# ---- dsa_pixel_engine_flat ----
**dsa_pixel_engine_flat: logic cells by family**

Drawn at 2 px/um.
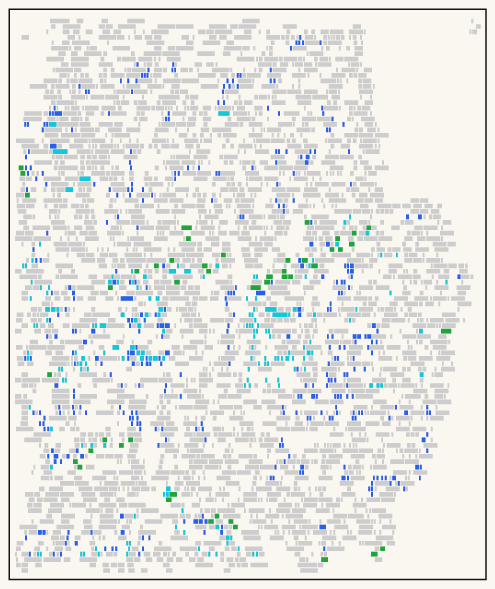

**src/rtl/dsa_pkg.sv**
```systemverilog
// Shared types for the bilinear pixel engine: FSM states, per-pixel source
// coordinates and the fixed-point scale helper.
package dsa_pkg;

    localparam int PIX_W_DEF     = 8;
    localparam int FRAC_BITS_DEF = 8;
    localparam int COORD_W       = 8;

    typedef enum logic [3:0] {
        S_IDLE,
        S_CALC,
        S_RD00,
        S_RD10,
        S_RD01,
        S_RD11,
        S_WAIT,
        S_INTERP,
        S_WRITE
    } state_t;

    typedef struct packed {
        logic [COORD_W-1:0]       x0;
        logic [COORD_W-1:0]       x1;
        logic [COORD_W-1:0]       y0;
        logic [COORD_W-1:0]       y1;
        logic [FRAC_BITS_DEF-1:0] fx;
        logic [FRAC_BITS_DEF-1:0] fy;
    } coord_t;

    // Floored source step per destination pixel, in FRAC_BITS fixed point.
    function automatic int scale_q(input int src, input int dst, input int frac);
        return ((src - 1) << frac) / (dst - 1);
    endfunction

endpackage

```
**src/rtl/dsa_pixel_engine_if.sv**
```systemverilog
// Memory port of the pixel engine: synchronous source reads and
// destination writes on one shared address space.
interface dsa_pixel_engine_if #(
    parameter int ADDR_W = 16,
    parameter int PIX_W  = 8
);
    logic              rd_en;
    logic [ADDR_W-1:0] rd_addr;
    logic [PIX_W-1:0]  rd_data;
    logic              wr_en;
    logic [ADDR_W-1:0] wr_addr;
    logic [PIX_W-1:0]  wr_data;

    modport master (
        output rd_en, rd_addr, wr_en, wr_addr, wr_data,
        input  rd_data
    );

    modport slave (
        input  rd_en, rd_addr, wr_en, wr_addr, wr_data,
        output rd_data
    );
endinterface

```
**src/rtl/dsa_bilinear_core.sv**
```systemverilog
// Combinational 2-D lerp of four neighbours with round-half-up and
// saturation; wide enough that no intermediate product is truncated.
module dsa_bilinear_core #(
    parameter int PIX_W     = 8,
    parameter int FRAC_BITS = 8
) (
    input  logic [PIX_W-1:0]     i00,
    input  logic [PIX_W-1:0]     i10,
    input  logic [PIX_W-1:0]     i01,
    input  logic [PIX_W-1:0]     i11,
    input  logic [FRAC_BITS-1:0] fx,
    input  logic [FRAC_BITS-1:0] fy,
    output logic [PIX_W-1:0]     res
);
    localparam int ACC_W = PIX_W + 2*FRAC_BITS + 2;
    localparam logic [ACC_W-1:0] ONE     = ACC_W'(1) << FRAC_BITS;
    localparam logic [ACC_W-1:0] HALF    = ACC_W'(1) << (2*FRAC_BITS - 1);
    localparam logic [ACC_W-1:0] MAX_PIX = (ACC_W'(1) << PIX_W) - ACC_W'(1);

    logic [ACC_W-1:0] wx, wy, top, bot, acc, scaled;

    always_comb begin
        wx     = ACC_W'(fx);
        wy     = ACC_W'(fy);
        top    = ACC_W'(i00) * (ONE - wx) + ACC_W'(i10) * wx;
        bot    = ACC_W'(i01) * (ONE - wx) + ACC_W'(i11) * wx;
        acc    = top * (ONE - wy) + bot * wy + HALF;
        scaled = acc >> (2*FRAC_BITS);
        res    = (scaled > MAX_PIX) ? MAX_PIX[PIX_W-1:0] : scaled[PIX_W-1:0];
    end
endmodule

```
**src/rtl/dsa_pixel_engine.sv**
```systemverilog
// Per-pixel bilinear upscaler: maps a destination index to source
// coordinates, reads four neighbours, interpolates and writes one pixel.
module dsa_pixel_engine
    import dsa_pkg::*;
#(
    parameter int SRC_WIDTH  = 4,
    parameter int SRC_HEIGHT = 4,
    parameter int DST_WIDTH  = 8,
    parameter int DST_HEIGHT = 8,
    parameter int FRAC_BITS  = FRAC_BITS_DEF,
    parameter int PIX_W      = PIX_W_DEF,
    parameter int ADDR_W     = 16,
    parameter int SRC_BASE   = 0,
    parameter int DST_BASE   = 256
) (
    input  logic        clk,
    input  logic        rst_n,
    input  logic        next_pixel,
    input  logic [15:0] pixel_index,
    output logic        done_pixel,
    output logic        busy,
    output logic        err_overrun,
    output logic        err_range,
    dsa_pixel_engine_if.master mem
);
    localparam int XW   = $clog2(DST_WIDTH);
    localparam int SX   = scale_q(SRC_WIDTH, DST_WIDTH, FRAC_BITS);
    localparam int SY   = scale_q(SRC_HEIGHT, DST_HEIGHT, FRAC_BITS);
    localparam int XS_W = COORD_W + FRAC_BITS;
    localparam int NPIX = DST_WIDTH * DST_HEIGHT;

    state_t            state, state_nxt;
    logic [15:0]       idx_q;
    coord_t            crd, calc_crd;
    logic              range_bad, range_now, accept;
    logic [PIX_W-1:0]  pix00, pix10, pix01, pix11, res_q, core_res;
    logic [XS_W-1:0]   xs, ys;
    logic [COORD_W:0]  x0n, y0n;
    logic [COORD_W-1:0] rx, ry;
    logic              rd_en, wr_en;

    // Source coordinates and fractional weights of the latched destination index.
    always_comb begin
        xs            = XS_W'(idx_q[XW-1:0]) * XS_W'(SX);
        ys            = XS_W'(idx_q >> XW) * XS_W'(SY);
        calc_crd      = '0;
        calc_crd.x0   = xs[XS_W-1:FRAC_BITS];
        calc_crd.y0   = ys[XS_W-1:FRAC_BITS];
        calc_crd.fx   = xs[FRAC_BITS-1:0];
        calc_crd.fy   = ys[FRAC_BITS-1:0];
        x0n           = {1'b0, calc_crd.x0} + (COORD_W+1)'(1);
        y0n           = {1'b0, calc_crd.y0} + (COORD_W+1)'(1);
        calc_crd.x1   = (x0n > (COORD_W+1)'(SRC_WIDTH - 1)) ? COORD_W'(SRC_WIDTH - 1) : x0n[COORD_W-1:0];
        calc_crd.y1   = (y0n > (COORD_W+1)'(SRC_HEIGHT - 1)) ? COORD_W'(SRC_HEIGHT - 1) : y0n[COORD_W-1:0];
        range_now     = {16'b0, idx_q} >= 32'(NPIX);
    end

    always_comb begin
        accept    = next_pixel && (state == S_IDLE || state == S_WRITE);
        state_nxt = state;
        case (state)
            S_IDLE:   if (next_pixel) state_nxt = S_CALC;
            S_CALC:   state_nxt = range_now ? S_WRITE : S_RD00;
            S_RD00:   state_nxt = S_RD10;
            S_RD10:   state_nxt = S_RD01;
            S_RD01:   state_nxt = S_RD11;
            S_RD11:   state_nxt = S_WAIT;
            S_WAIT:   state_nxt = S_INTERP;
            S_INTERP: state_nxt = S_WRITE;
            S_WRITE:  state_nxt = next_pixel ? S_CALC : S_IDLE;
            default:  state_nxt = S_IDLE;
        endcase
    end

    always_comb begin
        rd_en = 1'b0;
        rx    = crd.x0;
        ry    = crd.y0;
        case (state)
            S_RD00: rd_en = 1'b1;
            S_RD10: begin rd_en = 1'b1; rx = crd.x1; end
            S_RD01: begin rd_en = 1'b1; ry = crd.y1; end
            S_RD11: begin rd_en = 1'b1; rx = crd.x1; ry = crd.y1; end
            default: ;
        endcase
    end

    // Address and data buses are held at zero whenever their strobe is low.
    assign wr_en        = (state == S_WRITE) && !range_bad;
    assign mem.rd_en    = rd_en;
    assign mem.rd_addr  = rd_en ? ADDR_W'(SRC_BASE) + ADDR_W'(ry) * ADDR_W'(SRC_WIDTH) + ADDR_W'(rx) : '0;
    assign mem.wr_en    = wr_en;
    assign mem.wr_addr  = wr_en ? ADDR_W'(DST_BASE) + ADDR_W'(idx_q) : '0;
    assign mem.wr_data  = wr_en ? res_q : '0;
    assign done_pixel   = (state == S_WRITE);
    assign busy         = (state != S_IDLE);

    dsa_bilinear_core #(.PIX_W(PIX_W), .FRAC_BITS(FRAC_BITS)) u_core (
        .i00(pix00), .i10(pix10), .i01(pix01), .i11(pix11),
        .fx(crd.fx), .fy(crd.fy), .res(core_res)
    );

    // Each neighbour is captured one state after its read strobe.
    always_ff @(posedge clk or negedge rst_n) begin
        if (!rst_n) begin
            state       <= S_IDLE;
            idx_q       <= '0;
            crd         <= '0;
            range_bad   <= 1'b0;
            pix00       <= '0;
            pix10       <= '0;
            pix01       <= '0;
            pix11       <= '0;
            res_q       <= '0;
            err_overrun <= 1'b0;
            err_range   <= 1'b0;
        end else begin
            state <= state_nxt;
            if (accept) idx_q <= pixel_index;
            if (next_pixel && !accept) err_overrun <= 1'b1;
            case (state)
                S_CALC: begin
                    crd       <= calc_crd;
                    range_bad <= range_now;
                    if (range_now) err_range <= 1'b1;
                end
                S_RD10:   pix00 <= mem.rd_data;
                S_RD01:   pix10 <= mem.rd_data;
                S_RD11:   pix01 <= mem.rd_data;
                S_WAIT:   pix11 <= mem.rd_data;
                S_INTERP: res_q <= core_res;
                default: ;
            endcase
        end
    end
endmodule
```
**src/flat_wrapper.sv**
```systemverilog
// flat-port wrapper written by rule: the top's interface ports become plain ports
module dsa_pixel_engine_flat import dsa_pkg::*;
#(
    parameter int SRC_WIDTH  = 4,
    parameter int SRC_HEIGHT = 4,
    parameter int DST_WIDTH  = 8,
    parameter int DST_HEIGHT = 8,
    parameter int FRAC_BITS  = FRAC_BITS_DEF,
    parameter int PIX_W      = PIX_W_DEF,
    parameter int ADDR_W     = 16,
    parameter int SRC_BASE   = 0,
    parameter int DST_BASE   = 256
)
  (clk, rst_n, next_pixel, pixel_index, done_pixel, busy, err_overrun, err_range, mem_rd_en, mem_rd_addr, mem_wr_en, mem_wr_addr, mem_wr_data, mem_rd_data);
  dsa_pixel_engine_if #(.ADDR_W(ADDR_W), .PIX_W(PIX_W)) mem_i ();
  input  logic clk;
  input  logic rst_n;
  input  logic next_pixel;
  input  logic [15:0] pixel_index;
  output logic done_pixel;
  output logic busy;
  output logic err_overrun;
  output logic err_range;
  output wire logic [$bits(mem_i.rd_en)-1:0] mem_rd_en;
  output wire logic [$bits(mem_i.rd_addr)-1:0] mem_rd_addr;
  output wire logic [$bits(mem_i.wr_en)-1:0] mem_wr_en;
  output wire logic [$bits(mem_i.wr_addr)-1:0] mem_wr_addr;
  output wire logic [$bits(mem_i.wr_data)-1:0] mem_wr_data;
  input wire logic [$bits(mem_i.rd_data)-1:0] mem_rd_data;
  assign mem_rd_en = mem_i.rd_en;
  assign mem_rd_addr = mem_i.rd_addr;
  assign mem_wr_en = mem_i.wr_en;
  assign mem_wr_addr = mem_i.wr_addr;
  assign mem_wr_data = mem_i.wr_data;
  assign mem_i.rd_data = mem_rd_data;
  dsa_pixel_engine #(.SRC_WIDTH(SRC_WIDTH), .SRC_HEIGHT(SRC_HEIGHT), .DST_WIDTH(DST_WIDTH), .DST_HEIGHT(DST_HEIGHT), .FRAC_BITS(FRAC_BITS), .PIX_W(PIX_W), .ADDR_W(ADDR_W), .SRC_BASE(SRC_BASE), .DST_BASE(DST_BASE)) u_core (.clk(clk), .rst_n(rst_n), .next_pixel(next_pixel), .pixel_index(pixel_index), .done_pixel(done_pixel), .busy(busy), .err_overrun(err_overrun), .err_range(err_range), .mem(mem_i));
endmodule
```
**config.mk**
```make
export PLATFORM = sky130hd
export DESIGN_NAME = dsa_pixel_engine_flat
export DESIGN_NICKNAME = d
export VERILOG_FILES = /design/src/rtl/dsa_pkg.sv /design/src/rtl/dsa_pixel_engine_if.sv /design/src/rtl/dsa_bilinear_core.sv /design/src/rtl/dsa_pixel_engine.sv /design/src/flat_wrapper.sv
export SDC_FILE = /design/constraint.sdc
export NUM_CORES = 1
export LEC_CHECK = 0
export CORE_ASPECT_RATIO = 1.2
export CORE_MARGIN = 2
export CORE_UTILIZATION = 40
export CTS_CLUSTER_DIAMETER = 40
export DETAILED_ROUTE_END_ITERATION = 10
export GPL_TIMING_DRIVEN = 0
export PLACE_DENSITY_LB_ADDON = 0.1
export SLEW_MARGIN = 15
export SYNTH_ARGS = -nofsm -noshare
export SYNTH_HDL_FRONTEND = slang
export SYNTH_SLANG_ARGS = --single-unit
export TNS_END_PERCENT = 1
```
**constraint.sdc**
```tcl
create_clock -name clk -period 12.03 [get_ports clk]
set_clock_uncertainty 0.2 [all_clocks]
set_input_delay 2.406 -clock clk [delete_from_list [all_inputs] [get_ports clk]]
set_output_delay 2.406 -clock clk [all_outputs]
set_load 0.01 [all_outputs]
```
# ---- sd_spi_init_sequencer ----
<file path="src/rtl/sd_spi_init_sequencer.sv">
// SPI-mode SD card initialisation: slow SD clock, power-up dummy clocks, then
// CMD0 / CMD8 / CMD55+ACMD41 with R1 checking; reports ready card or error code.
module sd_spi_init_sequencer #(
    parameter int CLK_DIV      = 100,
    parameter int DUMMY_CLKS   = 80,
    parameter int RESP_TIMEOUT = 16,
    parameter int INIT_RETRIES = 1000
) (
    input  logic       CLOCK_50,
    input  logic       reset_n,
    input  logic       start,
    input  logic       sd_miso,
    output logic       sd_clk,
    output logic       sd_cs_n,
    output logic       sd_mosi,
    output logic       busy,
    output logic       done,
    output logic       error,
    output logic [2:0] err_code,
    output logic [7:0] last_r1,
    output logic       card_v2
);

    typedef enum logic [3:0] {
        S_IDLE, S_POWERUP, S_SEND, S_WAIT_R1, S_CHECK, S_TAIL, S_GAP, S_DONE, S_ERROR
    } state_t;

    localparam logic [1:0] C_CMD0   = 2'd0;
    localparam logic [1:0] C_CMD8   = 2'd1;
    localparam logic [1:0] C_CMD55  = 2'd2;
    localparam logic [1:0] C_ACMD41 = 2'd3;

    state_t      state, state_n;
    logic [1:0]  cmd, cmd_n;
    logic [15:0] div_cnt, cnt, retry_cnt;
    logic [7:0]  byte_cnt;
    logic [6:0]  rx;
    logic [11:0] tail;
    logic        have_tail;
    logic        rise_tick, fall_tick, accept, term_n, active_n, r1_found;
    logic [7:0]  rx_byte;
    logic [47:0] frame;
    logic        err_set, v2_wr, v2_val, retry_inc;
    logic [2:0]  err_val;

    // Last byte carries crc7 plus the stop bit.
    function automatic logic [47:0] cmd_frame(input logic [1:0] c, input logic v2);
        logic [47:0] f;
        case (c)
            C_CMD0:   f = {2'b01, 6'd0,  32'h0000_0000, 8'h95};
            C_CMD8:   f = {2'b01, 6'd8,  32'h0000_01AA, 8'h87};
            C_CMD55:  f = {2'b01, 6'd55, 32'h0000_0000, 8'h65};
            C_ACMD41: f = v2 ? {2'b01, 6'd41, 32'h4000_0000, 8'h77}
                             : {2'b01, 6'd41, 32'h0000_0000, 8'hE5};
            default:  f = {48{1'b1}};
        endcase
        return f;
    endfunction

    assign rise_tick = busy && (div_cnt == 16'(CLK_DIV - 1)) && !sd_clk;
    assign fall_tick = busy && (div_cnt == 16'(CLK_DIV - 1)) && sd_clk;
    assign rx_byte   = {rx, sd_miso};
    assign r1_found  = (state == S_WAIT_R1) && rise_tick && (cnt[2:0] == 3'd7) && !rx_byte[7];
    assign accept    = start && (state == S_IDLE || state == S_DONE || state == S_ERROR);
    assign term_n    = (state_n == S_IDLE || state_n == S_DONE || state_n == S_ERROR);
    assign active_n  = (state_n == S_SEND || state_n == S_WAIT_R1 || state_n == S_CHECK || state_n == S_TAIL);
    assign frame     = cmd_frame(cmd, card_v2);

    // Next-state and command-decision logic.
    always_comb begin
        state_n   = state;
        cmd_n     = cmd;
        err_set   = 1'b0;
        err_val   = 3'd0;
        v2_wr     = 1'b0;
        v2_val    = 1'b0;
        retry_inc = 1'b0;
        case (state)
            S_IDLE, S_DONE, S_ERROR: begin
                if (start) state_n = S_POWERUP;
                else       state_n = state;
            end
            S_POWERUP: begin
                if (rise_tick && cnt == 16'(DUMMY_CLKS - 1)) begin
                    state_n = S_SEND;
                    cmd_n   = C_CMD0;
                end else begin
                    state_n = S_POWERUP;
                end
            end
            S_SEND: begin
                if (rise_tick && cnt == 16'd47) state_n = S_WAIT_R1;
                else                            state_n = S_SEND;
            end
            S_WAIT_R1: begin
                if (r1_found) begin
                    state_n = S_CHECK;
                end else if (rise_tick && cnt[2:0] == 3'd7 && byte_cnt == 8'(RESP_TIMEOUT - 1)) begin
                    state_n = S_ERROR;
                    err_set = 1'b1;
                    err_val = 3'd5;
                end else begin
                    state_n = S_WAIT_R1;
                end
            end
            S_TAIL: begin
                if (rise_tick && cnt == 16'd31) state_n = S_CHECK;
                else                            state_n = S_TAIL;
            end
            S_GAP: begin
                if (rise_tick && cnt == 16'd7) state_n = S_SEND;
                else                           state_n = S_GAP;
            end
            S_CHECK: begin
                case (cmd)
                    C_CMD0: begin
                        if (last_r1 == 8'h01) begin
                            state_n = S_GAP; cmd_n = C_CMD8;
                        end else begin
                            state_n = S_ERROR; err_set = 1'b1; err_val = 3'd1;
                        end
                    end
                    C_CMD8: begin
                        if (last_r1 == 8'h01 && !have_tail) begin
                            state_n = S_TAIL;
                        end else if (last_r1 == 8'h01 && tail == 12'h1AA) begin
                            state_n = S_GAP; cmd_n = C_CMD55; v2_wr = 1'b1; v2_val = 1'b1;
                        end else if (last_r1 != 8'h01 && last_r1[2]) begin
                            state_n = S_GAP; cmd_n = C_CMD55; v2_wr = 1'b1; v2_val = 1'b0;
                        end else begin
                            state_n = S_ERROR; err_set = 1'b1; err_val = 3'd2;
                        end
                    end
                    C_CMD55: begin
                        if (last_r1 == 8'h00 || last_r1 == 8'h01) begin
                            state_n = S_GAP; cmd_n = C_ACMD41;
                        end else begin
                            state_n = S_ERROR; err_set = 1'b1; err_val = 3'd3;
                        end
                    end
                    C_ACMD41: begin
                        if (last_r1 == 8'h00) begin
                            state_n = S_DONE;
                        end else if (last_r1 == 8'h01 && (retry_cnt + 16'd1) != 16'(INIT_RETRIES)) begin
                            state_n = S_GAP; cmd_n = C_CMD55; retry_inc = 1'b1;
                        end else begin
                            state_n = S_ERROR; err_set = 1'b1; err_val = 3'd4; retry_inc = 1'b1;
                        end
                    end
                    default: begin
                        state_n = S_ERROR; err_set = 1'b1; err_val = 3'd1;
                    end
                endcase
            end
            default: state_n = S_IDLE;
        endcase
    end

    // State register.
    always_ff @(posedge CLOCK_50) begin
        if (!reset_n) begin
            state <= S_IDLE;
            cmd   <= C_CMD0;
        end else begin
            state <= state_n;
            cmd   <= cmd_n;
        end
    end

    // SD clock divider and pin drivers; MOSI only moves on falling ticks.
    always_ff @(posedge CLOCK_50) begin
        if (!reset_n) begin
            div_cnt <= 16'd0;
            sd_clk  <= 1'b0;
            sd_cs_n <= 1'b1;
            sd_mosi <= 1'b1;
            busy    <= 1'b0;
        end else begin
            busy    <= !term_n;
            sd_cs_n <= !active_n;
            if (term_n || !busy) begin
                div_cnt <= 16'd0;
                sd_clk  <= 1'b0;
            end else if (div_cnt == 16'(CLK_DIV - 1)) begin
                div_cnt <= 16'd0;
                sd_clk  <= !sd_clk;
            end else begin
                div_cnt <= div_cnt + 16'd1;
            end
            if (accept || term_n) sd_mosi <= 1'b1;
            else if (fall_tick)   sd_mosi <= (state == S_SEND) ? frame[6'd47 - cnt[5:0]] : 1'b1;
            else                  sd_mosi <= sd_mosi;
        end
    end

    // Bit/byte counters, receive shifters and status outputs.
    always_ff @(posedge CLOCK_50) begin
        if (!reset_n) begin
            cnt       <= 16'd0;
            byte_cnt  <= 8'd0;
            retry_cnt <= 16'd0;
            rx        <= 7'h7F;
            tail      <= 12'd0;
            have_tail <= 1'b0;
            last_r1   <= 8'hFF;
            done      <= 1'b0;
            error     <= 1'b0;
            err_code  <= 3'd0;
            card_v2   <= 1'b0;
        end else begin
            if (state_n != state) cnt <= 16'd0;
            else if (rise_tick)   cnt <= cnt + 16'd1;
            else                  cnt <= cnt;
            if (state_n != state)                                          byte_cnt <= 8'd0;
            else if (state == S_WAIT_R1 && rise_tick && cnt[2:0] == 3'd7)  byte_cnt <= byte_cnt + 8'd1;
            else                                                           byte_cnt <= byte_cnt;
            if (rise_tick) rx <= rx_byte[6:0];
            else           rx <= rx;
            if (rise_tick && state == S_TAIL) tail <= {tail[10:0], sd_miso};
            else                              tail <= tail;
            if (state == S_SEND)      have_tail <= 1'b0;
            else if (state == S_TAIL) have_tail <= 1'b1;
            else                      have_tail <= have_tail;
            if (r1_found) last_r1 <= rx_byte;
            else          last_r1 <= last_r1;
            if (accept) begin
                done      <= 1'b0;
                error     <= 1'b0;
                err_code  <= 3'd0;
                card_v2   <= 1'b0;
                retry_cnt <= 16'd0;
            end else begin
                if (err_set) begin
                    error    <= 1'b1;
                    err_code <= err_val;
                end else begin
                    error    <= error;
                    err_code <= err_code;
                end
                done      <= done || (state_n == S_DONE && state != S_DONE);
                card_v2   <= v2_wr ? v2_val : card_v2;
                retry_cnt <= retry_inc ? retry_cnt + 16'd1 : retry_cnt;
            end
        end
    end

endmodule

</file>
<file path="config.mk">
export PLATFORM = sky130hd
export DESIGN_NAME = sd_spi_init_sequencer
export DESIGN_NICKNAME = d
export VERILOG_FILES = /design/src/rtl/sd_spi_init_sequencer.sv
export SDC_FILE = /design/constraint.sdc
export NUM_CORES = 1
export LEC_CHECK = 0
export CORE_MARGIN = 2
export CORE_UTILIZATION = 60
export CTS_CLUSTER_SIZE = 14
export DETAILED_ROUTE_END_ITERATION = 8
export PLACE_DENSITY = 0.79
export SYNTH_ARGS = -nofsm -noshare
export SYNTH_HDL_FRONTEND = slang
export SYNTH_SLANG_ARGS = --single-unit
</file>
<file path="constraint.sdc">
create_clock -name CLOCK_50 -period 8.5 [get_ports CLOCK_50]
set_input_delay 2.125 -clock CLOCK_50 [delete_from_list [all_inputs] [get_ports CLOCK_50]]
set_output_delay 2.125 -clock CLOCK_50 [all_outputs]
set_load 0.05 [all_outputs]
</file>
**dsa_pixel_engine_flat: zoomed window**

Window x 104 to 134, y 70 to 100 um. Cells in grey, sequential cells in the stronger grey; small squares are vias.
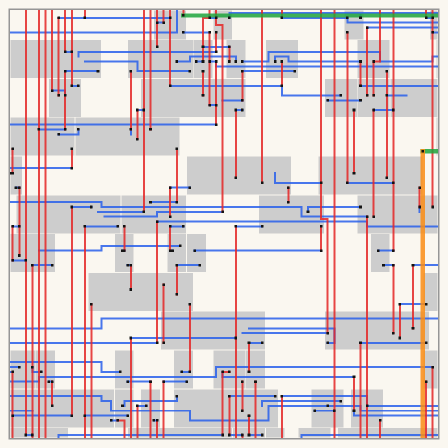
met1 -> blue
met2 -> red
met4 -> orange
met3 -> green
sequential cells in the window = 0
most frequent = fa_1 (12), inv_1 (10), and2_1 (9)
cells with their middle in the window = 40

Notes on 'logic cells by family' of dsa_pixel_engine_flat above:
AND-OR and OR-AND gates -> green  # cells 46
NAND gates -> blue  # cells 380, where spread over the die
NOR gates -> cyan  # cells 167
number of standard cells in the final layout excluding fillers: 3,874
combinational fraction of the cell area: 0.7299
most frequently placed logic cell in the final layout: sky130_fd_sc_hd__inv_1

==> notes.md, dsa_pixel_engine_flat <==
• **result of the run** finished, final reports clean
• **combinational cell area excluding buffers and inverters** 0.02195 sq mm
• **Placed Cells incl. Taps** 3,785
• **data arrival at the endpoint of the critical path** 12,090 ps
• **R2R cell count** 46
• **Critical-path top delay cell** sky130_fd_sc_hd__fa_1
• **most numerous cell in the Yosys netlist** sky130_fd_sc_hd__inv_1
• **Largest register FFs** 37
• **final critical-path setup slack** 60.57 ps
• **Post-DP HPWL** 61,820 um
• **post-synthesis simple-gate area fraction** 0.1705
• **endpoint with the worst hold slack** u_core.err_range
• **top flop regs** u_core.crd: 37 flops, u_core.idx_q: 16 flops
• **total global routing track utilization** 0.2299
• **final setup violating endpoints** 0
• **Worst Tran Pin Value** 1225 ps
• **Relative slew margins** 0.1774
• **area fraction in mux cells** 0.02107
• **Crit. End Element** flop
• **Filler cells** 6,322
• **ys flops** 100
• **top cells by count** sky130_fd_sc_hd__inv_1 (645), sky130_fd_sc_hd__fa_1 (497), sky130_fd_sc_hd__and2_1 (326), sky130_fd_sc_hd__nand2_1 (324), sky130_fd_sc_hd__ha_1 (298)
• **number of violations reported at the end of detailed-routing iteration 0** 875
• **post-synth top area cell** sky130_fd_sc_hd__fa_1
• **WP depth** 46
==> dsa_pixel_engine_flat: timing repair <==
item,CTS,global route
pin swaps,103,56
setup buffers,59,14
endpoints found under the hold margin,0,0
setup endpoints to repair,8,8
resized,195,33
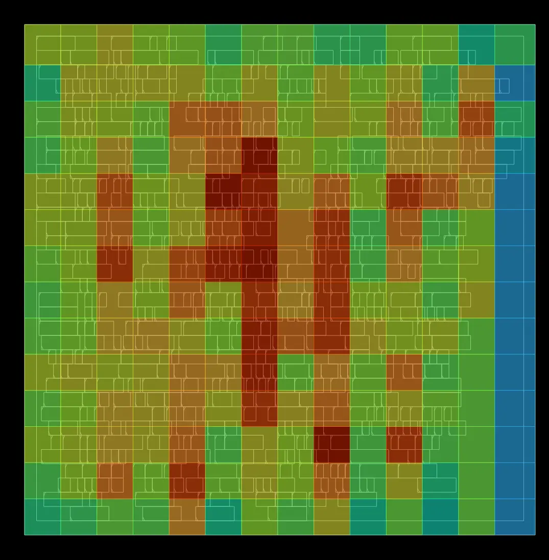
**Above:** sd_spi_init_sequencer (routing congestion).
wire length per cell: 15.24 um
M3 GR Usage: 0.04964
met1 demand-to-capacity share in global routing: 0.3280

==> notes.md, sd_spi_init_sequencer <==
• **area of placed instances** 0.005418 sq mm
• **layer with the highest usage after global routing** met2
• **invs w/o clock** 16
• **final WL** 11,510 um
• **Tool Warnings** 29
• **maximum fanout along the worst path** 24
• **worst endpoint required time** 8790 ps
• **sequential share of the synthesized area** 0.3823
• **cell count after synthesis** 645
• **postcts setup bufs** 0
• **clock period minus final worst setup slack** 4575 ps
• **WL met2** 5410 um
• **highest clock frequency the design can meet** 0.2186 GHz
• **Flops** 100
• **Reg clk slew, reported paths** 90 ps
• **combinational fraction of the cell area** 0.5369
• **path category of the worst min-delay check** reg -> reg
• **chain of cells forming the critical path** clkdlybuf4s50_1 > clkinv_1 > or4_4 > nor3b_1
• **FF-to-FF setup slack** 4860 ps
• **result of the run** finished, final reports clean
• **Critical-path top delay cell** sky130_fd_sc_hd__clkdlybuf4s50_1
==> sd_spi_init_sequencer: how the worst min path moves through the flow <==
stage | from | end | slack, ps | depth (start not counted)
2_1_floorplan | div_cnt[0] | div_cnt[0] | 420 | 1
3_5_place_dp | div_cnt[0] | div_cnt[0] | 450 | 1
6_report | div_cnt[0] | div_cnt[0] | 460 | 1
4_1_cts | div_cnt[0] | div_cnt[0] | 460 | 1
3_3_place_gp | div_cnt[0] | div_cnt[0] | 440 | 1
5_1_grt | div_cnt[0] | div_cnt[0] | 480 | 1

# ---- aibcr3_dcc_seq ----
**aibcr3_dcc_seq: clock distribution**

Drawn at 4 px/um.
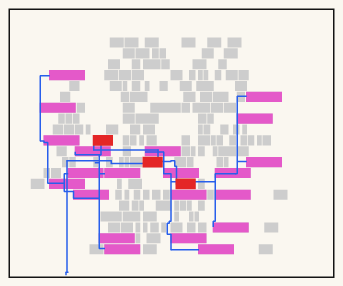

===== src/rtl/aibcr3_dcc_seq.sv =====
// aibcr3_dcc_seq: duty-cycle-correction calibration sequencer
// Ports:
//   clk      - block clock, all state changes on its rising edge
//   rst_n    - asynchronous active-low reset
//   dcc_en   - level enable: 1 starts and holds calibration, 0 aborts it
//   tmo_cfg  - request timeout in clk cycles, 0 disables the timeout
//   dcc_done - completion flag from the downstream DCC stage (asynchronous)
//   dcc_req  - request / active-low clear to the downstream DCC stage
//   dcc_lock - calibration complete and holding
//   dcc_err  - timeout exhausted or lock lost
//   busy     - sequencer is settling or requesting
// Optional feature: define AIBCR3_DCC_SEQ_RETRY_EN to retry timed-out requests
// up to MAX_RETRY extra times before flagging an error.
module aibcr3_dcc_seq #(
    parameter int SETTLE_CYC = 4,
    parameter int TMO_W      = 10,
    parameter int MAX_RETRY  = 3
) (
    input  logic             clk,
    input  logic             rst_n,
    input  logic             dcc_en,
    input  logic [TMO_W-1:0] tmo_cfg,
    input  logic             dcc_done,
    output logic             dcc_req,
    output logic             dcc_lock,
    output logic             dcc_err,
    output logic             busy
);
    localparam int SW = (SETTLE_CYC > 1) ? $clog2(SETTLE_CYC) : 1;
    typedef enum logic [2:0] {IDLE, SETTLE, REQ, LOCKED, ERR} state_t;
    state_t           state_q, state_d;
    logic [SW-1:0]    settle_q, settle_d;
    logic [TMO_W-1:0] timer_q, timer_d;
    logic             sync1_q, sync2_q, done_s;
    logic             req_q, lock_q, err_q, busy_q;
    logic             tmo_hit, retry_ok;
    if (SETTLE_CYC < 1 || TMO_W < 1 || MAX_RETRY < 0) begin : g_bad_param
        $error("aibcr3_dcc_seq: illegal parameter value");
    end
    assign done_s   = sync2_q;
    // done_s is excluded here so a completion always beats a coincident timeout
    assign tmo_hit  = !done_s && (tmo_cfg != '0) && (timer_q == tmo_cfg - TMO_W'(1));
    assign dcc_req  = req_q;
    assign dcc_lock = lock_q;
    assign dcc_err  = err_q;
    assign busy     = busy_q;
`ifdef AIBCR3_DCC_SEQ_RETRY_EN
    localparam int RW = (MAX_RETRY > 0) ? $clog2(MAX_RETRY + 1) : 1;
    logic [RW-1:0] retry_q, retry_d;
    assign retry_ok = retry_q < RW'(MAX_RETRY);
    always_comb begin
        retry_d = retry_q;
        if (!dcc_en || state_q == IDLE)
            retry_d = '0;
        else if (state_q == REQ && tmo_hit && retry_ok)
            retry_d = retry_q + RW'(1);
    end
    always_ff @(posedge clk or negedge rst_n) begin
        if (!rst_n) retry_q <= '0;
        else        retry_q <= retry_d;
    end
`else
    assign retry_ok = 1'b0;
`endif
    always_comb begin
        state_d  = state_q;
        settle_d = settle_q;
        timer_d  = timer_q;
        if (!dcc_en) begin
            state_d  = IDLE;
            settle_d = '0;
            timer_d  = '0;
        end else begin
            case (state_q)
                IDLE: begin
                    state_d  = SETTLE;
                    settle_d = '0;
                    timer_d  = '0;
                end
                SETTLE: begin
                    if (settle_q == SW'(SETTLE_CYC - 1)) begin
                        state_d = REQ;
                        timer_d = '0;
                    end else begin
                        settle_d = settle_q + SW'(1);
                    end
                end
                REQ: begin
                    timer_d = (&timer_q) ? timer_q : timer_q + TMO_W'(1);
                    if (done_s) begin
                        state_d = LOCKED;
                    end else if (tmo_hit) begin
                        state_d  = retry_ok ? SETTLE : ERR;
                        settle_d = '0;
                    end
                end
                LOCKED: state_d = done_s ? LOCKED : ERR;
                default: state_d = ERR;
            endcase
        end
    end
    always_ff @(posedge clk or negedge rst_n) begin
        if (!rst_n) begin
            state_q  <= IDLE;
            settle_q <= '0;
            timer_q  <= '0;
            sync1_q  <= 1'b0;
            sync2_q  <= 1'b0;
            req_q    <= 1'b0;
            lock_q   <= 1'b0;
            err_q    <= 1'b0;
            busy_q   <= 1'b0;
        end else begin
            state_q  <= state_d;
            settle_q <= settle_d;
            timer_q  <= timer_d;
            sync1_q  <= dcc_done;
            sync2_q  <= sync1_q;
            req_q    <= (state_d == REQ) || (state_d == LOCKED);
            lock_q   <= state_d == LOCKED;
            err_q    <= state_d == ERR;
            busy_q   <= (state_d == SETTLE) || (state_d == REQ);
        end
    end
endmodule

===== config.mk =====
export PLATFORM = sky130hd
export DESIGN_NAME = aibcr3_dcc_seq
export DESIGN_NICKNAME = d
export VERILOG_FILES = /design/src/rtl/aibcr3_dcc_seq.sv
export SDC_FILE = /design/constraint.sdc
export NUM_CORES = 1
export LEC_CHECK = 0
export CAP_MARGIN = 20
export CORE_ASPECT_RATIO = 0.8
export CORE_MARGIN = 5
export CORE_UTILIZATION = 35
export CTS_BUF_LIST = sky130_fd_sc_hd__clkbuf_8
export DETAILED_ROUTE_END_ITERATION = 10
export GPL_ROUTABILITY_DRIVEN = 0
export SYNTH_ARGS = -nofsm -noshare
export SYNTH_HDL_FRONTEND = slang
export SYNTH_SLANG_ARGS = --single-unit

===== constraint.sdc =====
create_clock -name clk -period 5 [get_ports clk]
set_clock_uncertainty 0.2 [all_clocks]
set_input_delay 0.5 -clock clk [delete_from_list [all_inputs] [get_ports clk]]
set_output_delay 0.5 -clock clk [all_outputs]
set_load 0.02 [all_outputs]

# ---- branch_resolve_unit ----
<file path="src/rtl/branch_resolve_unit.sv">
// Branch resolve unit: tracks in-flight predictions in an in-order queue,
// compares the oldest one against the execute-stage outcome, and issues the
// fetch redirect, predictor training update and performance counts.
module branch_resolve_unit #(
    parameter int unsigned DEPTH = 4,
    parameter int unsigned CNT_W = 32
) (
    input  logic             clk,
    input  logic             reset,
    input  logic             pred_valid,
    input  logic [31:0]      pred_PC,
    input  logic             pred_taken,
    input  logic [31:0]      predicted_PC,
    input  logic             resolve_valid,
    input  logic             actual_taken,
    input  logic [31:0]      targetaddress,
    output logic             flushbp,
    output logic [31:0]      correct_PC,
    output logic             update_valid,
    output logic [31:0]      update_PC,
    output logic             update_taken,
    output logic [31:0]      update_target,
    output logic             q_full,
    output logic             q_empty,
    output logic             overflow_err,
    output logic             underflow_err,
    output logic [CNT_W-1:0] branch_cnt,
    output logic [CNT_W-1:0] mispred_cnt
);

    localparam int unsigned PTR_W  = (DEPTH > 1) ? $clog2(DEPTH) : 1;
    localparam int unsigned CNT_QW = PTR_W + 1;

    typedef struct packed {
        logic [31:0] pc;
        logic        taken;
        logic [31:0] ppc;
    } entry_t;

    entry_t              mem_q [DEPTH];
    entry_t              mem_d [DEPTH];
    logic [PTR_W-1:0]    rd_ptr_q, rd_ptr_d;
    logic [PTR_W-1:0]    wr_ptr_q, wr_ptr_d;
    logic [CNT_QW-1:0]   count_q, count_d;

    logic                flush_q, flush_d;
    logic [31:0]         cpc_q, cpc_d;
    logic                upd_valid_q, upd_valid_d;
    logic [31:0]         upd_pc_q, upd_pc_d;
    logic                upd_taken_q, upd_taken_d;
    logic [31:0]         upd_target_q, upd_target_d;
    logic                ovf_q, ovf_d;
    logic                unf_q, unf_d;
    logic [CNT_W-1:0]    branch_cnt_q, branch_cnt_d;
    logic [CNT_W-1:0]    mispred_cnt_q, mispred_cnt_d;

    logic                full_c;
    logic                empty_c;
    logic                pop_ok_c;
    logic                push_ok_c;
    logic                mispred_c;
    entry_t              head_c;

    // Queue occupancy flags straight from the count
    assign full_c  = (count_q == CNT_QW'(DEPTH));
    assign empty_c = (count_q == '0);
    assign head_c  = mem_q[rd_ptr_q];

    // Resolve/push qualification and mispredict detection against the oldest entry
    always_comb begin
        pop_ok_c  = resolve_valid & ~empty_c;
        mispred_c = pop_ok_c & ((head_c.taken != actual_taken) |
                                (actual_taken & (head_c.ppc != targetaddress)));
        // A same-cycle pop frees a slot; a mispredict makes the push wrong-path
        push_ok_c = pred_valid & ~mispred_c & (~full_c | pop_ok_c);
    end

    // Next-state for queue storage, pointers, results, flags and counters
    always_comb begin
        mem_d         = mem_q;
        rd_ptr_d      = rd_ptr_q;
        wr_ptr_d      = wr_ptr_q;
        count_d       = count_q;
        flush_d       = 1'b0;
        cpc_d         = cpc_q;
        upd_valid_d   = 1'b0;
        upd_pc_d      = upd_pc_q;
        upd_taken_d   = upd_taken_q;
        upd_target_d  = upd_target_q;
        ovf_d         = ovf_q;
        unf_d         = unf_q;
        branch_cnt_d  = branch_cnt_q;
        mispred_cnt_d = mispred_cnt_q;

        if (pred_valid && full_c && !pop_ok_c) begin
            ovf_d = 1'b1;
        end
        if (resolve_valid && empty_c) begin
            unf_d = 1'b1;
        end

        if (push_ok_c) begin
            mem_d[wr_ptr_q] = '{pc: pred_PC, taken: pred_taken, ppc: predicted_PC};
            wr_ptr_d        = wr_ptr_q + PTR_W'(1);
        end

        if (mispred_c) begin
            // Squash everything younger than the mispredicted branch
            rd_ptr_d = wr_ptr_q;
            count_d  = '0;
        end else begin
            if (pop_ok_c) begin
                rd_ptr_d = rd_ptr_q + PTR_W'(1);
            end
            count_d = count_q + CNT_QW'(push_ok_c) - CNT_QW'(pop_ok_c);
        end

        if (pop_ok_c) begin
            upd_valid_d  = 1'b1;
            upd_pc_d     = head_c.pc;
            upd_taken_d  = actual_taken;
            upd_target_d = targetaddress;
            if (branch_cnt_q != '1) begin
                branch_cnt_d = branch_cnt_q + CNT_W'(1);
            end
        end

        if (mispred_c) begin
            flush_d = 1'b1;
            cpc_d   = actual_taken ? targetaddress : (head_c.pc + 32'd4);
            if (mispred_cnt_q != '1) begin
                mispred_cnt_d = mispred_cnt_q + CNT_W'(1);
            end
        end
    end

    // State registers with synchronous reset
    always_ff @(posedge clk) begin
        if (reset) begin
            for (int i = 0; i < int'(DEPTH); i++) begin
                mem_q[i] <= '0;
            end
            rd_ptr_q      <= '0;
            wr_ptr_q      <= '0;
            count_q       <= '0;
            flush_q       <= 1'b0;
            cpc_q         <= '0;
            upd_valid_q   <= 1'b0;
            upd_pc_q      <= '0;
            upd_taken_q   <= 1'b0;
            upd_target_q  <= '0;
            ovf_q         <= 1'b0;
            unf_q         <= 1'b0;
            branch_cnt_q  <= '0;
            mispred_cnt_q <= '0;
        end else begin
            mem_q         <= mem_d;
            rd_ptr_q      <= rd_ptr_d;
            wr_ptr_q      <= wr_ptr_d;
            count_q       <= count_d;
            flush_q       <= flush_d;
            cpc_q         <= cpc_d;
            upd_valid_q   <= upd_valid_d;
            upd_pc_q      <= upd_pc_d;
            upd_taken_q   <= upd_taken_d;
            upd_target_q  <= upd_target_d;
            ovf_q         <= ovf_d;
            unf_q         <= unf_d;
            branch_cnt_q  <= branch_cnt_d;
            mispred_cnt_q <= mispred_cnt_d;
        end
    end

    assign flushbp       = flush_q;
    assign correct_PC    = cpc_q;
    assign update_valid  = upd_valid_q;
    assign update_PC     = upd_pc_q;
    assign update_taken  = upd_taken_q;
    assign update_target = upd_target_q;
    assign q_full        = full_c;
    assign q_empty       = empty_c;
    assign overflow_err  = ovf_q;
    assign underflow_err = unf_q;
    assign branch_cnt    = branch_cnt_q;
    assign mispred_cnt   = mispred_cnt_q;

endmodule

</file>
<file path="config.mk">
export PLATFORM = sky130hd
export DESIGN_NAME = branch_resolve_unit
export DESIGN_NICKNAME = d
export VERILOG_FILES = /design/src/rtl/branch_resolve_unit.sv
export SDC_FILE = /design/constraint.sdc
export NUM_CORES = 1
export LEC_CHECK = 0
export CAP_MARGIN = 25
export CORE_UTILIZATION = 45
export CTS_BUF_LIST = sky130_fd_sc_hd__clkbuf_2
export CTS_CLUSTER_SIZE = 12
export DETAILED_ROUTE_END_ITERATION = 7
export GPL_TIMING_DRIVEN = 0
export PLACE_DENSITY_LB_ADDON = 0.12
export SYNTH_ARGS = -nofsm -noshare
export SYNTH_HDL_FRONTEND = slang
export SYNTH_SLANG_ARGS = --single-unit
</file>
<file path="constraint.sdc">
create_clock -name clk -period 6 [get_ports clk]
set_input_delay 1.5 -clock clk [delete_from_list [all_inputs] [get_ports clk]]
set_output_delay 1.5 -clock clk [all_outputs]
set_load 0.02 [all_outputs]
</file>
# ---- analog_scan_sequencer ----
**src/rtl/analog_pkg.sv**
```systemverilog
// Shared definitions for the analog scan sequencer: FSM states, config-word
// field positions and the result code written when a conversion times out.
`timescale 1ns/1ps
package analog_pkg;

    typedef enum logic [2:0] {
        ST_IDLE     = 3'd0,
        ST_FETCH    = 3'd1,
        ST_MUX      = 3'd2,
        ST_SETTLE   = 3'd3,
        ST_CONV     = 3'd4,
        ST_WAIT_EOC = 3'd5,
        ST_READ     = 3'd6,
        ST_STORE    = 3'd7
    } scan_state_e;

    localparam int CFG_EN_BIT     = 31;
    localparam int CFG_CHIP_MSB   = 29;
    localparam int CFG_CHIP_LSB   = 28;
    localparam int CFG_ADDR_MSB   = 27;
    localparam int CFG_ADDR_LSB   = 24;
    localparam int CFG_SETTLE_MSB = 23;
    localparam int CFG_SETTLE_LSB = 16;

    localparam logic [13:0] TIMEOUT_CODE = 14'h3FFF;

    // Active-low one-hot chip select for a 2-bit ADG chip number.
    function automatic logic [3:0] adg_chip_select(input logic [1:0] chip);
        return ~(4'b0001 << chip);
    endfunction

endpackage

```
**src/rtl/analog_cycle_timer.sv**
```systemverilog
// Loadable down-counter; done is high during the last cycle of a loaded
// interval, so a load of N keeps the caller in its state for N cycles.
`timescale 1ns/1ps
module analog_cycle_timer #(
    parameter int W = 8
) (
    input  logic         clk,
    input  logic         rst_n,
    input  logic         load,
    input  logic [W-1:0] load_val,
    output logic         done
);

    logic [W-1:0] cnt_r;

    // Count down from the loaded value, parking at zero.
    always_ff @(posedge clk) begin
        if (!rst_n) begin
            cnt_r <= '0;
        end else if (load) begin
            cnt_r <= load_val;
        end else if (cnt_r != '0) begin
            cnt_r <= cnt_r - {{(W-1){1'b0}}, 1'b1};
        end else begin
            cnt_r <= cnt_r;
        end
    end

    assign done = (cnt_r == {{(W-1){1'b0}}, 1'b1});

endmodule

```
**src/rtl/analog_scan_sequencer.sv**
```systemverilog
// Scans CH_NUM analog channels: fetches each channel's config word, routes the
// ADG multiplexer, runs one ADC conversion and writes the result out.
`timescale 1ns/1ps
module analog_scan_sequencer
    import analog_pkg::*;
#(
    parameter int CH_NUM      = 32,
    parameter int CONVST_W    = 2,
    parameter int RD_W        = 2,
    parameter int EOC_TIMEOUT = 255
) (
    input  logic        CLOCK_BMQ,
    input  logic        RST_N,
    input  logic        RUN,
    output logic [4:0]  ID_Convst_Analog,
    input  logic [31:0] Configer_Word,
    output logic [3:0]  CS_ADG,
    output logic [3:0]  ADD_ADG,
    output logic        CONVST_ADC,
    input  logic        EOC_ADC,
    output logic        CS_ADC,
    output logic        RD_ADC,
    input  logic [13:0] DATA_ADC,
    output logic        WR_EN,
    output logic [4:0]  WR_ADDR,
    output logic [13:0] WR_DATA,
    output logic        TIMEOUT_ERR
);

    scan_state_e state_r;
    logic [4:0]  idx_r;
    logic        fetch_ph_r;
    logic [1:0]  chip_r;
    logic [3:0]  addr_r;
    logic [7:0]  settle_r;
    logic [4:0]  next_idx_s;
    logic        timer_load_s;
    logic [7:0]  timer_val_s;
    logic        timer_done_s;

    assign ID_Convst_Analog = idx_r;

    analog_cycle_timer #(.W(8)) u_timer (
        .clk      (CLOCK_BMQ),
        .rst_n    (RST_N),
        .load     (timer_load_s),
        .load_val (timer_val_s),
        .done     (timer_done_s)
    );

    // Channel index successor with wrap at the last channel.
    always_comb begin
        next_idx_s = 5'd0;
        if (idx_r == 5'(CH_NUM - 1)) begin
            next_idx_s = 5'd0;
        end else begin
            next_idx_s = idx_r + 5'd1;
        end
    end

    // Timer loads coincide with the edge that enters the timed state.
    always_comb begin
        timer_load_s = 1'b0;
        timer_val_s  = 8'd0;
        case (state_r)
            ST_MUX: begin
                timer_load_s = 1'b1;
                if (settle_r == 8'd0) begin
                    timer_val_s = 8'd1;
                end else begin
                    timer_val_s = settle_r;
                end
            end
            ST_SETTLE: begin
                if (timer_done_s) begin
                    timer_load_s = 1'b1;
                    timer_val_s  = 8'(CONVST_W);
                end else begin
                    timer_load_s = 1'b0;
                end
            end
            ST_CONV: begin
                if (timer_done_s) begin
                    timer_load_s = 1'b1;
                    timer_val_s  = 8'(EOC_TIMEOUT);
                end else begin
                    timer_load_s = 1'b0;
                end
            end
            ST_WAIT_EOC: begin
                if (!EOC_ADC) begin
                    timer_load_s = 1'b1;
                    timer_val_s  = 8'(RD_W);
                end else begin
                    timer_load_s = 1'b0;
                end
            end
            default: begin
                timer_load_s = 1'b0;
                timer_val_s  = 8'd0;
            end
        endcase
    end

    // Scan FSM with all interface outputs registered.
    always_ff @(posedge CLOCK_BMQ) begin
        if (!RST_N) begin
            state_r     <= ST_IDLE;
            idx_r       <= 5'd0;
            fetch_ph_r  <= 1'b0;
            chip_r      <= 2'd0;
            addr_r      <= 4'd0;
            settle_r    <= 8'd0;
            CS_ADG      <= 4'hF;
            ADD_ADG     <= 4'd0;
            CONVST_ADC  <= 1'b1;
            CS_ADC      <= 1'b1;
            RD_ADC      <= 1'b1;
            WR_EN       <= 1'b0;
            WR_ADDR     <= 5'd0;
            WR_DATA     <= 14'd0;
            TIMEOUT_ERR <= 1'b0;
        end else begin
            WR_EN <= 1'b0;
            case (state_r)
                ST_IDLE: begin
                    CS_ADG     <= 4'hF;
                    ADD_ADG    <= 4'd0;
                    CONVST_ADC <= 1'b1;
                    CS_ADC     <= 1'b1;
                    RD_ADC     <= 1'b1;
                    fetch_ph_r <= 1'b0;
                    if (RUN) begin
                        state_r <= ST_FETCH;
                    end
                end
                ST_FETCH: begin
                    if (!fetch_ph_r) begin
                        fetch_ph_r <= 1'b1;
                    end else begin
                        fetch_ph_r <= 1'b0;
                        chip_r     <= Configer_Word[CFG_CHIP_MSB:CFG_CHIP_LSB];
                        addr_r     <= Configer_Word[CFG_ADDR_MSB:CFG_ADDR_LSB];
                        settle_r   <= Configer_Word[CFG_SETTLE_MSB:CFG_SETTLE_LSB];
                        if (Configer_Word[CFG_EN_BIT]) begin
                            state_r <= ST_MUX;
                        end else begin
                            // Disabled channel: leave the mux untouched and move on.
                            idx_r <= next_idx_s;
                            if (RUN) begin
                                state_r <= ST_FETCH;
                            end else begin
                                state_r <= ST_IDLE;
                                CS_ADG  <= 4'hF;
                                ADD_ADG <= 4'd0;
                            end
                        end
                    end
                end
                ST_MUX: begin
                    CS_ADG  <= adg_chip_select(chip_r);
                    ADD_ADG <= addr_r;
                    state_r <= ST_SETTLE;
                end
                ST_SETTLE: begin
                    if (timer_done_s) begin
                        CONVST_ADC <= 1'b0;
                        state_r    <= ST_CONV;
                    end
                end
                ST_CONV: begin
                    if (timer_done_s) begin
                        CONVST_ADC <= 1'b1;
                        state_r    <= ST_WAIT_EOC;
                    end
                end
                ST_WAIT_EOC: begin
                    if (!EOC_ADC) begin
                        CS_ADC  <= 1'b0;
                        RD_ADC  <= 1'b0;
                        state_r <= ST_READ;
                    end else if (timer_done_s) begin
                        TIMEOUT_ERR <= 1'b1;
                        WR_DATA     <= TIMEOUT_CODE;
                        WR_ADDR     <= idx_r;
                        WR_EN       <= 1'b1;
                        state_r     <= ST_STORE;
                    end
                end
                ST_READ: begin
                    if (timer_done_s) begin
                        CS_ADC  <= 1'b1;
                        RD_ADC  <= 1'b1;
                        WR_DATA <= DATA_ADC;
                        WR_ADDR <= idx_r;
                        WR_EN   <= 1'b1;
                        state_r <= ST_STORE;
                    end
                end
                ST_STORE: begin
                    idx_r <= next_idx_s;
                    if (RUN) begin
                        state_r <= ST_FETCH;
                    end else begin
                        state_r <= ST_IDLE;
                        CS_ADG  <= 4'hF;
                        ADD_ADG <= 4'd0;
                    end
                end
                default: begin
                    state_r <= ST_IDLE;
                end
            endcase
        end
    end

endmodule

```
**config.mk**
```make
export PLATFORM = sky130hd
export DESIGN_NAME = analog_scan_sequencer
export DESIGN_NICKNAME = d
export VERILOG_FILES = /design/src/rtl/analog_pkg.sv /design/src/rtl/analog_cycle_timer.sv /design/src/rtl/analog_scan_sequencer.sv
export SDC_FILE = /design/constraint.sdc
export NUM_CORES = 1
export LEC_CHECK = 0
export ABC_CLOCK_PERIOD_IN_PS = 2000
export CORE_MARGIN = 1
export CORE_UTILIZATION = 34
export CTS_BUF_LIST = sky130_fd_sc_hd__clkbuf_16
export DETAILED_ROUTE_END_ITERATION = 7
export HOLD_SLACK_MARGIN = 0.08
export MAX_ROUTING_LAYER = met4
export PLACE_DENSITY = 0.61
export REMOVE_ABC_BUFFERS = 1
export SYNTH_ARGS = -nofsm -noshare
export SYNTH_HDL_FRONTEND = slang
export SYNTH_SLANG_ARGS = --single-unit
```
**constraint.sdc**
```tcl
create_clock -name CLOCK_BMQ -period 2 [get_ports CLOCK_BMQ]
set_input_delay 0.3 -clock CLOCK_BMQ [delete_from_list [all_inputs] [get_ports CLOCK_BMQ]]
set_output_delay 0.3 -clock CLOCK_BMQ [all_outputs]
set_load 0.01 [all_outputs]
```
# ---- block_norm_scheduler ----
==> config.mk <==
export PLATFORM = sky130hd
export DESIGN_NAME = block_norm_scheduler
export DESIGN_NICKNAME = d
export VERILOG_FILES = /design/src/rtl/block_norm_scheduler.sv
export SDC_FILE = /design/constraint.sdc
export NUM_CORES = 1
export LEC_CHECK = 0
export CAP_MARGIN = 20
export CORE_MARGIN = 8
export CORE_UTILIZATION = 45
export CTS_CLUSTER_DIAMETER = 40
export DETAILED_ROUTE_END_ITERATION = 8
export GPL_ROUTABILITY_DRIVEN = 1
export MAX_ROUTING_LAYER = met4
export PLACE_DENSITY = 0.74
export REMOVE_ABC_BUFFERS = 1
export SYNTH_ARGS = -nofsm -noshare
export SYNTH_HDL_FRONTEND = slang
export SYNTH_SLANG_ARGS = --single-unit
==> constraint.sdc <==
create_clock -name iClk -period 2.6 [get_ports iClk]
set_input_delay 0.52 -clock iClk [delete_from_list [all_inputs] [get_ports iClk]]
set_output_delay 0.52 -clock iClk [all_outputs]
set_load 0.005 [all_outputs]
==> src/rtl/block_norm_scheduler.sv <==
// Sequencer for the block-normalization core: fetches each 2x2 cell block, runs the core, hands the block downstream.
// Optional done-flag watchdog enabled by defining BLOCK_NORM_SCHED_TIMEOUT_EN.
module block_norm_scheduler #(
  parameter int CELLS_X = 8,
  parameter int CELLS_Y = 16,
  parameter int ADDR_W  = 7,
  parameter int RD_LAT  = 2,
  parameter int TIMEOUT = 64
) (
  input  logic                         iClk,
  input  logic                         iRst_n,
  input  logic                         iStart,
  input  logic                         iAbort,
  output logic                         oBusy,
  output logic                         oCellRd,
  output logic [ADDR_W-1:0]            oCellAddr,
  output logic                         oCapture,
  output logic [1:0]                   oCaptureSlot,
  output logic                         oNormStart,
  input  logic                         iNormDone,
  output logic                         oBlkValid,
  input  logic                         iBlkReady,
  output logic [$clog2(CELLS_X-1)-1:0] oBlkX,
  output logic [$clog2(CELLS_Y-1)-1:0] oBlkY,
  output logic                         oFrameDone,
  output logic                         oError
);

  localparam int BX_W = $clog2(CELLS_X-1);
  localparam int BY_W = $clog2(CELLS_Y-1);

  if (RD_LAT < 1 || RD_LAT > 4 || TIMEOUT < 1 || (1 << ADDR_W) < CELLS_X * CELLS_Y) begin : g_param_check
    $error("block_norm_scheduler: illegal parameter set");
  end

  typedef enum logic [2:0] {
    IDLE, FETCH, WAIT_RD, START, WAIT_NORM, EMIT, NEXT, DONE
  } state_t;

  // Tag travelling alongside each RAM read so the capture strobe lines up with returning data.
  typedef struct packed {
    logic       vld;
    logic [1:0] slot;
  } rd_tag_t;

  state_t          state_q, state_d;
  logic [BX_W-1:0] bx_q, bx_d;
  logic [BY_W-1:0] by_q, by_d;
  logic [1:0]      slot_q, slot_d;
  rd_tag_t         rd_pipe_q [RD_LAT];

`ifdef BLOCK_NORM_SCHED_TIMEOUT_EN
  localparam int WD_W = $clog2(TIMEOUT + 1);
  logic [WD_W-1:0] wd_cnt_q, wd_cnt_d;
  logic            err_q, err_d;
`endif

  assign oBusy        = (state_q != IDLE);
  assign oBlkX        = bx_q;
  assign oBlkY        = by_q;
  assign oCapture     = rd_pipe_q[RD_LAT-1].vld;
  assign oCaptureSlot = rd_pipe_q[RD_LAT-1].slot;

  // Slot bit 0 steps one cell right, slot bit 1 steps one cell down.
  always_comb begin
    oCellAddr = '0;
    if (oCellRd) begin
      oCellAddr = ADDR_W'((int'(by_q) + int'(slot_q[1])) * CELLS_X + int'(bx_q) + int'(slot_q[0]));
    end
  end

  always_comb begin
    // NOTE: every signal driven here gets a default first, so no branch can leave one unassigned and infer a latch.
    state_d    = state_q;
    bx_d       = bx_q;
    by_d       = by_q;
    slot_d     = slot_q;
    oCellRd    = 1'b0;
    oNormStart = 1'b0;
    oBlkValid  = 1'b0;
    oFrameDone = 1'b0;
`ifdef BLOCK_NORM_SCHED_TIMEOUT_EN
    wd_cnt_d   = wd_cnt_q;
    err_d      = err_q;
`endif
    unique case (state_q)
      IDLE: begin
        if (iStart) begin
          bx_d    = '0;
          by_d    = '0;
          slot_d  = '0;
          state_d = FETCH;
        end
      end
      FETCH: begin
        oCellRd = 1'b1;
        slot_d  = slot_q + 2'd1;
        if (slot_q == 2'd3) state_d = WAIT_RD;
      end
      WAIT_RD: begin
        if (oCapture && oCaptureSlot == 2'd3) state_d = START;
      end
      START: begin
        oNormStart = 1'b1;
        state_d    = WAIT_NORM;
`ifdef BLOCK_NORM_SCHED_TIMEOUT_EN
        wd_cnt_d   = '0;
`endif
      end
      WAIT_NORM: begin
        if (iNormDone) begin
          state_d = EMIT;
        end
`ifdef BLOCK_NORM_SCHED_TIMEOUT_EN
        else if (wd_cnt_q == WD_W'(TIMEOUT - 1)) begin
          err_d   = 1'b1;
          state_d = IDLE;
        end else begin
          wd_cnt_d = wd_cnt_q + 1'b1;
        end
`endif
      end
      EMIT: begin
        oBlkValid = 1'b1;
        if (iBlkReady) state_d = NEXT;
      end
      NEXT: begin
        slot_d = '0;
        if (bx_q == BX_W'(CELLS_X - 2)) begin
          if (by_q == BY_W'(CELLS_Y - 2)) begin
            state_d = DONE;
          end else begin
            bx_d    = '0;
            by_d    = by_q + 1'b1;
            state_d = FETCH;
          end
        end else begin
          bx_d    = bx_q + 1'b1;
          state_d = FETCH;
        end
      end
      DONE: begin
        oFrameDone = 1'b1;
        state_d    = IDLE;
      end
      default: state_d = IDLE;
    endcase
    if (iAbort) state_d = IDLE;
  end

  always_ff @(posedge iClk or negedge iRst_n) begin
    if (!iRst_n) begin
      state_q <= IDLE;
      bx_q    <= '0;
      by_q    <= '0;
      slot_q  <= '0;
    end else begin
      // NOTE: non-blocking assignments make every flop sample pre-edge values, independent of statement order.
      state_q <= state_d;
      bx_q    <= bx_d;
      by_q    <= by_d;
      slot_q  <= slot_d;
    end
  end

  // NOTE: the read pipeline is a handful of flops, not a RAM, so resetting and flushing it costs nothing.
  always_ff @(posedge iClk or negedge iRst_n) begin
    if (!iRst_n) begin
      for (int i = 0; i < RD_LAT; i++) rd_pipe_q[i] <= '0;
    end else if (iAbort) begin
      for (int i = 0; i < RD_LAT; i++) rd_pipe_q[i] <= '0;
    end else begin
      rd_pipe_q[0] <= rd_tag_t'{vld: oCellRd, slot: slot_q};
      for (int i = 1; i < RD_LAT; i++) rd_pipe_q[i] <= rd_pipe_q[i-1];
    end
  end

`ifdef BLOCK_NORM_SCHED_TIMEOUT_EN
  always_ff @(posedge iClk or negedge iRst_n) begin
    if (!iRst_n) begin
      wd_cnt_q <= '0;
      err_q    <= 1'b0;
    end else begin
      wd_cnt_q <= wd_cnt_d;
      err_q    <= err_d;
    end
  end

  assign oError = err_q;
`else
  assign oError = 1'b0;
`endif

endmodule
**aibcr3_dcc_seq: wire density map**

Drawn at 4 px/um. The die is cut into 16 by 13 equal tiles; white is low, dark blue is high, scaled to the fullest tile. Values are wire area over tile area, all layers added.
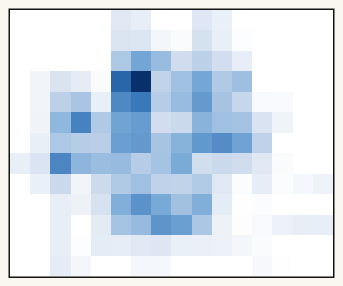
fullest tile = 0.55
emptiest ninth of the die = bottom right
densest ninth of the die = middle
tiles over half the peak = 9.1%
total global routing track utilization: 0.1285
total number of vias: 1,209
wire length per cell: 14.05 um
final WL: 3147 um

## Picture notes: 'clock distribution' of aibcr3_dcc_seq
flip-flops -> magenta  # count 21
cells driving clock nets -> red  # count 3
clock wires -> blue  # length 265 um
routed clock nets = 4
Clk Latency, worst-skew pair: 250 ps
clock share of power: 0.320

==> notes.md, aibcr3_dcc_seq <==
• **result of the run** finished, final reports clean
• **Period Utilization, post-route** 0.5315
• **wire length of the first global-routing pass** 5437 um
• **Pwr per Cell Area** 199.1 mW/mm^2
• **FF-to-FF setup slack** 2690 ps
• **final setup violating endpoints** 0
• **fraction of power spent switching nets** 0.2445
• **number of antenna violations at the first check in global routing** 0
• **cell count after synthesis** 152
• **summed standard-cell area reported by yosys** 0.001401 sq mm
• **warning count from the yosys run** 0
• **sequential share of the synthesized area** 0.3750
• **power consumed by combinational cells** 49.3 uW
• **Worst R2R Start** state_q[0]
• **Post-DP HPWL** 2392 um
• **number of standard cells in the final layout excluding fillers** 224
• **top cells by count** sky130_fd_sc_hd__dfrtp_1 (21), sky130_fd_sc_hd__nand2_1 (12), sky130_fd_sc_hd__nor2_1 (10), sky130_fd_sc_hd__o21ai_1 (10), sky130_fd_sc_hd__a21oi_1 (9)
• **data arrival at the endpoint of the critical path** 2570 ps
• **Crit. End Element** flop
• **max-capacitance violation count** 0
• **# IOs** 18
• **via count of the first global-routing pass** 1,106
• **area fraction in mux cells** 0.007143
• **crit path buf inv count** 2
• **largest incremental delay on the critical path** 560 ps
• **startpoint of the worst setup timing path** tmo_cfg[0]
• **reg-to-reg endpoint** timer_q[4]
• **most frequently placed logic cell in the final layout** sky130_fd_sc_hd__dfrtp_1
• **LEAKAGE** 0.6504 nW
• **WP depth** 8
• **clock period minus final worst setup slack** 2657 ps
• **number of buffers created by CTS** 3
• **chain of cells forming the critical path** clkdlybuf4s50_1 > inv_1 > ha_1 > xnor2_1 > nor3_1 > nand4_1 > nor4_4 > o22ai_1
• **unrepaired setup endpoints after global routing** no
• **maximum fanout along the worst path** 7
• **Adder-Cell Fraction of Synth Area** 0.03571
• **core area** 0.003829 sq mm
• **Post-CTS Hold Fix Bufs** 0
• **floorplan-stage core utilization** 0.3660
• **postcts setup bufs** 0
• **post-cts gate resize count** 0
• **per-cell via count in the routed design** 5.397
• **post-synthesis xor/xnor area fraction** 0.07500
• **Relative slew margins** 0.5787
==> aibcr3_dcc_seq: layer usage <==
layer	share of wire	vias up	track usage
li1	-	603	-
met1	0.50	561	0.1867
met2	0.45	32	0.1921
met3	0.031	13	0.02162
met4	0.021	0	0.04219
met5	0	-	0
==> aibcr3_dcc_seq: cell type report <==
class / instances / area [sq um] / area share
tap: 55 / 68.82 / 0.04145
timing repair buffer: 19 / 190.2 / 0.1145
inverter: 5 / 18.77 / 0.01130
clock inverter: 1 / 3.754 / 0.002261
sequential: 21 / 525.5 / 0.3165
clock buffer: 3 / 41.29 / 0.02487
multi-input combinational: 120 / 812.0 / 0.4891
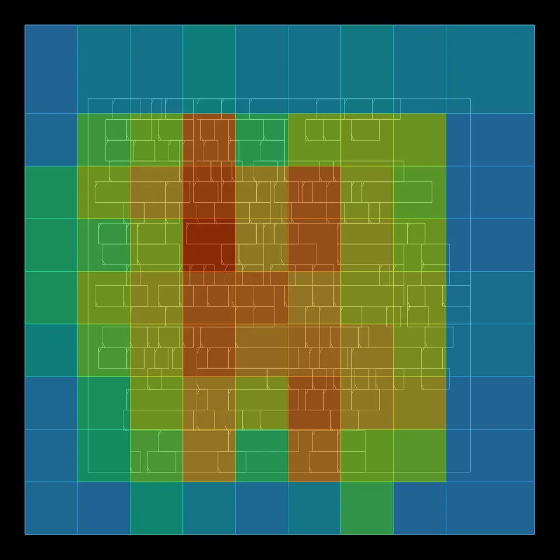
**Above:** block_norm_scheduler (routing congestion).
layer with the highest usage after global routing: met2
total global routing track utilization: 0.1345
met1 demand-to-capacity share in global routing: 0.1485

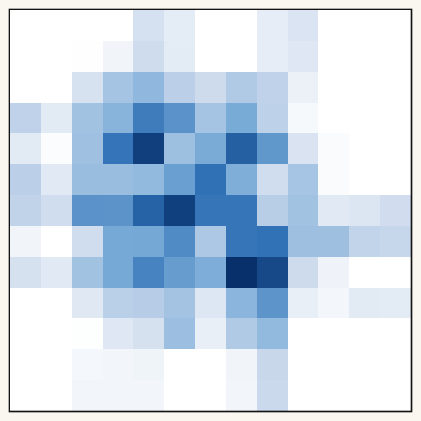
**Above:** block_norm_scheduler (wire density map).
Drawn at 6 px/um. The die is cut into 13 by 13 equal tiles; white is low, dark blue is high, scaled to the fullest tile. Values are wire area over tile area, all layers added.
densest ninth of the die = middle
tiles over half the peak = 15%
nearly empty tiles = 34%
mean over tiles = 0.096

==> notes.md, block_norm_scheduler <==
• **result of the run** finished, final reports clean
• **uppermost metal layer occupied by signal nets** met4
• **deepest level of the CTS H-tree** 1
• **ANT cells** 0
• **top cells by count** sky130_fd_sc_hd__dfrtp_1 (18), sky130_fd_sc_hd__nor2_1 (12), sky130_fd_sc_hd__nand2_1 (9), sky130_fd_sc_hd__ha_1 (7)
• **final critical-path setup slack** 114.2 ps
• **path category of the worst min-delay check** reg -> reg
• **clock tree buffer depth** 2
• **Detail Route met3 WL** 151 um
• **worst endpoint required time** 2080 ps
• **wire length per cell** 14.71 um
• **via count of the first global-routing pass** 1,005
• **floorplan-stage core utilization** 0.4730
• **Sum Neg Setup Slack** 0 ps
• **warning count from the yosys run** 0
• **data arrival at the endpoint of the critical path** 1970 ps
• **total number of clock tree sinks** 18
• **Filler cells** 219
• **ys flops** 18
• **final design instance area without fill** 0.001519 sq mm
• **number of buffers created by CTS** 3
• **WP depth** 6
• **remaining antenna violation count** 0
• **wire length of the first global-routing pass** 4623 um
• **combinational fraction of the cell area** 0.4275
• **Final Net Count** 169
• **M3 GR Usage** 0.03020
• **sequential share of the synthesized area** 0.3879
• **clock buffer instance count of the final layout** 4
• **total congestion overflow** 0
• **per-cell via count in the routed design** 5.416
• **postcts setup bufs** 1
• **post-synthesis simple-gate area fraction** 0.2651
• **post-synthesis instance area** 0.001161 sq mm
• **# IOs** 29
• **Largest register FFs** 4
• **Worst Tran Pin Value** 776.9 ps
==> block_norm_scheduler: final timing paths <==
check | endpoint | slack (ps)
min in group asynchronous | state_q[2] | 660
min | oCapture | 470
max reg2reg | state_q[2] | 830
max in group asynchronous | state_q[0] | 1440
max | oCellAddr[5] | 110
min reg2reg | oCapture | 470
==> block_norm_scheduler: power by group <==
| group | total, mW | internal [mW] | switching [mW] |
|---|---|---|---|
| registers | 0.330 | 0.311 | 0.0190 |
| logic | 0.219 | 0.113 | 0.106 |
| clock network | 0.176 | 0.0853 | 0.0910 |
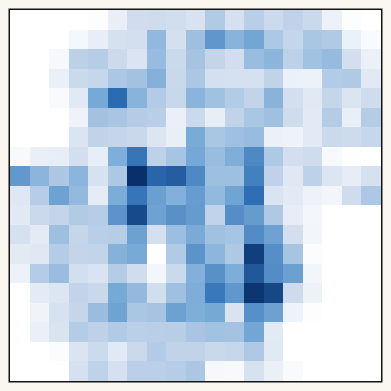
**Above:** analog_scan_sequencer (wire density map).
Drawn at 4 px/um. The die is cut into 19 by 19 equal tiles; white is low, dark blue is high, scaled to the fullest tile. Values are wire area over tile area, all layers added.
nearly empty tiles = 19%
fullest tile = 0.48
densest ninth of the die = middle
tiles over half the peak = 13%
mean over tiles = 0.12
total number of vias: 2,509
wire length per cell: 13.83 um

==> notes.md, analog_scan_sequencer <==
• **# IOs** 87
• **most frequently placed logic cells in the final layout** sky130_fd_sc_hd__clkdlybuf4s50_1 (69), sky130_fd_sc_hd__dfxtp_1 (62), sky130_fd_sc_hd__nand2_1 (56)
• **path category of the worst min-delay check** reg -> reg
• **result of the run** finished, final reports clean
• **post-synthesis simple-gate area fraction** 0.2186
• **height of the die** 92.73 um
• **cell count after synthesis** 314
• **number of DRC violations after detailed routing** 0
• **clock tree skew after final layout** 6.156 ps
• **summed standard-cell area reported by yosys** 0.002799 sq mm
• **Crit Path Class** reg -> reg
• **postcts setup bufs** 0
• **dominant register cell** sky130_fd_sc_hd__dfxtp_1
• **TritonCTS clock tree** yes
• **post-synthesis compound-gate area fraction** 0.2477
• **Area contributors post-synth** sky130_fd_sc_hd__dfxtp_1 (44%), sky130_fd_sc_hd__nand2_1 (7.6%), sky130_fd_sc_hd__o221a_2 (5.6%), sky130_fd_sc_hd__a21boi_0 (4.6%), sky130_fd_sc_hd__a21oi_1 (3.2%)
• **Clk Latency, worst-skew pair** 330 ps
• **wire length of the first global-routing pass** 11,280 um
• **sequential cell power** 1.40 mW
• **flip-flop and latch share of the layout cell area** 0.3123
• **post-synth top area cell** sky130_fd_sc_hd__dfxtp_1
• **Flops** 62
• **top cells by count** sky130_fd_sc_hd__dfxtp_1 (62), sky130_fd_sc_hd__nand2_1 (57), sky130_fd_sc_hd__a21oi_1 (18), sky130_fd_sc_hd__a21boi_0 (17), sky130_fd_sc_hd__nor2_1 (16)
• **post-synthesis instance area** 0.002799 sq mm
• **Relative slew margins** 0.6122
• **unrepaired setup endpoints after global routing** no
• **port buffer count** 69
• **Final Net Count** 443
• **Post-DP HPWL** 4652 um
• **worst vdd rail ir drop** 0.4090 mV
• **combinational fraction of the cell area** 0.3643
• **data arrival at the endpoint of the critical path** 2100 ps
• **final critical-path setup slack** 115.3 ps
• **maximum number of pins on one net before global-route repair** 59
• **share of Yosys cell area claimed by the top area cell type** 0.4435
• **most numerous cell in the Yosys netlist** sky130_fd_sc_hd__dfxtp_1
• **floorplan-stage core utilization** 0.3567
• **Final Hold Vio Count** 0
• **clock period minus final worst setup slack** 1885 ps
• **Tool Warnings** 43
• **area fraction in mux cells** 0.007152
==> analog_scan_sequencer: path summary, 6_finish.rpt <==
path / endpoint / from
setup / recovery: u_timer.cnt_r[1] / u_timer.cnt_r[4]
setup reg to reg: u_timer.cnt_r[1] / u_timer.cnt_r[4]
hold reg to reg: WR_ADDR[1] / WR_ADDR[1]
hold / removal: WR_ADDR[1] / WR_ADDR[1]
==> analog_scan_sequencer: per-stage QoR <==
stage	instance area, sq um	instances
final	3974	496
after global routing	3974	496
after CTS	3938	495
after detailed placement	3631	479
after global placement	3631	479
after floorplan	2683	294
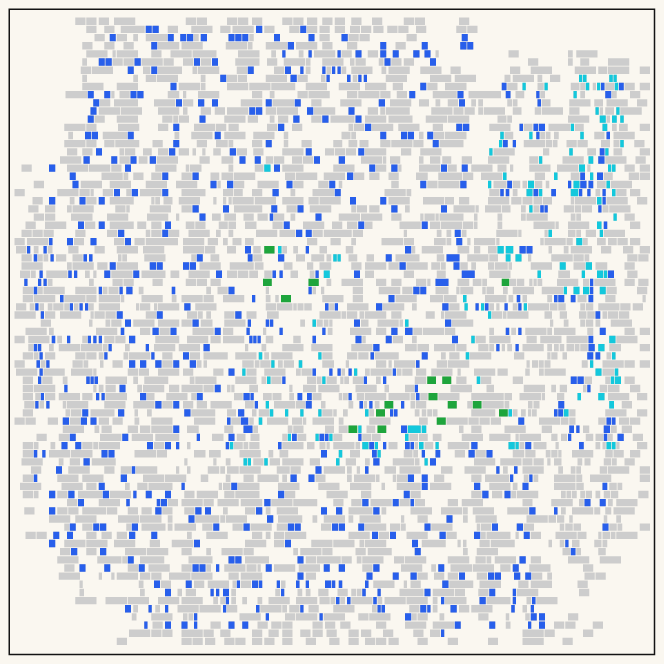
**Above:** branch_resolve_unit (logic cells by family).
Drawn at 3 px/um.
NOR gates -> cyan  # cells 128
NAND gates -> blue  # cells 603, where spread over the die
AND-OR and OR-AND gates -> green  # cells 16
most frequently placed logic cell in the final layout: sky130_fd_sc_hd__dfxtp_1
number of standard cells in the final layout excluding fillers: 3,115
combinational fraction of the cell area: 0.4359

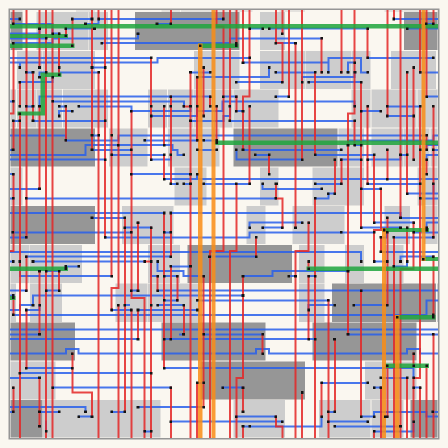
**Above:** branch_resolve_unit (zoomed window).
Window x 92 to 122, y 49 to 79 um. Cells in grey, sequential cells in the stronger grey; small squares are vias.
met1 -> blue
met2 -> red
met3 -> green
met4 -> orange
most frequent = mux2i_1 (11), dfxtp_1 (10), nor2_1 (6)
netlist names of flops here include = correct_PC (5), mem_q (5)
cells with their middle in the window = 59
sequential cells in the window = 10

==> notes.md, branch_resolve_unit <==
• **most frequently placed logic cells in the final layout** sky130_fd_sc_hd__dfxtp_1 (432), sky130_fd_sc_hd__nand2b_1 (335), sky130_fd_sc_hd__mux2i_1 (311)
• **Pre-antenna DRT Iters** 5
• **clock buffer instance count of the final layout** 169
• **CP most frequent cell** sky130_fd_sc_hd__xnor2_1
• **Adder-Cell Fraction of Synth Area** 0.005908
• **result of the run** finished, final reports clean
• **Non-clock buffers, area share** 0.1400
• **Post-DP HPWL** 50,060 um
• **total number of vias** 16,892
• **Post-CTS Hold Fix Bufs** 0
• **largest incremental delay on the critical path** 560 ps
• **Reg clk slew, reported paths** 100 ps
• **Relative slew margins** 0.3090
• **per-instance average area after synthesis** 9.873 sq um
• **power group with the highest consumption** sequential cells
• **final WL** 68,080 um
• **capture point of the worst path** count_q[2]
• **# IOs** 269
• **Area contributors post-synth** sky130_fd_sc_hd__dfxtp_1 (43%), sky130_fd_sc_hd__mux2i_1 (15%), sky130_fd_sc_hd__nand2b_1 (10%), sky130_fd_sc_hd__mux4_2 (5.9%), sky130_fd_sc_hd__nand2_1 (3.7%)
• **total global routing track utilization** 0.2916
• **per-cell via count in the routed design** 5.423
• **chain of cells forming the critical path** buf_6 > buf_12 > mux4_2 > xnor2_1 > nand4_1 > nor4_1 > nand4_1 > o31ai_2 > buf_4 > buf_4 > and3_1 > a21o_1 > ha_1 > inv_1 > fa_1 > xnor2_1 > xnor2_1 > and2_1
• **post-synthesis simple-gate area fraction** 0.2105
• **DIE WIDTH** 214.6 um
• **post-synthesis compound-gate area fraction** 0.05736
• **startpoint of the worst setup timing path** rd_ptr_q[1]
## branch_resolve_unit: registers in the layout (all words and copies together), names as in the netlist
register	cells
branch_cnt	32
correct_PC	32
count_q	3
flushbp	1
mem_q	260
mispred_cnt	32
overflow_err	1
rd_ptr_q	2
underflow_err	1
update_PC	32
update_taken	1
update_target	32
update_valid	1
wr_ptr_q	2
## branch_resolve_unit: per-layer routing
| metal | GRT usage | wire length [um] |
|---|---|---|
| met1 | 0.3698 | 28820 |
| met5 | 0 | 14 |
| met2 | 0.4602 | 31160 |
| met4 | 0.1407 | 2463 |
| met3 | 0.07674 | 5615 |


==> layout pictures side by side <==
Wire density map.
Plate I
Drawn at 1.5 px/um. The die is cut into 24 by 28 equal tiles; white is low, dark blue is high, scaled to the fullest tile. Values are wire area over tile area, all layers added.
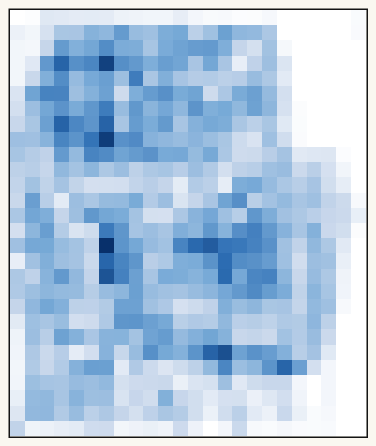
Plate II
Drawn at 4 px/um. The die is cut into 19 by 19 equal tiles; white is low, dark blue is high, scaled to the fullest tile. Values are wire area over tile area, all layers added.
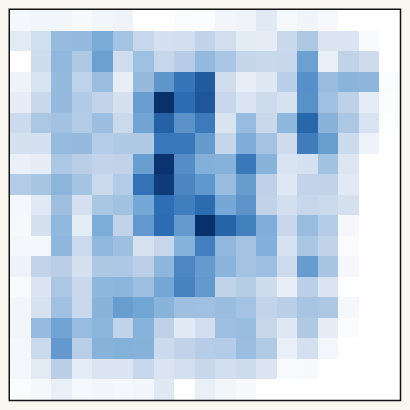
Plate III
Drawn at 1.5 px/um. The die is cut into 21 by 21 equal tiles; white is low, dark blue is high, scaled to the fullest tile. Values are wire area over tile area, all layers added.
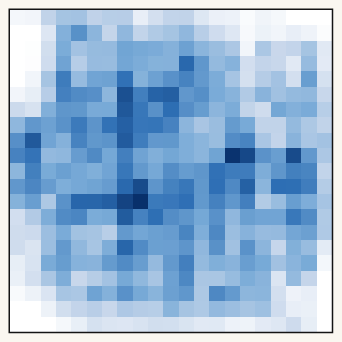
Plate I -> dsa_pixel_engine_flat
Plate III -> branch_resolve_unit
Plate II -> sd_spi_init_sequencer
Of these, smallest die: Plate II
Of these, largest die: Plate I


## Gallery

Logic cells by family.
panel A
Drawn at 6 px/um.
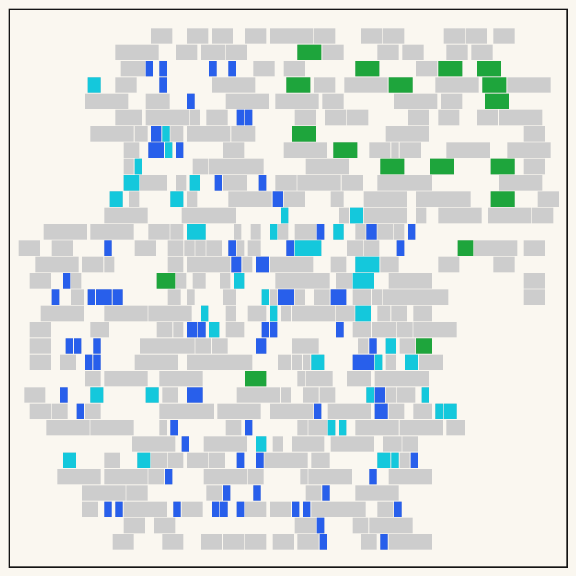
panel B
Drawn at 6 px/um.
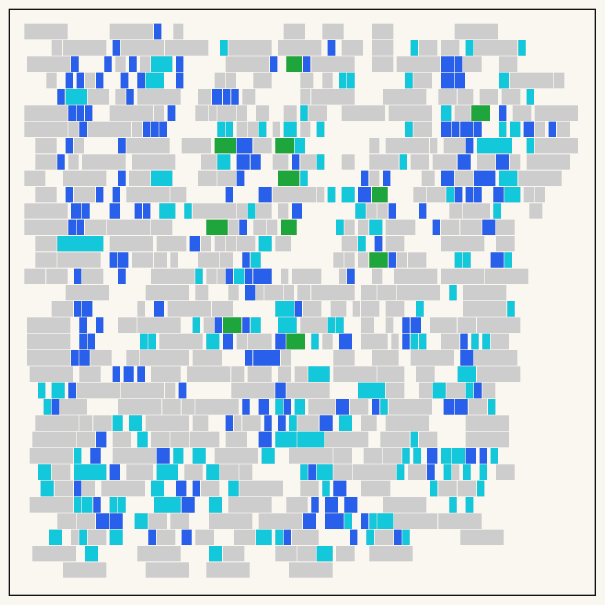
panel C
Drawn at 8 px/um.
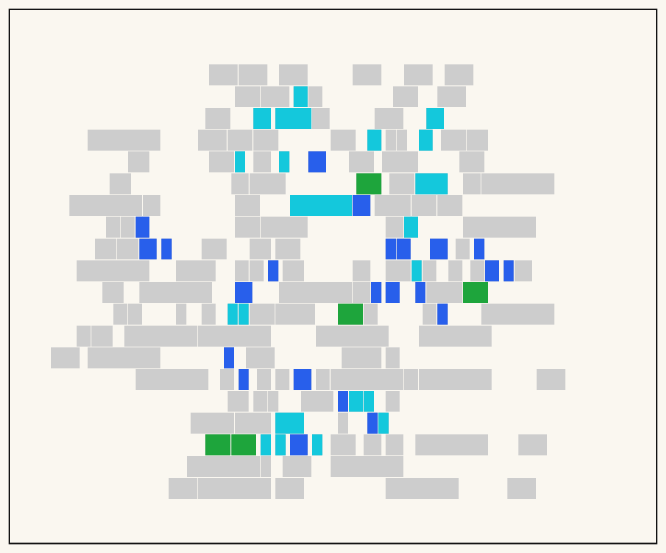
panel D
Drawn at 8 px/um.
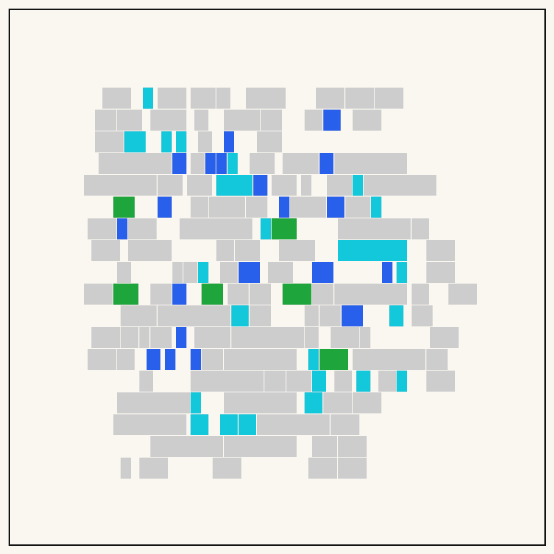
panel D: block_norm_scheduler
panel A: analog_scan_sequencer
panel B: sd_spi_init_sequencer
panel C: aibcr3_dcc_seq

Key to panel A:
NOR gates -> cyan  # cells 39
NAND gates -> blue  # cells 72
AND-OR and OR-AND gates -> green  # cells 18

No activity file was given, so power comes from the tool's default toggle rates.
